==================== design 1
## src/rtl/beat_pkg.sv

```systemverilog
// Shared types and width helpers for the multi-band beat detector.
package beat_pkg;

  typedef enum logic [1:0] {
    WARMUP,
    ARMED,
    HOLDOFF
  } band_state_t;

  function automatic int hist_aw(input int depth);
    return (depth > 1) ? $clog2(depth) : 1;
  endfunction

  function automatic int acc_w(input int mag_w, input int idx_w);
    return mag_w + idx_w;
  endfunction

endpackage

```

## src/rtl/beat_band_tracker.sv

```systemverilog
// One band: frame accumulator, energy history ring with running sum, and the
// warmup/armed/hold-off decision FSM. Decision lands two cycles after frame end.
module beat_band_tracker
  import beat_pkg::*;
#(
  parameter int MAG_W      = 24,
  parameter int ACC_W      = 31,
  parameter int HIST_DEPTH = 8,
  parameter int HOLDOFF_W  = 8
) (
  input  logic                 clk,
  input  logic                 rst_n,
  input  logic                 add_en,
  input  logic [MAG_W-1:0]     mag,
  input  logic                 frame_sync,
  input  logic                 frame_end,
  input  logic [3:0]           sens_shift,
  input  logic [ACC_W-1:0]     min_energy,
  input  logic [HOLDOFF_W-1:0] holdoff_frames,
  output logic                 beat,
  output logic [ACC_W-1:0]     energy
);

  localparam int AW     = hist_aw(HIST_DEPTH);
  localparam int HS_W   = ACC_W + AW;
  localparam int FILL_W = AW + 1;

  logic [ACC_W-1:0]     acc_q, acc_d;
  logic [ACC_W-1:0]     e_s1_q, e_s1_d;
  logic                 s1_vld_q, s1_vld_d;
  logic [ACC_W-1:0]     hist_q [HIST_DEPTH];
  logic [ACC_W-1:0]     hist_d [HIST_DEPTH];
  logic [AW-1:0]        wptr_q, wptr_d;
  logic [HS_W-1:0]      hist_sum_q, hist_sum_d;
  band_state_t          state_q, state_d;
  logic [FILL_W-1:0]    fill_q, fill_d;
  logic [HOLDOFF_W-1:0] hold_q, hold_d;
  logic                 beat_q, beat_d;
  logic [ACC_W-1:0]     energy_q, energy_d;

  logic [ACC_W-1:0] addend, acc_sum, avg;
  logic [ACC_W:0]   thr;
  logic             meets;

  always_comb begin
    addend  = add_en ? ACC_W'(mag) : '0;
    // A frame sync drops the partial frame before this bin is added.
    acc_sum = (frame_sync ? '0 : acc_q) + addend;
    acc_d   = acc_sum;
    e_s1_d  = e_s1_q;
    s1_vld_d = 1'b0;
    if (frame_end) begin
      e_s1_d   = acc_sum;
      s1_vld_d = 1'b1;
      acc_d    = '0;
    end

    avg   = ACC_W'(hist_sum_q >> AW);
    thr   = {1'b0, avg} + ({1'b0, avg} >> sens_shift);
    meets = ({1'b0, e_s1_q} > thr) && (e_s1_q >= min_energy);

    hist_d     = hist_q;
    wptr_d     = wptr_q;
    hist_sum_d = hist_sum_q;
    state_d    = state_q;
    fill_d     = fill_q;
    hold_d     = hold_q;
    beat_d     = 1'b0;
    energy_d   = energy_q;
    if (s1_vld_q) begin
      energy_d       = e_s1_q;
      hist_d[wptr_q] = e_s1_q;
      wptr_d         = wptr_q + 1'b1;
      hist_sum_d     = hist_sum_q + HS_W'(e_s1_q) - HS_W'(hist_q[wptr_q]);
      case (state_q)
        WARMUP: begin
          fill_d = fill_q + 1'b1;
          if (fill_d == FILL_W'(HIST_DEPTH)) state_d = ARMED;
        end
        ARMED: begin
          if (meets) begin
            beat_d = 1'b1;
            hold_d = holdoff_frames;
            if (holdoff_frames != '0) state_d = HOLDOFF;
          end
        end
        HOLDOFF: begin
          hold_d = hold_q - 1'b1;
          if (hold_d == '0) state_d = ARMED;
        end
        default: state_d = WARMUP;
      endcase
    end
  end

  always_ff @(posedge clk) begin
    if (!rst_n) begin
      acc_q      <= '0;
      e_s1_q     <= '0;
      s1_vld_q   <= 1'b0;
      hist_q     <= '{default: '0};
      wptr_q     <= '0;
      hist_sum_q <= '0;
      state_q    <= WARMUP;
      fill_q     <= '0;
      hold_q     <= '0;
      beat_q     <= 1'b0;
      energy_q   <= '0;
    end else begin
      acc_q      <= acc_d;
      e_s1_q     <= e_s1_d;
      s1_vld_q   <= s1_vld_d;
      hist_q     <= hist_d;
      wptr_q     <= wptr_d;
      hist_sum_q <= hist_sum_d;
      state_q    <= state_d;
      fill_q     <= fill_d;
      hold_q     <= hold_d;
      beat_q     <= beat_d;
      energy_q   <= energy_d;
    end
  end

  assign beat   = beat_q;
  assign energy = energy_q;

endmodule

```

## src/rtl/beat_detect_multiband.sv

```systemverilog
// Multi-band beat detector: decodes bin membership and frame strobes, fans out
// to one tracker per band, and merges their flags and energies.
module beat_detect_multiband
  import beat_pkg::*;
#(
  parameter int                         NUM_BANDS  = 4,
  parameter int                         MAG_W      = 24,
  parameter int                         IDX_W      = 7,
  parameter int                         LAST_INDEX = 127,
  parameter logic [NUM_BANDS*IDX_W-1:0] BAND_LO    = {7'd1, 7'd4, 7'd12, 7'd32},
  parameter logic [NUM_BANDS*IDX_W-1:0] BAND_HI    = {7'd3, 7'd11, 7'd31, 7'd63},
  parameter int                         HIST_DEPTH = 8,
  parameter int                         HOLDOFF_W  = 8,
  parameter int                         ACC_W      = acc_w(MAG_W, IDX_W)
) (
  input  logic                       clk_100mhz,
  input  logic                       rst_n,
  input  logic                       valid_in,
  input  logic [MAG_W-1:0]           fft_mag,
  input  logic [IDX_W-1:0]           fft_index,
  input  logic [3:0]                 sens_shift,
  input  logic [ACC_W-1:0]           min_energy,
  input  logic [HOLDOFF_W-1:0]       holdoff_frames,
  output logic [NUM_BANDS-1:0]       beat_flags,
  output logic                       beat_any,
  output logic [NUM_BANDS*ACC_W-1:0] band_energy,
  output logic                       energy_valid
);

  logic                 frame_sync, frame_end;
  logic [NUM_BANDS-1:0] add_en;
  logic                 fe_s1_q, fe_s1_d;
  logic                 ev_q, ev_d;

  assign frame_sync = valid_in && (fft_index == '0);
  assign frame_end  = valid_in && (fft_index == IDX_W'(LAST_INDEX));

  for (genvar b = 0; b < NUM_BANDS; b++) begin : g_band
    localparam logic [IDX_W-1:0] LO = BAND_LO[b*IDX_W +: IDX_W];
    localparam logic [IDX_W-1:0] HI = BAND_HI[b*IDX_W +: IDX_W];

    assign add_en[b] = valid_in && (fft_index >= LO) && (fft_index <= HI);

    beat_band_tracker #(
      .MAG_W      (MAG_W),
      .ACC_W      (ACC_W),
      .HIST_DEPTH (HIST_DEPTH),
      .HOLDOFF_W  (HOLDOFF_W)
    ) u_tracker (
      .clk            (clk_100mhz),
      .rst_n          (rst_n),
      .add_en         (add_en[b]),
      .mag            (fft_mag),
      .frame_sync     (frame_sync),
      .frame_end      (frame_end),
      .sens_shift     (sens_shift),
      .min_energy     (min_energy),
      .holdoff_frames (holdoff_frames),
      .beat           (beat_flags[b]),
      .energy         (band_energy[b*ACC_W +: ACC_W])
    );
  end

  // Mirrors the tracker pipeline so energy_valid aligns with the band outputs.
  always_comb begin
    fe_s1_d = frame_end;
    ev_d    = fe_s1_q;
  end

  always_ff @(posedge clk_100mhz) begin
    if (!rst_n) begin
      fe_s1_q <= 1'b0;
      ev_q    <= 1'b0;
    end else begin
      fe_s1_q <= fe_s1_d;
      ev_q    <= ev_d;
    end
  end

  assign energy_valid = ev_q;
  assign beat_any     = |beat_flags;

endmodule

```

## config.mk

```make
export PLATFORM = sky130hd
export DESIGN_NAME = beat_detect_multiband
export DESIGN_NICKNAME = d
export VERILOG_FILES = /design/src/rtl/beat_pkg.sv /design/src/rtl/beat_band_tracker.sv /design/src/rtl/beat_detect_multiband.sv
export SDC_FILE = /design/constraint.sdc
export NUM_CORES = 2
export LEC_CHECK = 0
export ABC_AREA = 1
export CORE_MARGIN = 3
export CORE_UTILIZATION = 30
export CTS_CLUSTER_DIAMETER = 80
export DETAILED_ROUTE_END_ITERATION = 8
export GPL_TIMING_DRIVEN = 0
export PLACE_DENSITY_LB_ADDON = 0.2
export RECOVER_POWER = 100
export SYNTH_ARGS = -nofsm -noshare
export SYNTH_HDL_FRONTEND = slang
export SYNTH_HIERARCHICAL = 1
export SYNTH_SLANG_ARGS = --single-unit
export TNS_END_PERCENT = 20
```

## constraint.sdc

```tcl
create_clock -name clk_100mhz -period 13.6 [get_ports clk_100mhz]
set_clock_uncertainty 0.1 [all_clocks]
set_input_delay 1.36 -clock clk_100mhz [delete_from_list [all_inputs] [get_ports clk_100mhz]]
set_output_delay 1.36 -clock clk_100mhz [all_outputs]
set_load 0.05 [all_outputs]
```

### Supply network, design 1

The bar under the picture is 200 um long. Pins as bars on the die edge.
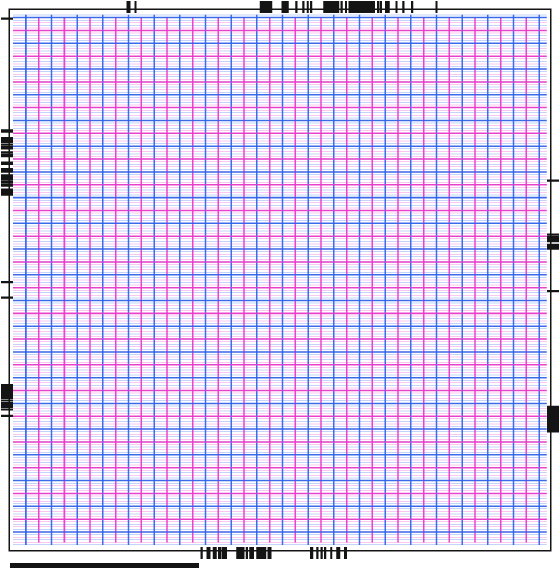
Magenta shows VDD. Blue shows VSS.
The core has 206 rows. 207 met1 rails follow the rows. 41 straps on met5.
Worst VDD drop: 92.49 uV
Die H: 571.1 um
Core ar.: 316300 um^2
chip width: 571.1 um

### Placed cells, one colour a class, design 1

The bar under the picture is 200 um long.
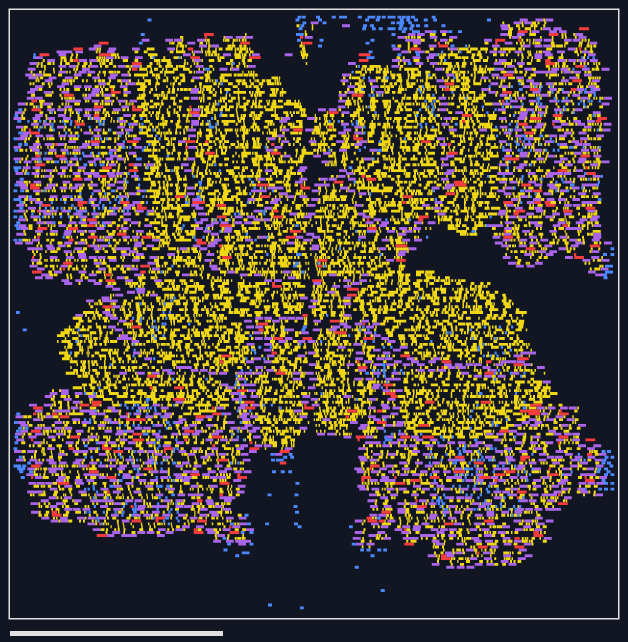
Yellow shows all other logic, cells 11395, share of their area 58%. Purple shows flops, cells 1578, share of their area 30%. Blue shows other buffers and delay cells, cells 1005, share of their area 4.9%. Red shows clock drivers and dummy loads, cells 347, share of their area 6.4%.
post-layout util: 0.3462
register fraction of the total cell area: 0.2885
Final Cell Area: 109500 um^2
num rows: 206

## cells in the mapped netlist, drive strengths merged, types with 42 or more instances
library cell / number
a21o: 53
a21oi: 1760
a31oi: 57
buf: 61
clkbuf: 740
dfxtp: 1578
fa: 132
ha: 620
inv: 1611
mux2i: 108
nand2: 1764
nand3: 257
nand4: 96
nor2: 1736
nor3: 81
nor4: 42
o2111ai: 123
o211ai: 47
o21ai: 2259
o21bai: 54
o22ai: 100
xnor2: 128
xor2: 182
## power groups by stage
stage	sequential [W]	clock [W]	combinational, W
after global placement	0.00474	0	0.000712
final	0.00464	0.00541	0.000718
after global routing	0.00464	0.00572	0.000782
after CTS	0.00464	0.00554	0.000714
after floorplan	0.00474	0	0.000425
after detailed placement	0.00474	0	0.000711
## worst reg2reg max path: cells and delay by family, from the launching register on
kind                       cells  cell delay (ns)
and+or+nand+nor               17             2.33
AOI/OAI and AO/OA              6             1.73
muxes                          1             0.11
adders and majority gates      3             0.90
DFF                            1             0.46
xor gates and xnor gates       1             0.08
buffers and inverters          4             0.73
==> impl_metrics.csv <==
group,metric,value,unit
worst_setup_path,cpMaxStageDelayCell,"dlygate4sd3_1",
final_timing,fin_setup_tns,0,ns
layout,nNonClkBuffers,1005,
floorplan,ios,207,
clock_network,clockBufferDepth,4,
detailed_routing,vias,94000,
run_status,outcome,"completed",
final_timing,fin_crit,8.568,ns
clock_network,cts_hold_buf,0,
layout,largestRegisters,"g_band.u_tracker/hist_q x992, g_band.u_tracker/hist_sum_q x136",
worst_setup_path,cpMostUsedCell,"nand2_1",
layout,drive_above_1_share,0.03400,
worst_setup_path,critPathMaxFanout,10,
power_and_ir_drop,switching_share,0.2519,
synth,syn_inst,13770,
detailed_routing,viasPerCell,5.081,
worst_setup_path,cp_num_buf_inv,5,
layout,syn_to_final_growth,14.31,%
grt,antenna_found_initial,32,
final_timing,drv_slew,0,
clock_network,cts_setup_buffers,0,
detailed_routing,met2WireLength,179000,um
floorplan,chipArea,326100,um^2
power_and_ir_drop,clock_power_share,0.503,
worst_setup_path,cp.arrival,9.20,ns
power_and_ir_drop,seqPwrFrac,0.431,
detailed_routing,wl_per_cell,21.03,um

==================== design 2
[src/rtl/bcd_digit_scanner_if.sv]
// Display-side bundle for the BCD digit scanner: load/blanking controls in,
// multiplexed BCD digit, blanking, digit select and status out.
interface bcd_digit_scanner_if #(
    parameter int unsigned N_DIGITS = 4
);
    logic                  load;
    logic [4*N_DIGITS-1:0] digits_in;
    logic                  blank_lz;
    logic [3:0]            bcd_out;
    logic                  blank_out;
    logic [N_DIGITS-1:0]   digit_en;
    logic                  pending;
    logic                  err;

    modport master (
        output load,
        output digits_in,
        output blank_lz,
        input  bcd_out,
        input  blank_out,
        input  digit_en,
        input  pending,
        input  err
    );

    modport slave (
        input  load,
        input  digits_in,
        input  blank_lz,
        output bcd_out,
        output blank_out,
        output digit_en,
        output pending,
        output err
    );
endinterface

[src/rtl/bcd_digit_scanner.sv]
// Time-multiplexes an N-digit packed BCD value onto one shared 7-segment decoder,
// with frame-aligned double buffering, leading-zero blanking and invalid-digit flagging.
module bcd_digit_scanner #(
    parameter int unsigned N_DIGITS = 4,
    parameter int unsigned PRESCALE = 1000
) (
    input logic                clk,
    input logic                rst_n,
    bcd_digit_scanner_if.slave bus
);
    localparam int unsigned PS_W   = $clog2(PRESCALE);
    localparam int unsigned IDX_W  = $clog2(N_DIGITS);
    localparam int unsigned DATA_W = 4 * N_DIGITS;

    localparam logic [PS_W-1:0]     PS_LAST  = PS_W'(PRESCALE - 1);
    localparam logic [IDX_W-1:0]    IDX_LAST = IDX_W'(N_DIGITS - 1);
    localparam logic [N_DIGITS-1:0] EN_RESET = {{(N_DIGITS - 1){1'b0}}, 1'b1};

    logic [PS_W-1:0]     count_q, count_d;
    logic [IDX_W-1:0]    idx_q, idx_d;
    logic [DATA_W-1:0]   active_q, active_d;
    logic [DATA_W-1:0]   shadow_q, shadow_d;
    logic                pending_q, pending_d;
    logic                err_q, err_d;
    logic [3:0]          bcd_q, bcd_d;
    logic                blank_q, blank_d;
    logic [N_DIGITS-1:0] en_q, en_d;

    logic                tick;
    logic                boundary;
    logic                commit;
    logic [3:0]          cur_digit;
    logic [N_DIGITS-1:0] lz;
    logic                lz_blank;
    logic                invalid;

    // Prescaler, digit index and double-buffer control
    always_comb begin
        tick     = (count_q == PS_LAST);
        boundary = tick && (idx_q == IDX_LAST);
        commit   = boundary && pending_q;

        count_d = tick ? '0 : count_q + 1'b1;

        idx_d = idx_q;
        if (tick) begin
            idx_d = (idx_q == IDX_LAST) ? '0 : idx_q + 1'b1;
        end

        // A load on the boundary cycle lands in shadow after the commit has
        // already taken the old shadow, so pending stays set for the next frame.
        active_d  = commit ? shadow_q : active_q;
        shadow_d  = bus.load ? bus.digits_in : shadow_q;
        pending_d = bus.load | (pending_q & ~commit);
    end

    // Leading-zero map: lz[k] is set when digit k and all above it are zero
    always_comb begin
        logic all_zero;
        all_zero = 1'b1;
        lz       = '0;
        for (int k = N_DIGITS - 1; k >= 0; k--) begin
            all_zero = all_zero & (active_d[4*k +: 4] == 4'd0);
            lz[k]    = all_zero;
        end
    end

    // Outputs are precomputed from next-state index/value so they move with the index
    always_comb begin
        cur_digit = active_d[{idx_d, 2'b00} +: 4];
        invalid   = (cur_digit > 4'd9);
        lz_blank  = bus.blank_lz && (idx_d != '0) && lz[idx_d];

        blank_d = invalid | lz_blank;
        bcd_d   = blank_d ? 4'd0 : cur_digit;
        err_d   = err_q | invalid;

        en_d = '0;
        for (int unsigned k = 0; k < N_DIGITS; k++) begin
            en_d[k] = (idx_d == IDX_W'(k));
        end
    end

    always_ff @(posedge clk or negedge rst_n) begin
        if (!rst_n) begin
            count_q   <= '0;
            idx_q     <= '0;
            active_q  <= '0;
            shadow_q  <= '0;
            pending_q <= 1'b0;
            err_q     <= 1'b0;
            bcd_q     <= 4'd0;
            blank_q   <= 1'b0;
            en_q      <= EN_RESET;
        end else begin
            count_q   <= count_d;
            idx_q     <= idx_d;
            active_q  <= active_d;
            shadow_q  <= shadow_d;
            pending_q <= pending_d;
            err_q     <= err_d;
            bcd_q     <= bcd_d;
            blank_q   <= blank_d;
            en_q      <= en_d;
        end
    end

    assign bus.bcd_out   = bcd_q;
    assign bus.blank_out = blank_q;
    assign bus.digit_en  = en_q;
    assign bus.pending   = pending_q;
    assign bus.err       = err_q;
endmodule

[src/flat_wrapper.sv]
// flat-port wrapper written by rule: the top's interface ports become plain ports
module bcd_digit_scanner_flat 
#(
    parameter int unsigned N_DIGITS = 4,
    parameter int unsigned PRESCALE = 1000
)
  (clk, rst_n, bus_load, bus_digits_in, bus_blank_lz, bus_bcd_out, bus_blank_out, bus_digit_en, bus_pending, bus_err);
  bcd_digit_scanner_if #(.N_DIGITS(N_DIGITS)) bus_i ();
  input logic clk;
  input logic rst_n;
  input wire logic [$bits(bus_i.load)-1:0] bus_load;
  input wire logic [$bits(bus_i.digits_in)-1:0] bus_digits_in;
  input wire logic [$bits(bus_i.blank_lz)-1:0] bus_blank_lz;
  output wire logic [$bits(bus_i.bcd_out)-1:0] bus_bcd_out;
  output wire logic [$bits(bus_i.blank_out)-1:0] bus_blank_out;
  output wire logic [$bits(bus_i.digit_en)-1:0] bus_digit_en;
  output wire logic [$bits(bus_i.pending)-1:0] bus_pending;
  output wire logic [$bits(bus_i.err)-1:0] bus_err;
  assign bus_i.load = bus_load;
  assign bus_i.digits_in = bus_digits_in;
  assign bus_i.blank_lz = bus_blank_lz;
  assign bus_bcd_out = bus_i.bcd_out;
  assign bus_blank_out = bus_i.blank_out;
  assign bus_digit_en = bus_i.digit_en;
  assign bus_pending = bus_i.pending;
  assign bus_err = bus_i.err;
  bcd_digit_scanner #(.N_DIGITS(N_DIGITS), .PRESCALE(PRESCALE)) u_core (.clk(clk), .rst_n(rst_n), .bus(bus_i));
endmodule
[config.mk]
export PLATFORM = sky130hd
export DESIGN_NAME = bcd_digit_scanner_flat
export DESIGN_NICKNAME = d
export VERILOG_FILES = /design/src/rtl/bcd_digit_scanner_if.sv /design/src/rtl/bcd_digit_scanner.sv /design/src/flat_wrapper.sv
export SDC_FILE = /design/constraint.sdc
export NUM_CORES = 1
export LEC_CHECK = 0
export CAP_MARGIN = 20
export CORE_ASPECT_RATIO = 2
export CORE_MARGIN = 4
export CORE_UTILIZATION = 38
export CTS_CLUSTER_SIZE = 12
export DETAILED_ROUTE_END_ITERATION = 16
export GPL_ROUTABILITY_DRIVEN = 0
export HOLD_SLACK_MARGIN = 0.1
export PLACE_DENSITY = 0.58
export SYNTH_ARGS = -nofsm -noshare
export SYNTH_HDL_FRONTEND = slang
export SYNTH_SLANG_ARGS = --single-unit
[constraint.sdc]
create_clock -name clk -period 3.5 [get_ports clk]
set_input_delay 0.875 -clock clk [delete_from_list [all_inputs] [get_ports clk]]
set_output_delay 0.875 -clock clk [all_outputs]
set_load 0.05 [all_outputs]
==> impl_metrics.csv <==
group,metric,value,unit
run_status,outcome,"completed",
layout,logic_area,973.4,um^2
grt,gr-usage-met3,0.02768,
grt,grt_first_pass_wirelength,8355,um
synth,logic_family,"multiplexers",
synth,ys_sh_mux,0.1532,
layout,buffer_area_frac,0.1142,
layout,diodes,0,
synth,yosysWarnings,0,
detailed_routing,drtIter0Drc,78,
clock_network,cts_tree,"yes",
layout,fin_cells,319,
clock_network,cts_hold_buf,0,
worst_setup_path,crit_path_max_incr_delay,0.58,ns
worst_setup_path,rr_worst_depth,9,
clock_network,cts_num_sinks,55,
final_timing,maxSlewHeadroom,0.4910,
synth,yosys_most_used_dff,"dfrtp_1",
detailed_routing,met2WireLength,2814,um
floorplan,num_tap_cells,86,
grt,grt_use_met2,0.2585,
grt,overflow,0,
synth,synth.area.top_cells,"dfrtp_1, mux2_2, mux2i_1",
layout,nNonClkInverters,17,
final_timing,hold_slack,0.4412,ns
worst_hold_path,min_path_type,"in -> async",
layout,design_area,3024,um^2
worst_setup_path,worstSetupEndpointType,"register",
==> layout by cell type, fill, tap and decap left out, drive strengths merged, types with 2 or more instances in the layout <==
| cell | synthesis | final |
|---|---|---|
| a211oi | 4 | 4 |
| a21o | 2 | 2 |
| a21oi | 6 | 6 |
| a221oi | 4 | 4 |
| a41oi | 2 | 2 |
| and2 | 3 | 3 |
| buf | 6 | 6 |
| clkbuf | 1 | 8 |
| clkdlybuf4s50 | 0 | 29 |
| dfrtp | 54 | 54 |
| ha | 2 | 2 |
| inv | 17 | 17 |
| mux2 | 21 | 21 |
| mux2i | 14 | 14 |
| nand2 | 8 | 8 |
| nand3 | 5 | 5 |
| nand4 | 4 | 4 |
| nor2 | 12 | 12 |
| o211a | 2 | 2 |
| o21ai | 5 | 5 |
| o31ai | 3 | 3 |
| o41a | 4 | 4 |
| or4 | 2 | 2 |
| xnor2 | 2 | 2 |
| xor2 | 3 | 3 |
==> report_power, final <==
| group | total [W] | switching, W | internal (W) | leakage [nW] |
|---|---|---|---|---|
| sequential | 0.000668 | 0.0000133 | 0.000654 | 0.709 |
| combinational | 0.0000598 | 0.0000221 | 0.0000377 | 0.647 |
| clock | 0.000511 | 0.000206 | 0.000305 | 0.0772 |
### Supply network, design 2

The bar under the picture is 20 um long. Pins as bars on the die edge.
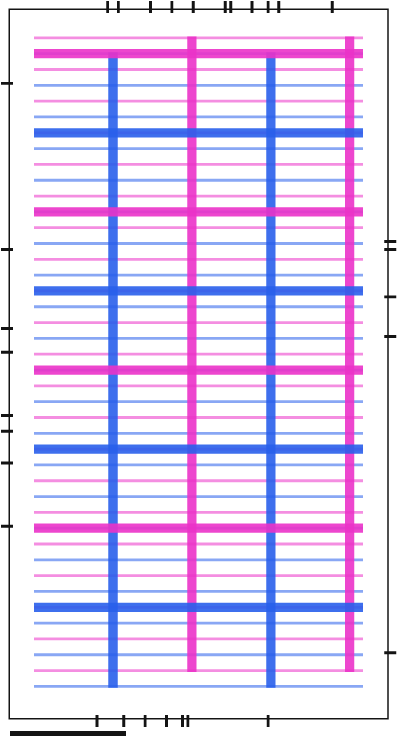
Blue shows VSS. Magenta shows VDD.
8 straps on met5. 42 met1 rails follow the rows.
Core ar.: 6310 um^2
Die H: 121.8 um
chip width: 64.88 um
Worst VDD drop: 391.9 uV


==================== design 3
### Supply network, design 3

The bar under the picture is 20 um long. Pins as bars on the die edge.
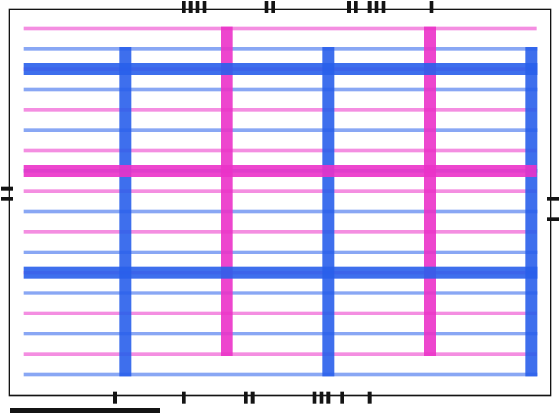
### Placed cells, one colour a class, design 3

The bar under the picture is 20 um long.
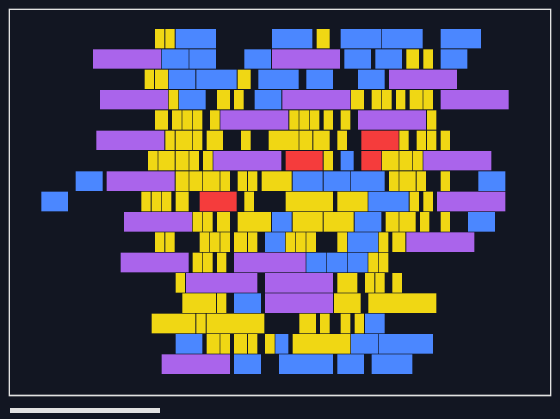
### Clock wires, drivers and flops, design 3

The bar under the picture is 20 um long.
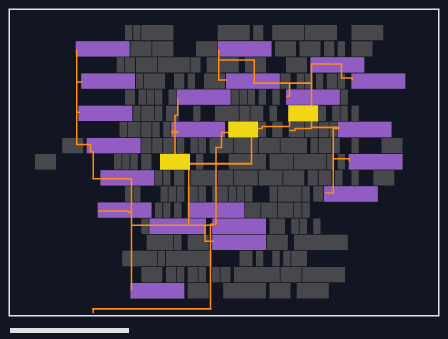
**src/rtl/fifo_pkg.sv**
```systemverilog
// ---------------------------------------------------------------------------
// fifo_pkg
// Shared definitions for the FIFO stream reader: default word width, the
// fixed output-buffer depth, occupancy counter width and the reader FSM
// state encoding.
// No ports (package).
// ---------------------------------------------------------------------------
package fifo_pkg;

  localparam int READER_WIDTH     = 8;  // default data word width
  localparam int READER_BUF_DEPTH = 2;  // output buffer entries (fixed)
  localparam int OCC_W            = 2;  // holds occupancy 0..2

  typedef enum logic {
    RUN   = 1'b0,
    FLUSH = 1'b1
  } reader_state_t;

endpackage

```
**src/rtl/rd_skid_buf.sv**
```systemverilog
// ---------------------------------------------------------------------------
// rd_skid_buf
// Two-entry in-order output buffer. Words enter at the tail and leave from
// the head; a simultaneous push and pop advances the head while the new word
// fills the freed slot.
// Ports:
//   clk, rst       clock, asynchronous active-high reset
//   i_push, i_data write i_data at the tail this edge
//   i_pop          head word consumed this edge (only asserted when occ!=0)
//   i_clear        discard all entries this edge (a pop is still honoured)
//   o_head         head entry, registered; holds its value when empty
//   o_occ          number of valid entries, 0..2
// ---------------------------------------------------------------------------
module rd_skid_buf
  import fifo_pkg::*;
#(
  parameter int WIDTH = READER_WIDTH
) (
  input  logic             clk,
  input  logic             rst,
  input  logic             i_push,
  input  logic [WIDTH-1:0] i_data,
  input  logic             i_pop,
  input  logic             i_clear,
  output logic [WIDTH-1:0] o_head,
  output logic [OCC_W-1:0] o_occ
);

  logic [WIDTH-1:0] r_head;
  logic [WIDTH-1:0] r_tail;
  logic [OCC_W-1:0] r_occ;

  always_ff @(posedge clk or posedge rst) begin
    if (rst) begin
      r_head <= '0;
      r_tail <= '0;
      r_occ  <= '0;
    end else begin
      // Head: shift the tail forward on a pop from a full buffer, otherwise
      // the incoming word becomes the head when the buffer is (or is about
      // to become) empty.
      if (i_pop && (r_occ == 2'd2)) begin
        r_head <= r_tail;
      end else if (i_push && ((r_occ == 2'd0) || ((r_occ == 2'd1) && i_pop))) begin
        r_head <= i_data;
      end

      // Tail: written when the head slot stays occupied after this edge.
      if (i_push && (((r_occ == 2'd1) && !i_pop) || ((r_occ == 2'd2) && i_pop))) begin
        r_tail <= i_data;
      end

      if (i_clear) begin
        r_occ <= '0;
      end else begin
        r_occ <= r_occ + {1'b0, i_push} - {1'b0, i_pop};
      end
    end
  end

  assign o_head = r_head;
  assign o_occ  = r_occ;

endmodule

```
**src/rtl/fifo_stream_reader.sv**
```systemverilog
// ---------------------------------------------------------------------------
// fifo_stream_reader
// Read-side consumer for a single-clock synchronous FIFO with a one-cycle
// registered read. Issues reads, absorbs the read latency and presents the
// words as a valid/ready stream through a 2-entry buffer, with a flush
// control and a protocol-error pulse.
// Ports:
//   clk, rst       clock, asynchronous active-high reset
//   fifo_empty_i   FIFO empty flag
//   fifo_rdata_i   FIFO read data, valid the cycle after a read
//   fifo_error_i   FIFO error flag
//   fifo_rd_en_o   FIFO read request
//   m_data_o       stream data (buffer head)
//   m_valid_o      stream valid
//   m_ready_i      downstream accept
//   flush_i        discard buffered and in-flight data
//   proto_err_o    one-cycle pulse: FIFO error while a read was landing
//   word_cnt_o     (FIFO_READER_WORD_COUNT_EN only) wrapping pop counter
// Build option: define FIFO_READER_WORD_COUNT_EN to add word_cnt_o.
// ---------------------------------------------------------------------------
module fifo_stream_reader
  import fifo_pkg::*;
#(
  parameter int WIDTH     = READER_WIDTH,
  parameter int BUF_DEPTH = READER_BUF_DEPTH
) (
  input  logic             clk,
  input  logic             rst,
  input  logic             fifo_empty_i,
  input  logic [WIDTH-1:0] fifo_rdata_i,
  input  logic             fifo_error_i,
  output logic             fifo_rd_en_o,
  output logic [WIDTH-1:0] m_data_o,
  output logic             m_valid_o,
  input  logic             m_ready_i,
  input  logic             flush_i,
  output logic             proto_err_o
`ifdef FIFO_READER_WORD_COUNT_EN
  ,
  output logic [15:0]      word_cnt_o
`endif
);

  if (BUF_DEPTH != READER_BUF_DEPTH) begin : g_bad_depth
    $error("fifo_stream_reader: BUF_DEPTH must be 2");
  end

  reader_state_t    r_state;
  logic             r_inflight;
  logic             r_proto_err;

  logic [OCC_W-1:0] w_occ;
  logic [OCC_W-1:0] w_pending;
  logic [WIDTH-1:0] w_head;
  logic             w_pop;
  logic             w_push;
  logic             w_rd_en;

  assign m_valid_o = (w_occ != '0);
  assign m_data_o  = w_head;
  assign w_pop     = m_valid_o & m_ready_i;

  // Buffered words plus the one possibly in flight; never exceeds 2.
  assign w_pending = w_occ + {{(OCC_W-1){1'b0}}, r_inflight};

  // A read is allowed when a slot is guaranteed free at landing time. The
  // rst term keeps the request low while reset is held.
  assign w_rd_en = !rst && !fifo_empty_i && !flush_i && (r_state == RUN) &&
                   ((w_pending <= 2'd1) || ((w_pending == 2'd2) && w_pop));
  assign fifo_rd_en_o = w_rd_en;

  // Landing word is dropped on flush or when the FIFO flags an error.
  assign w_push = r_inflight && !flush_i && !fifo_error_i && (r_state == RUN);

  rd_skid_buf #(
    .WIDTH (WIDTH)
  ) u_buf (
    .clk     (clk),
    .rst     (rst),
    .i_push  (w_push),
    .i_data  (fifo_rdata_i),
    .i_pop   (w_pop),
    .i_clear (flush_i),
    .o_head  (w_head),
    .o_occ   (w_occ)
  );

  always_ff @(posedge clk or posedge rst) begin
    if (rst) begin
      r_state     <= RUN;
      r_inflight  <= 1'b0;
      r_proto_err <= 1'b0;
    end else begin
      r_inflight  <= w_rd_en;
      r_proto_err <= r_inflight && fifo_error_i;
      case (r_state)
        RUN: begin
          if (flush_i && r_inflight) begin
            r_state <= FLUSH;
          end
        end
        FLUSH: begin
          r_state <= RUN;
        end
        default: begin
          r_state <= RUN;
        end
      endcase
    end
  end

  assign proto_err_o = r_proto_err;

`ifdef FIFO_READER_WORD_COUNT_EN
  logic [15:0] r_word_cnt;

  always_ff @(posedge clk or posedge rst) begin
    if (rst) begin
      r_word_cnt <= '0;
    end else if (w_pop) begin
      r_word_cnt <= r_word_cnt + 16'd1;
    end
  end

  assign word_cnt_o = r_word_cnt;
`endif

endmodule

```
**config.mk**
```make
export PLATFORM = sky130hd
export DESIGN_NAME = fifo_stream_reader
export DESIGN_NICKNAME = d
export VERILOG_FILES = /design/src/rtl/fifo_pkg.sv /design/src/rtl/rd_skid_buf.sv /design/src/rtl/fifo_stream_reader.sv
export SDC_FILE = /design/constraint.sdc
export NUM_CORES = 1
export LEC_CHECK = 0
export ABC_AREA = 1
export CAP_MARGIN = 40
export CORE_ASPECT_RATIO = 0.7
export CORE_MARGIN = 1.5
export CORE_UTILIZATION = 35
export DETAILED_ROUTE_END_ITERATION = 6
export GPL_TIMING_DRIVEN = 0
export HOLD_SLACK_MARGIN = 0.08
export PLACE_DENSITY = 0.7
export SKIP_CTS_REPAIR_TIMING = 1
export SYNTH_ARGS = -nofsm -noshare
export SYNTH_HDL_FRONTEND = slang
export SYNTH_HIERARCHICAL = 1
export SYNTH_SLANG_ARGS = --single-unit
export TNS_END_PERCENT = 10
```
**constraint.sdc**
```tcl
create_clock -name clk -period 2.05 [get_ports clk]
set_clock_uncertainty 0.15 [all_clocks]
set_input_delay 0.3075 -clock clk [delete_from_list [all_inputs] [get_ports clk]]
set_output_delay 0.3075 -clock clk [all_outputs]
set_load 0.1 [all_outputs]
```
==> impl_metrics.csv <==
group,metric,value,unit
place,place_area,1633,um^2
clock_network,cts-root-buf,"clkbuf_8",
floorplan,ios,25,
grt,overflow,0,
layout,nNonClkBuffers,44,
detailed_routing,wl_per_cell,13.75,um
layout,layout.nets,207,
layout,flop_area,528.0,um^2
layout,design.seq.count,21,
detailed_routing,ant_nets,0,
layout,dominant_cells,"multi-input combinational cells",
worst_setup_path,start_kind,"register",
detailed_routing,remaining_drc_errors,0,
final_timing,drv_slew,0,
clock_network,cts_tree,"yes",
worst_setup_path,rrSetupSlack,0.14,ns
final_timing,worstMarginPinSlew,0.7086,ns
layout,buffer_area_frac,0.2766,
power_and_ir_drop,p_comb_frac,0.638,
worst_setup_path,required,1.59,ns
worst_setup_path,startpoint,"r_inflight$_DFF_PP0_",
power_and_ir_drop,clock_power_share,0.110,
run_status,outcome,"completed",
grt,grt_pass1_vias,1187,
worst_setup_path,crit_type,"reg -> out",
grt,grt_usage,0.1787,
About 'Supply network' of design 3:
Magenta shows VDD. Blue shows VSS.
18 met1 rails follow the rows. The core has 17 rows.
Worst VDD drop: 616.5 uV
Die H: 51.43 um
Core ar.: 3169 um^2
chip width: 72.18 um

About 'Placed cells, one colour a class' of design 3:
Yellow shows all other logic, cells 120, share of their area 38%. Blue shows other buffers and delay cells, cells 44, share of their area 28%. Red shows clock drivers and dummy loads, cells 4, share of their area 2.9%. Purple shows flops, cells 21, share of their area 31%.
Final Cell Area: 1755 um^2
num rows: 17
post-layout util: 0.5539
register fraction of the total cell area: 0.3008

About 'Clock wires, drivers and flops' of design 3:
Orange shows clock wires, length 258 um. Yellow shows cells driving clock nets, count 3. Purple shows flip-flops, count 21.
There are 4 routed clock nets.
Clock Latency Late Sink: 0.26 ns
Clk. pwr: 0.000275 W

[logic make-up (layout without fill, tap and decap cells)]
logic type / Yosys count / after routing / share of synthesized area
buffers and inverters: 21 / 65 / 0.08431
DFF: 21 / 21 / 0.4482
AOI/OAI and AO/OA: 3 / 3 / 0.01814
and+or+nand+nor: 97 / 97 / 0.4173
adders and majority gates: 3 / 3 / 0.03202
[per-layer routing]
metal | up-vias | GRT usage | wire, um
met2 | 45 | 0.3086 | 1624
met5 | - | 0 | 0
met3 | 6 | 0.04536 | 209
li1 | 556 | - | -
met4 | 0 | 0.07547 | 50
met1 | 572 | 0.2125 | 1236
[metrics by stage]
step	power, W	cells	setup WS [ns]	util	hold WS (ns)
final	0.002502	227	0.004939	0.5539	0.1080
after global routing	0.002619	227	-0.05944	0.5539	0.1168
after CTS	0.002455	222	-0.4410	0.5306	0.1005
after floorplan	0.001580	145	0.007017	-	-0.08036
after detailed placement	0.002175	218	-0.2866	0.5152	0.3230
after global placement	0.001845	207	-0.7039	0.4631	0.3146
[worst max-delay path, cell delays in order, from the launching register on]
cell	delay [ns]
dfrtp_1	0.42
ha_4	0.24
inv_1	0.06
nand3_2	0.09
a21oi_4	0.19
buf_2	0.15
buf_12	0.17

==================== design 4
### Supply network, design 4

The bar under the picture is 20 um long. Pins as bars on the die edge.
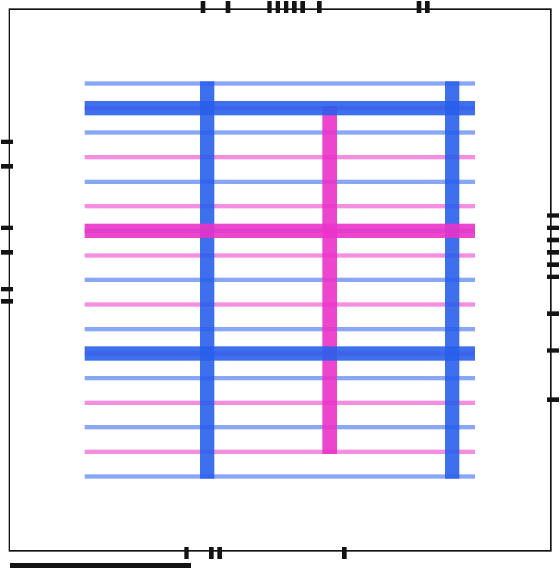
### Placed cells, one colour a class, design 4

The bar under the picture is 20 um long.
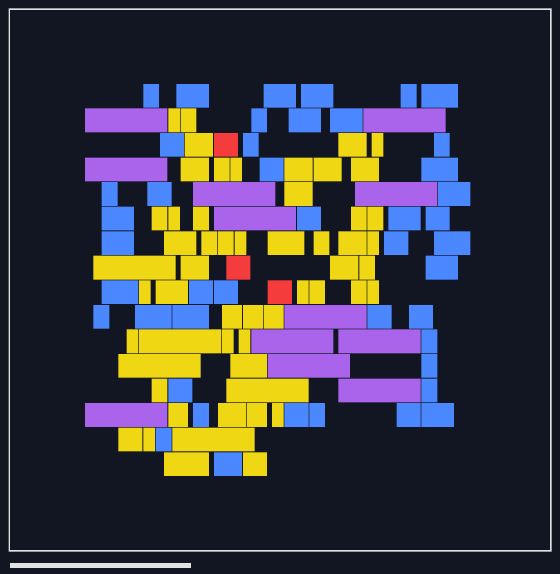
### Clock wires, drivers and flops, design 4

The bar under the picture is 20 um long.
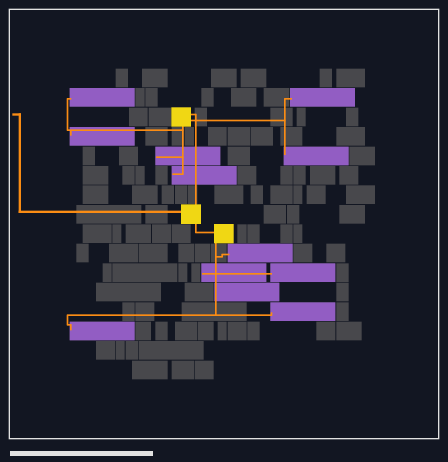
## config.mk

```make
export PLATFORM = sky130hd
export DESIGN_NAME = univ_shift_reg
export DESIGN_NICKNAME = d
export VERILOG_FILES = /design/src/rtl/shift_reg_pkg.sv /design/src/rtl/shift_bit_cnt.sv /design/src/rtl/univ_shift_reg.sv
export SDC_FILE = /design/constraint.sdc
export NUM_CORES = 1
export LEC_CHECK = 0
export ABC_CLOCK_PERIOD_IN_PS = 1200
export CORE_MARGIN = 8
export CORE_UTILIZATION = 37
export DETAILED_ROUTE_END_ITERATION = 7
export PLACE_DENSITY_LB_ADDON = 0.15
export SETUP_SLACK_MARGIN = 0.02
export SLEW_MARGIN = 10
export SYNTH_ARGS = -nofsm -noshare
export SYNTH_HDL_FRONTEND = slang
export SYNTH_SLANG_ARGS = --single-unit
```

## constraint.sdc

```tcl
create_clock -name clk -period 1.2 [get_ports clk]
set_clock_uncertainty 0.05 [all_clocks]
set_input_delay 0.3 -clock clk [delete_from_list [all_inputs] [get_ports clk]]
set_output_delay 0.3 -clock clk [all_outputs]
set_load 0.01 [all_outputs]
```

## src/rtl/shift_reg_pkg.sv

```systemverilog
`default_nettype none
// ============================================================================
// Module      : shift_reg_pkg
// Description : Mode encodings shared by the universal shift register slice.
// Revision    : 1.0 - initial release
// ============================================================================
package shift_reg_pkg;

    typedef enum logic [1:0] {
        MODE_HOLD = 2'b00,
        MODE_SHR  = 2'b01,
        MODE_SHL  = 2'b10,
        MODE_LOAD = 2'b11
    } mode_e;

endpackage : shift_reg_pkg
`default_nettype wire

```

## src/rtl/shift_bit_cnt.sv

```systemverilog
`default_nettype none
// ============================================================================
// Module      : shift_bit_cnt
// Description : Modulo-WIDTH shift counter with a registered wrap pulse.
// Revision    : 1.0 - initial release
// ============================================================================
module shift_bit_cnt #(
    parameter int WIDTH = 8,
    parameter int CNT_W = $clog2(WIDTH)
) (
    input  logic             clk,
    input  logic             Reset_n,
    input  logic             inc,
    input  logic             clr,
    output logic [CNT_W-1:0] cnt,
    output logic             wrap_pulse
);

    localparam logic [CNT_W-1:0] c_MAX = CNT_W'(WIDTH - 1);

    logic [CNT_W-1:0] r_cnt;
    logic             r_wrap;
    logic             w_wrap;

    // A clear on the same edge suppresses the wrap, so a load always wins.
    assign w_wrap = inc & ~clr & (r_cnt == c_MAX);

    always_ff @(posedge clk or negedge Reset_n) begin
        if (!Reset_n) begin
            r_cnt  <= '0;
            r_wrap <= 1'b0;
        end else begin
            r_wrap <= w_wrap;
            if (clr) begin
                r_cnt <= '0;
            end else if (inc) begin
                r_cnt <= w_wrap ? '0 : r_cnt + CNT_W'(1);
            end
        end
    end

    assign cnt        = r_cnt;
    assign wrap_pulse = r_wrap;

endmodule : shift_bit_cnt
`default_nettype wire

```

## src/rtl/univ_shift_reg.sv

```systemverilog
`default_nettype none
// ============================================================================
// Module      : univ_shift_reg
// Description : Universal shift register (hold/shift right/shift left/load)
//               with a word-complete pulse every WIDTH shifts.
// Revision    : 1.0 - initial release
// ============================================================================
module univ_shift_reg
    import shift_reg_pkg::*;
#(
    parameter int WIDTH = 8,
    parameter int CNT_W = $clog2(WIDTH)
) (
    input  logic             clk,
    input  logic             Reset_n,
    input  logic             en,
    input  logic [1:0]       mode,
    input  logic             sin_r,
    input  logic             sin_l,
    input  logic [WIDTH-1:0] pin,
    output logic [WIDTH-1:0] pout,
    output logic             sout_r,
    output logic             sout_l,
    output logic [CNT_W-1:0] shift_cnt,
    output logic             word_valid
);

    mode_e            w_mode;
    logic             w_shift;
    logic             w_load;
    logic [WIDTH-1:0] r_pout;

    assign w_mode  = mode_e'(mode);
    assign w_shift = en & ((w_mode == MODE_SHR) | (w_mode == MODE_SHL));
    assign w_load  = en & (w_mode == MODE_LOAD);

    always_ff @(posedge clk or negedge Reset_n) begin
        if (!Reset_n) begin
            r_pout <= '0;
        end else if (en) begin
            case (w_mode)
                MODE_SHR:  r_pout <= {sin_r, r_pout[WIDTH-1:1]};
                MODE_SHL:  r_pout <= {r_pout[WIDTH-2:0], sin_l};
                MODE_LOAD: r_pout <= pin;
                default:   r_pout <= r_pout;
            endcase
        end
    end

    shift_bit_cnt #(
        .WIDTH (WIDTH),
        .CNT_W (CNT_W)
    ) u_cnt (
        .clk        (clk),
        .Reset_n    (Reset_n),
        .inc        (w_shift),
        .clr        (w_load),
        .cnt        (shift_cnt),
        .wrap_pulse (word_valid)
    );

    assign pout   = r_pout;
    assign sout_r = r_pout[0];
    assign sout_l = r_pout[WIDTH-1];

endmodule : univ_shift_reg
`default_nettype wire

```

==> impl_metrics.csv <==
group,metric,value,unit
layout,logic_area,422.9,um^2
worst_setup_path,cp.depth,5,
synth,syn_inst,73,
final_timing,maxSlewHeadroom,0.7838,
final_timing,rsz0062_at_grt,"yes",
synth,ys_seq_share,0.4225,
detailed_routing,viasPerCell,4.830,
final_timing,setup_violations,3,
synth,netlist.area_leader.share,0.4225,
final_timing,hold_slack,0.2853,ns
run_status,outcome,"finished with violations",
worst_setup_path,rr_worst_depth,5,
place,portBuffers,28,
worst_setup_path,cpMaxStageDelayCell,"dfrtp_1",
power_and_ir_drop,seqPwrFrac,0.362,
grt,antenna_found_initial,0,
run_status,violations,"negative setup slack",
clock_network,cts_setup_buffers,3,
layout,syn_to_final_growth,61.44,%
grt,use_met1,0.1407,
worst_hold_path,min_path_type,"in -> async",
final_timing,layout_setup_ws,-0.09499,ns
Notes on 'Supply network' of design 4 above:
Magenta shows VDD. Blue shows VSS.
The core has 16 rows. 3 straps on met5. 29 signal pins sit on the boundary. 17 met1 rails follow the rows. 3 straps on met4.
Worst VDD drop: 831.0 uV
Core ar.: 1882 um^2
chip width: 59.83 um

Notes on 'Placed cells, one colour a class' of design 4 above:
Blue shows other buffers and delay cells, cells 44, share of their area 31%. Red shows cells driving clock nets, cells 3, share of their area 2.0%. Yellow shows all other logic, cells 55, share of their area 40%. Purple shows flops, cells 12, share of their area 27%.
Final Cell Area: 1147 um^2
post-layout util: 0.6097
register fraction of the total cell area: 0.2617
num rows: 16

Notes on 'Clock wires, drivers and flops' of design 4 above:
Yellow shows cells driving clock nets, count 3. Orange shows clock wires, length 175 um. Purple shows flip-flops, count 12.
There are 4 routed clock nets.
Clk. pwr: 0.000241 W
Clock Latency Late Sink: 0.26 ns
Clk pwr share: 0.155

==> power by group through the flow <==
stage               clock network (W)  logic (W)  registers, W
CTS                          0.000250   0.000726      0.000551
floorplan                           0   0.000292      0.000631
finish                       0.000241   0.000753      0.000565
detailed placement                  0   0.000778      0.000561
global route                 0.000269   0.000826      0.000577
global placement                    0   0.000762      0.000560
==> cell usage in the layout (no fill, tap or decap), types with 2 or more instances in the layout <==
| cell | synthesis | layout |
|---|---|---|
| clkdlybuf4s50_1 | 0 | 11 |
| o21ai_1 | 5 | 5 |
| inv_1 | 5 | 5 |
| buf_4 | 3 | 13 |
| o21a_1 | 2 | 2 |
| dfrtp_1 | 12 | 12 |
| o22ai_1 | 3 | 3 |
| o21ai_0 | 2 | 2 |
| clkbuf_4 | 0 | 3 |
| a21oi_2 | 1 | 3 |
| a22o_2 | 2 | 2 |
| ha_4 | 0 | 5 |
| a21oi_1 | 7 | 5 |
| a22o_1 | 6 | 6 |
| buf_2 | 2 | 13 |
| buf_6 | 1 | 6 |
| nand2_1 | 8 | 8 |
==> area by class of cell <==
class,count,share of cell area
timing repair buffer,44,0.3043
clock buffer,3,0.01963
inverter,5,0.01636
sequential,12,0.2617
multi-input combinational,50,0.3686
tap,27,0.02944

==================== design 5
**src/rtl/ctu_jbus_rst_seq.sv**
```systemverilog
// ctu_jbus_rst_seq
//   Drives the jbus cluster header's cluster_cken, grst_l and gdbginit_l
//   inputs through an ordered bring-up: clock-enable ramp, held global reset,
//   then release. Also handles warm-reset and debug-init requests while
//   running, and an orderly shutdown that reasserts reset before gating the
//   clock. Every output is a flop, so the header sees glitch-free levels.
//
// Ports
//   gclk         in   global jbus clock, rising-edge active
//   arst         in   asynchronous active-high reset
//   cken_en      in   software enable for the jbus cluster (level)
//   wrst_req     in   warm reset request, sampled only in RUN (level)
//   dbg_req      in   debug-init request, sampled only in RUN (level)
//   cluster_cken out  cluster clock enable
//   grst_l       out  global reset, active-low
//   gdbginit_l   out  debug init, active-low
//   seq_busy     out  high in every state except IDLE and RUN
//   seq_done     out  one-cycle pulse on the cycle RUN is entered

module ctu_jbus_rst_seq #(
    parameter int unsigned CNT_W    = 8,
    parameter int unsigned CKEN_DLY = 4,
    parameter int unsigned GRST_CYC = 16,
    parameter int unsigned DBG_CYC  = 8
) (
    input  logic gclk,
    input  logic arst,
    input  logic cken_en,
    input  logic wrst_req,
    input  logic dbg_req,
    output logic cluster_cken,
    output logic grst_l,
    output logic gdbginit_l,
    output logic seq_busy,
    output logic seq_done
);

    typedef enum logic [2:0] {
        StIdle,
        StCken,
        StGrst,
        StRun,
        StDbg,
        StQuies
    } state_e;

    // Phase lengths expressed as counter load values (N-1).
    localparam logic [CNT_W-1:0] CkenLoad = CNT_W'(CKEN_DLY - 1);
    localparam logic [CNT_W-1:0] GrstLoad = CNT_W'(GRST_CYC - 1);
    localparam logic [CNT_W-1:0] DbgLoad  = CNT_W'(DBG_CYC - 1);

    state_e           state_q, state_d;
    logic [CNT_W-1:0] cnt_q, cnt_d;

    logic cken_q, cken_d;
    logic grst_l_q, grst_l_d;
    logic dbg_l_q, dbg_l_d;
    logic busy_q, busy_d;
    logic done_q, done_d;

    logic cnt_zero;
    assign cnt_zero = (cnt_q == '0);

    // State register (includes the counter and the registered outputs).
    always_ff @(posedge gclk or posedge arst) begin
        if (arst) begin
            state_q  <= StIdle;
            cnt_q    <= '0;
            cken_q   <= 1'b0;
            grst_l_q <= 1'b0;
            dbg_l_q  <= 1'b0;
            busy_q   <= 1'b0;
            done_q   <= 1'b0;
        end else begin
            state_q  <= state_d;
            cnt_q    <= cnt_d;
            cken_q   <= cken_d;
            grst_l_q <= grst_l_d;
            dbg_l_q  <= dbg_l_d;
            busy_q   <= busy_d;
            done_q   <= done_d;
        end
    end

    // Next-state and counter logic.
    always_comb begin
        state_d = state_q;
        cnt_d   = (cnt_zero) ? cnt_q : cnt_q - CNT_W'(1);
        unique case (state_q)
            StIdle: begin
                if (cken_en) begin
                    state_d = StCken;
                    cnt_d   = CkenLoad;
                end
            end
            StCken: begin
                if (cnt_zero) begin
                    state_d = StGrst;
                    cnt_d   = GrstLoad;
                end
            end
            StGrst: begin
                if (cnt_zero) begin
                    state_d = StRun;
                end
            end
            StRun: begin
                // Warm reset wins over debug init when both are requested.
                if (wrst_req) begin
                    state_d = StGrst;
                    cnt_d   = GrstLoad;
                end else if (dbg_req) begin
                    state_d = StDbg;
                    cnt_d   = DbgLoad;
                end
            end
            StDbg: begin
                if (cnt_zero) begin
                    state_d = StRun;
                end
            end
            StQuies: begin
                // Always runs to completion; cken_en is ignored here.
                if (cnt_zero) begin
                    state_d = StIdle;
                end
            end
            default: begin
                state_d = StIdle;
                cnt_d   = '0;
            end
        endcase

        // Dropping the enable overrides every other transition, including an
        // expiring counter, so reset is reasserted before the clock is gated.
        if (!cken_en && (state_q inside {StCken, StGrst, StRun, StDbg})) begin
            state_d = StQuies;
            cnt_d   = CkenLoad;
        end
    end

    // Output logic: decoded from the next state so outputs move on the same
    // edge as the state itself.
    always_comb begin
        cken_d   = 1'b0;
        grst_l_d = 1'b0;
        dbg_l_d  = 1'b0;
        busy_d   = 1'b0;
        done_d   = (state_d == StRun) && (state_q != StRun);
        unique case (state_d)
            StIdle: begin
            end
            StCken, StGrst, StQuies: begin
                cken_d = 1'b1;
                busy_d = 1'b1;
            end
            StRun: begin
                cken_d   = 1'b1;
                grst_l_d = 1'b1;
                dbg_l_d  = 1'b1;
            end
            StDbg: begin
                cken_d   = 1'b1;
                grst_l_d = 1'b1;
                busy_d   = 1'b1;
            end
            default: begin
            end
        endcase
    end

    assign cluster_cken = cken_q;
    assign grst_l       = grst_l_q;
    assign gdbginit_l   = dbg_l_q;
    assign seq_busy     = busy_q;
    assign seq_done     = done_q;

endmodule

```
**config.mk**
```make
export PLATFORM = sky130hd
export DESIGN_NAME = ctu_jbus_rst_seq
export DESIGN_NICKNAME = d
export VERILOG_FILES = /design/src/rtl/ctu_jbus_rst_seq.sv
export SDC_FILE = /design/constraint.sdc
export NUM_CORES = 1
export LEC_CHECK = 0
export CORE_ASPECT_RATIO = 0.8
export CORE_MARGIN = 5
export CORE_UTILIZATION = 40
export CTS_CLUSTER_DIAMETER = 30
export DETAILED_ROUTE_END_ITERATION = 7
export PLACE_DENSITY = 0.56
export SYNTH_ARGS = -nofsm -noshare
export SYNTH_HDL_FRONTEND = slang
export SYNTH_SLANG_ARGS = --single-unit
```
**constraint.sdc**
```tcl
create_clock -name gclk -period 5.8 [get_ports gclk]
set_clock_uncertainty 0.15 [all_clocks]
set_input_delay 1.45 -clock gclk [delete_from_list [all_inputs] [get_ports gclk]]
set_output_delay 1.45 -clock gclk [all_outputs]
set_load 0.005 [all_outputs]
```
==> impl_metrics.csv <==
group,metric,value,unit
synth,synth.avg_cell_area,8.512,um^2
grt,gr-usage-met3,0.04391,
detailed_routing,drtIter0Drc,43,
detailed_routing,ant_nets,0,
worst_hold_path,hold_depth,2,
worst_setup_path,crit_type,"in -> reg",
worst_setup_path,critPathMaxFanout,11,
run_status,outcome,"completed",
layout,layout_top_cells,"dfrtp_1, nor2_1, o21ai_0",
worst_setup_path,start_kind,"primary input",
synth,top_cell,"dfrtp_1",
clock_network,cts_resized,0,
detailed_routing,vias,951,
clock_network,htreeDepth,1,
place,place_area,1184,um^2
synth,fp_nets,134,
synth,top_cells_by_count,"dfrtp_1, nor2_1, o21ai_0",
[how the worst max path moves through the flow]
stage                               to  slack [ns]  depth (start not counted)
floorplan           seq_done$_DFF_PP0_        3.02                          4
global placement    seq_done$_DFF_PP0_        2.33                          5
detailed placement  seq_done$_DFF_PP0_        2.25                          5
CTS                 seq_done$_DFF_PP0_        2.56                          5
global route        seq_done$_DFF_PP0_        2.44                          5
finish              seq_done$_DFF_PP0_        2.55                          5
[where the power goes]
group	switching, W	internal, W	leakage [nW]
clock network	0.0000387	0.0000383	0.0210
registers	0.0000649	0.000149	0.197
logic	0.000165	0.000140	0.282
total	0.000268	0.000328	0.500
[worst max-delay path, delay by kind of cell]
family | cells | cell delay (ns)
buf+inv | 1 | 0.67
compound gates | 3 | 0.67
simple gates | 1 | 0.53
[state kept, by name (all words and copies together), names as in the netlist]
| register | count |
|---|---|
| cnt_q | 8 |
| grst_l | 1 |
| seq_busy | 1 |
| cluster_cken | 1 |
| gdbginit_l | 1 |
| seq_done | 1 |
| state_q | 3 |
[cell type report]
cell class	instances	area share
repair buffers	9	0.07385
multi-input cells	95	0.5067
inverters	8	0.02462
flip-flops and latches	16	0.3282
well taps	36	0.03692
clock buffers	4	0.02974
### Supply network, design 5

The bar under the picture is 20 um long. Pins as bars on the die edge.
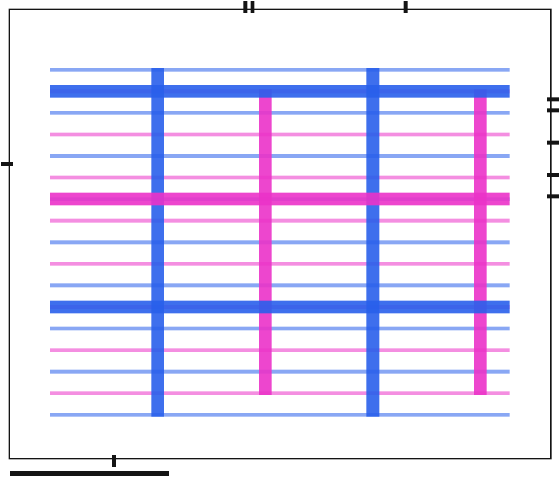
Magenta shows VDD. Blue shows VSS.
10 signal pins sit on the boundary. 3 straps on met5. 17 met1 rails follow the rows. The core has 16 rows. 4 straps on met4.
Die H: 56.50 um
Core ar.: 2522 um^2
Worst VDD drop: 205.2 uV

### Placed cells, one colour a class, design 5

The bar under the picture is 20 um long.
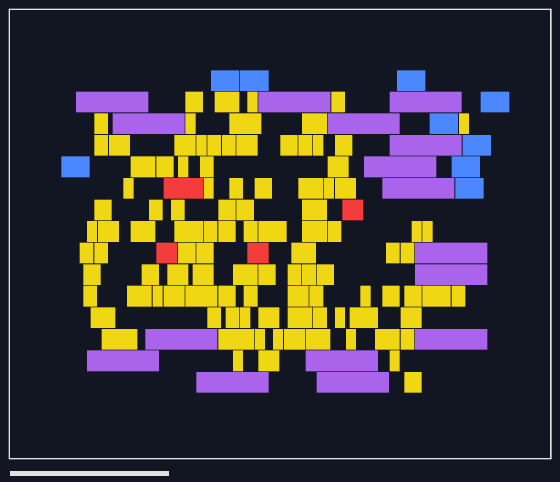
Blue shows other buffers and delay cells, cells 9, share of their area 7.7%. Yellow shows all other logic, cells 103, share of their area 55%. Purple shows flops, cells 16, share of their area 34%. Red shows clock drivers and dummy loads, cells 4, share of their area 3.1%.
post-layout util: 0.4836
Final Cell Area: 1220 um^2
register fraction of the total cell area: 0.3282
num rows: 16


==================== design 6
--- config.mk ---
export PLATFORM = sky130hd
export DESIGN_NAME = gatherer
export DESIGN_NICKNAME = d
export VERILOG_FILES = /design/src/rtl/gatherer.sv
export SDC_FILE = /design/constraint.sdc
export NUM_CORES = 1
export LEC_CHECK = 0
export ABC_AREA = 1
export CAP_MARGIN = 5
export CELL_PAD_IN_SITES_DETAIL_PLACEMENT = 0
export CELL_PAD_IN_SITES_GLOBAL_PLACEMENT = 1
export CORE_MARGIN = 3
export CORE_UTILIZATION = 34
export DETAILED_ROUTE_END_ITERATION = 10
export HOLD_SLACK_MARGIN = 0.08
export PLACE_DENSITY = 0.93
export SLEW_MARGIN = 20
export SYNTH_ARGS = -nofsm -noshare
export SYNTH_HDL_FRONTEND = slang
export SYNTH_SLANG_ARGS = --single-unit
--- constraint.sdc ---
create_clock -name clk -period 3.44 [get_ports clk]
set_input_delay 0.516 -clock clk [delete_from_list [all_inputs] [get_ports clk]]
set_output_delay 0.516 -clock clk [all_outputs]
set_load 0.02 [all_outputs]
--- src/rtl/gatherer.sv ---
// gatherer: serial-to-parallel collector of LEN words of N bits.
// Presents the assembled vector on a valid/ready handshake.
module gatherer #(
  parameter int N   = 16,
  parameter int LEN = 3
) (
  input  logic                        clk,
  input  logic                        rst,
  input  logic                        ena,
  input  logic                        in_valid,
  input  logic [N-1:0]                in,
  output logic                        in_ready,
  output logic [LEN-1:0][N-1:0]       out,
  output logic                        out_valid,
  input  logic                        out_ready,
  output logic [$clog2(LEN+1)-1:0]    count
);

  localparam int IW = (LEN > 1) ? $clog2(LEN) : 1;
  localparam int CW = $clog2(LEN + 1);

  localparam logic [IW-1:0] IDX_LAST = IW'(LEN - 1);
  localparam logic [IW-1:0] IDX_ONE  = IW'(1);

  typedef enum logic {
    FILL,
    HOLD
  } state_e;

  state_e                state_q, state_d;
  logic [IW-1:0]         idx_q, idx_d;
  logic [CW-1:0]         count_q, count_d;
  logic [LEN-1:0][N-1:0] out_q, out_d;

  logic accept;
  logic rel;

  assign in_ready  = ena && ((state_q == FILL) || out_ready);
  assign accept    = in_valid && in_ready;
  assign out_valid = (state_q == HOLD);
  assign rel       = out_valid && out_ready && ena;

  assign out   = out_q;
  assign count = count_q;

  always_comb begin
    state_d = state_q;
    idx_d   = idx_q;
    count_d = count_q;
    out_d   = out_q;

    unique case (state_q)
      FILL: begin
        if (accept) begin
          out_d[idx_q] = in;
          count_d      = count_q + CW'(1);
          if (idx_q == IDX_LAST) begin
            idx_d   = '0;
            state_d = HOLD;
          end else begin
            idx_d = idx_q + IDX_ONE;
          end
        end
      end
      HOLD: begin
        // accept in HOLD implies release: the new word starts the next vector
        if (rel && accept) begin
          out_d[0] = in;
          count_d  = CW'(1);
          if (LEN == 1) begin
            idx_d   = '0;
            state_d = HOLD;
          end else begin
            idx_d   = IDX_ONE;
            state_d = FILL;
          end
        end else if (rel) begin
          idx_d   = '0;
          count_d = '0;
          state_d = FILL;
        end
      end
      default: state_d = FILL;
    endcase
  end

  always_ff @(posedge clk) begin
    if (rst) begin
      state_q <= FILL;
      idx_q   <= '0;
      count_q <= '0;
      out_q   <= '0;
    end else begin
      state_q <= state_d;
      idx_q   <= idx_d;
      count_q <= count_d;
      out_q   <= out_d;
    end
  end

endmodule

==> impl_metrics.csv <==
group,metric,value,unit
final_timing,rsz0062_at_grt,"no",
grt,grt_max_degree,40,
detailed_routing,viasPerCell,4.530,
worst_setup_path,rr_worst_depth,6,
grt,grt_usage,0.1483,
power_and_ir_drop,p_comb_frac,0.150,
final_timing,fin_crit,2.437,ns
final_timing,fin_worst_skew,0.006406,ns
grt,antenna_found_initial,0,
final_timing,maxSlewHeadroom,0.5523,
worst_hold_path,min_from,"out[22]$_SDFFE_PP0P_",
power_and_ir_drop,top_power_group,"sequential cells",
clock_network,cts_hold_buf,0,
clock_network,cts_resized,0,
detailed_routing,first_pass_iters,4,
layout,lay_top_count,"nor2_1",
worst_setup_path,critPathMaxFanout,4,
grt,busiest_layer,"met2",
detailed_routing,drtIter0Drc,115,
final_timing,fmax,410.4,MHz
power_and_ir_drop,clock_power_share,0.346,
synth,ys_ff,53,
grt,use_met1,0.2115,
run_status,outcome,"completed",
==> critical path, delay by kind of cell <==
kind            cells  cell delay, ns
buf+inv             2            1.20
compound gates      1            0.20
==> cells in the mapped netlist <==
master / instances
inv_4: 1
clkbuf_1: 2
nand3_1: 37
a21oi_1: 4
buf_8: 1
nor2_1: 99
xnor2_1: 1
a21oi_2: 1
nor2_4: 3
buf_6: 5
buf_4: 3
nor2_8: 2
buf_2: 1
inv_2: 2
nand4_4: 1
dfxtp_1: 53
o21ai_0: 16
o22ai_1: 1
buf_1: 3
a21boi_0: 1
nand2_1: 38
nand3_2: 1
nand2_4: 1
inv_1: 22
==> final cells by class <==
type | instances | area share
multi-input combinational | 206 | 0.3109
clock buffer | 6 | 0.02710
sequential | 53 | 0.3483
tap | 75 | 0.03080
timing repair buffer | 73 | 0.2390
clock inverter | 2 | 0.01232
inverter | 25 | 0.03162
==> cell families after synthesis <==
kind of cell              synth area share
xor gates and xnor gates          0.003942
DFF                                 0.4775
buffers and inverters              0.09628
AOI/OAI and AO/OA                  0.05519
and+or+nand+nor                     0.3671
==> state kept, by name (all words and copies together), names as in the netlist <==
| register | flops |
|---|---|
| out | 48 |
| out_valid | 1 |
| idx_q | 2 |
| count | 2 |
### Supply network, design 6

The bar under the picture is 20 um long. Pins as bars on the die edge.
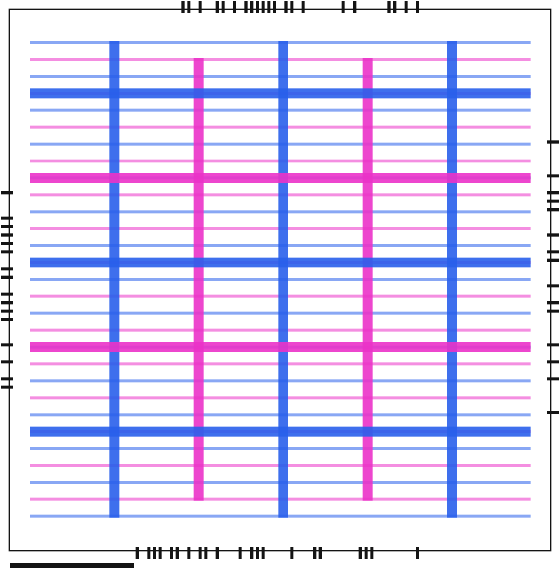
Blue shows VSS. Magenta shows VDD.
29 met1 rails follow the rows. 73 signal pins sit on the boundary. 5 straps on met4.
chip width: 86.85 um
Die H: 86.85 um
Worst VDD drop: 219.5 uV
Core ar.: 6131 um^2

### Placed cells, one colour a class, design 6

The bar under the picture is 20 um long.
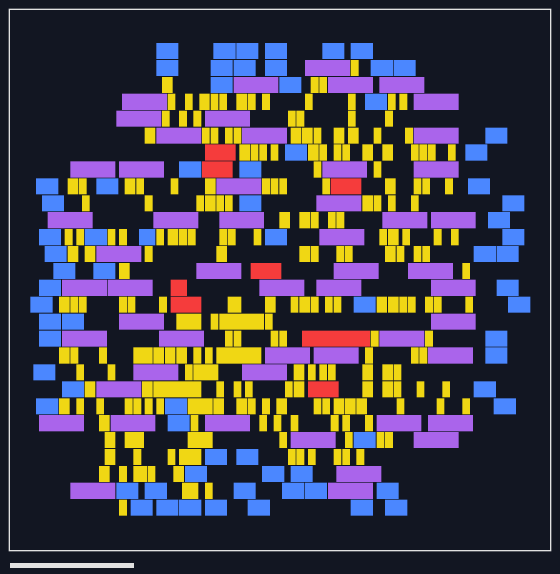
Purple shows flops, cells 53, share of their area 36%. Red shows clock drivers and dummy loads, cells 8, share of their area 4.1%. Blue shows other buffers and delay cells, cells 73, share of their area 25%. Yellow shows all other logic, cells 231, share of their area 35%.
num rows: 28
Final Cell Area: 3047 um^2
register fraction of the total cell area: 0.3483

### Clock wires, drivers and flops, design 6

The bar under the picture is 20 um long.
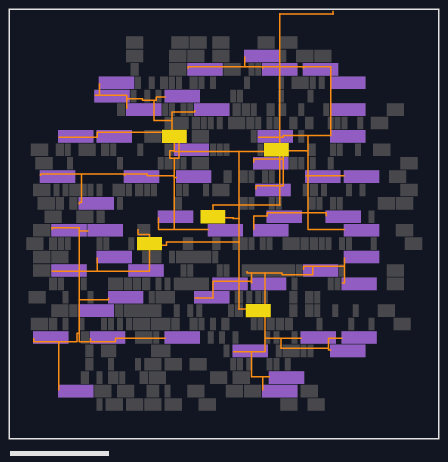
Orange shows clock wires, length 647 um. Yellow shows cells driving clock nets, count 5. Purple shows flip-flops, count 53.
There are 6 routed clock nets.
Clock Latency Late Sink: 0.31 ns
Clk. pwr: 0.000445 W



==> notes/layouts.md <==
Pictures saved along the way, in no particular order.

Cell placement.
panel A
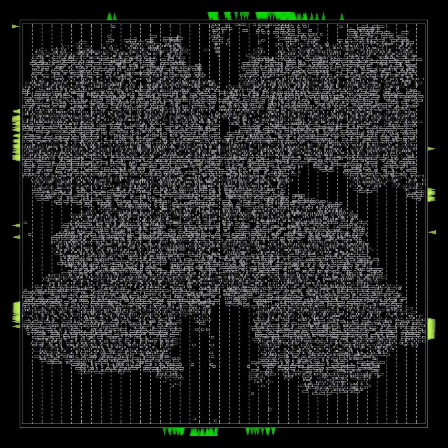
panel B
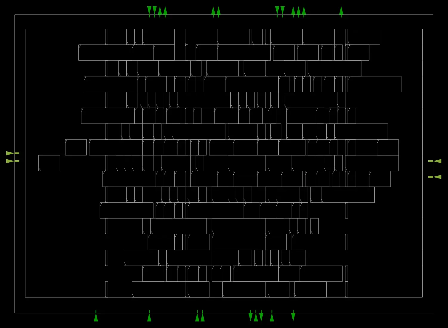
panel C
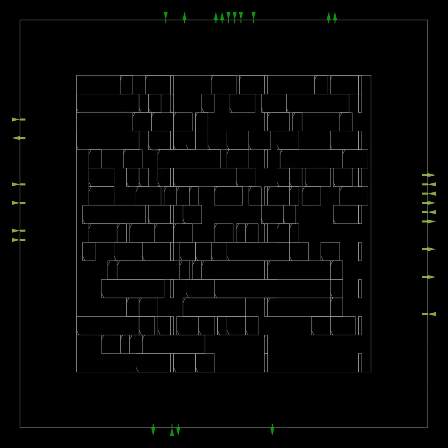
panel D
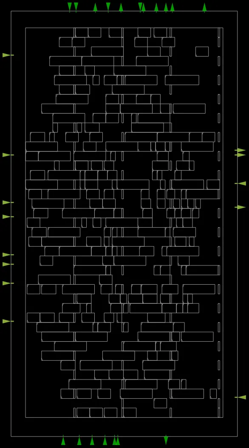
panel E
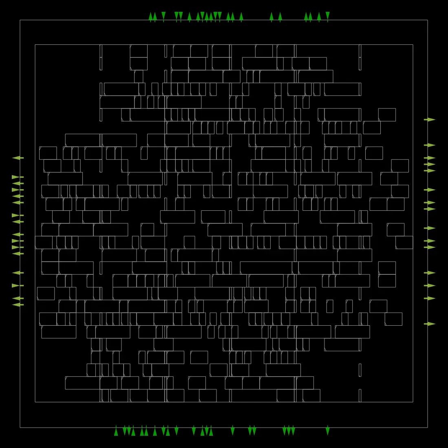
panel F
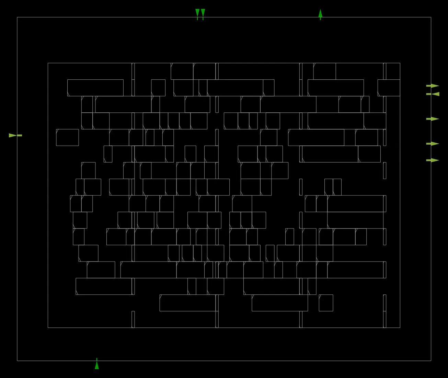
The one with the fewest sequential cells is panel C.
The one with the lowest utilization is panel A.
panel C -> design 4
panel E -> design 6
panel A -> design 1
panel F -> design 5
panel B -> design 3
panel D -> design 2


==> notes/layouts.md <==
Pictures saved along the way, in no particular order.

Clock wires, drivers and flops.
image #1
The bar under the picture is 20 um long.
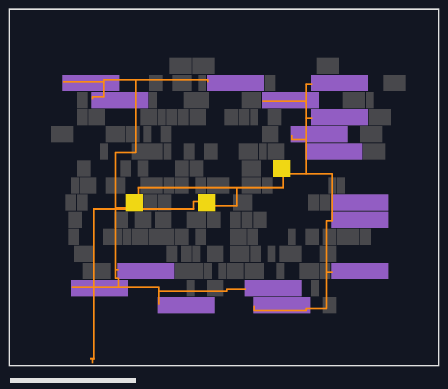
image #2
The bar under the picture is 200 um long.
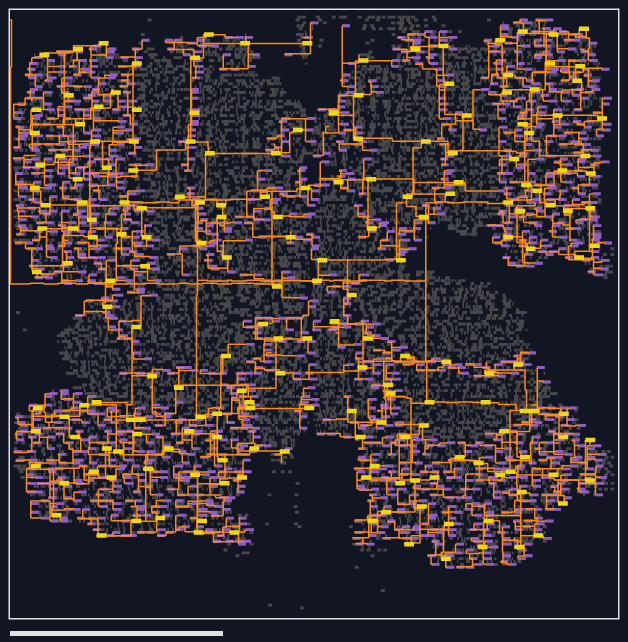
image #3
The bar under the picture is 20 um long.
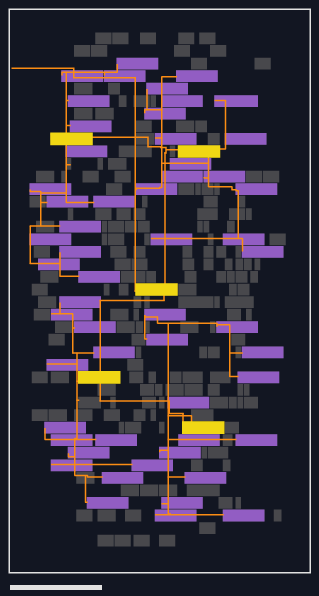
- largest die: image #2
- fewest sequential cells: image #1
Design 2 is image #3.
Design 5 is image #1.
Design 1 is image #2.

Key to image #3:
Yellow shows cells driving clock nets, count 5. Purple shows flip-flops, count 55. Orange shows clock wires, length 667 um.
There are 6 routed clock nets.

Power and IR drop assume default switching activity.
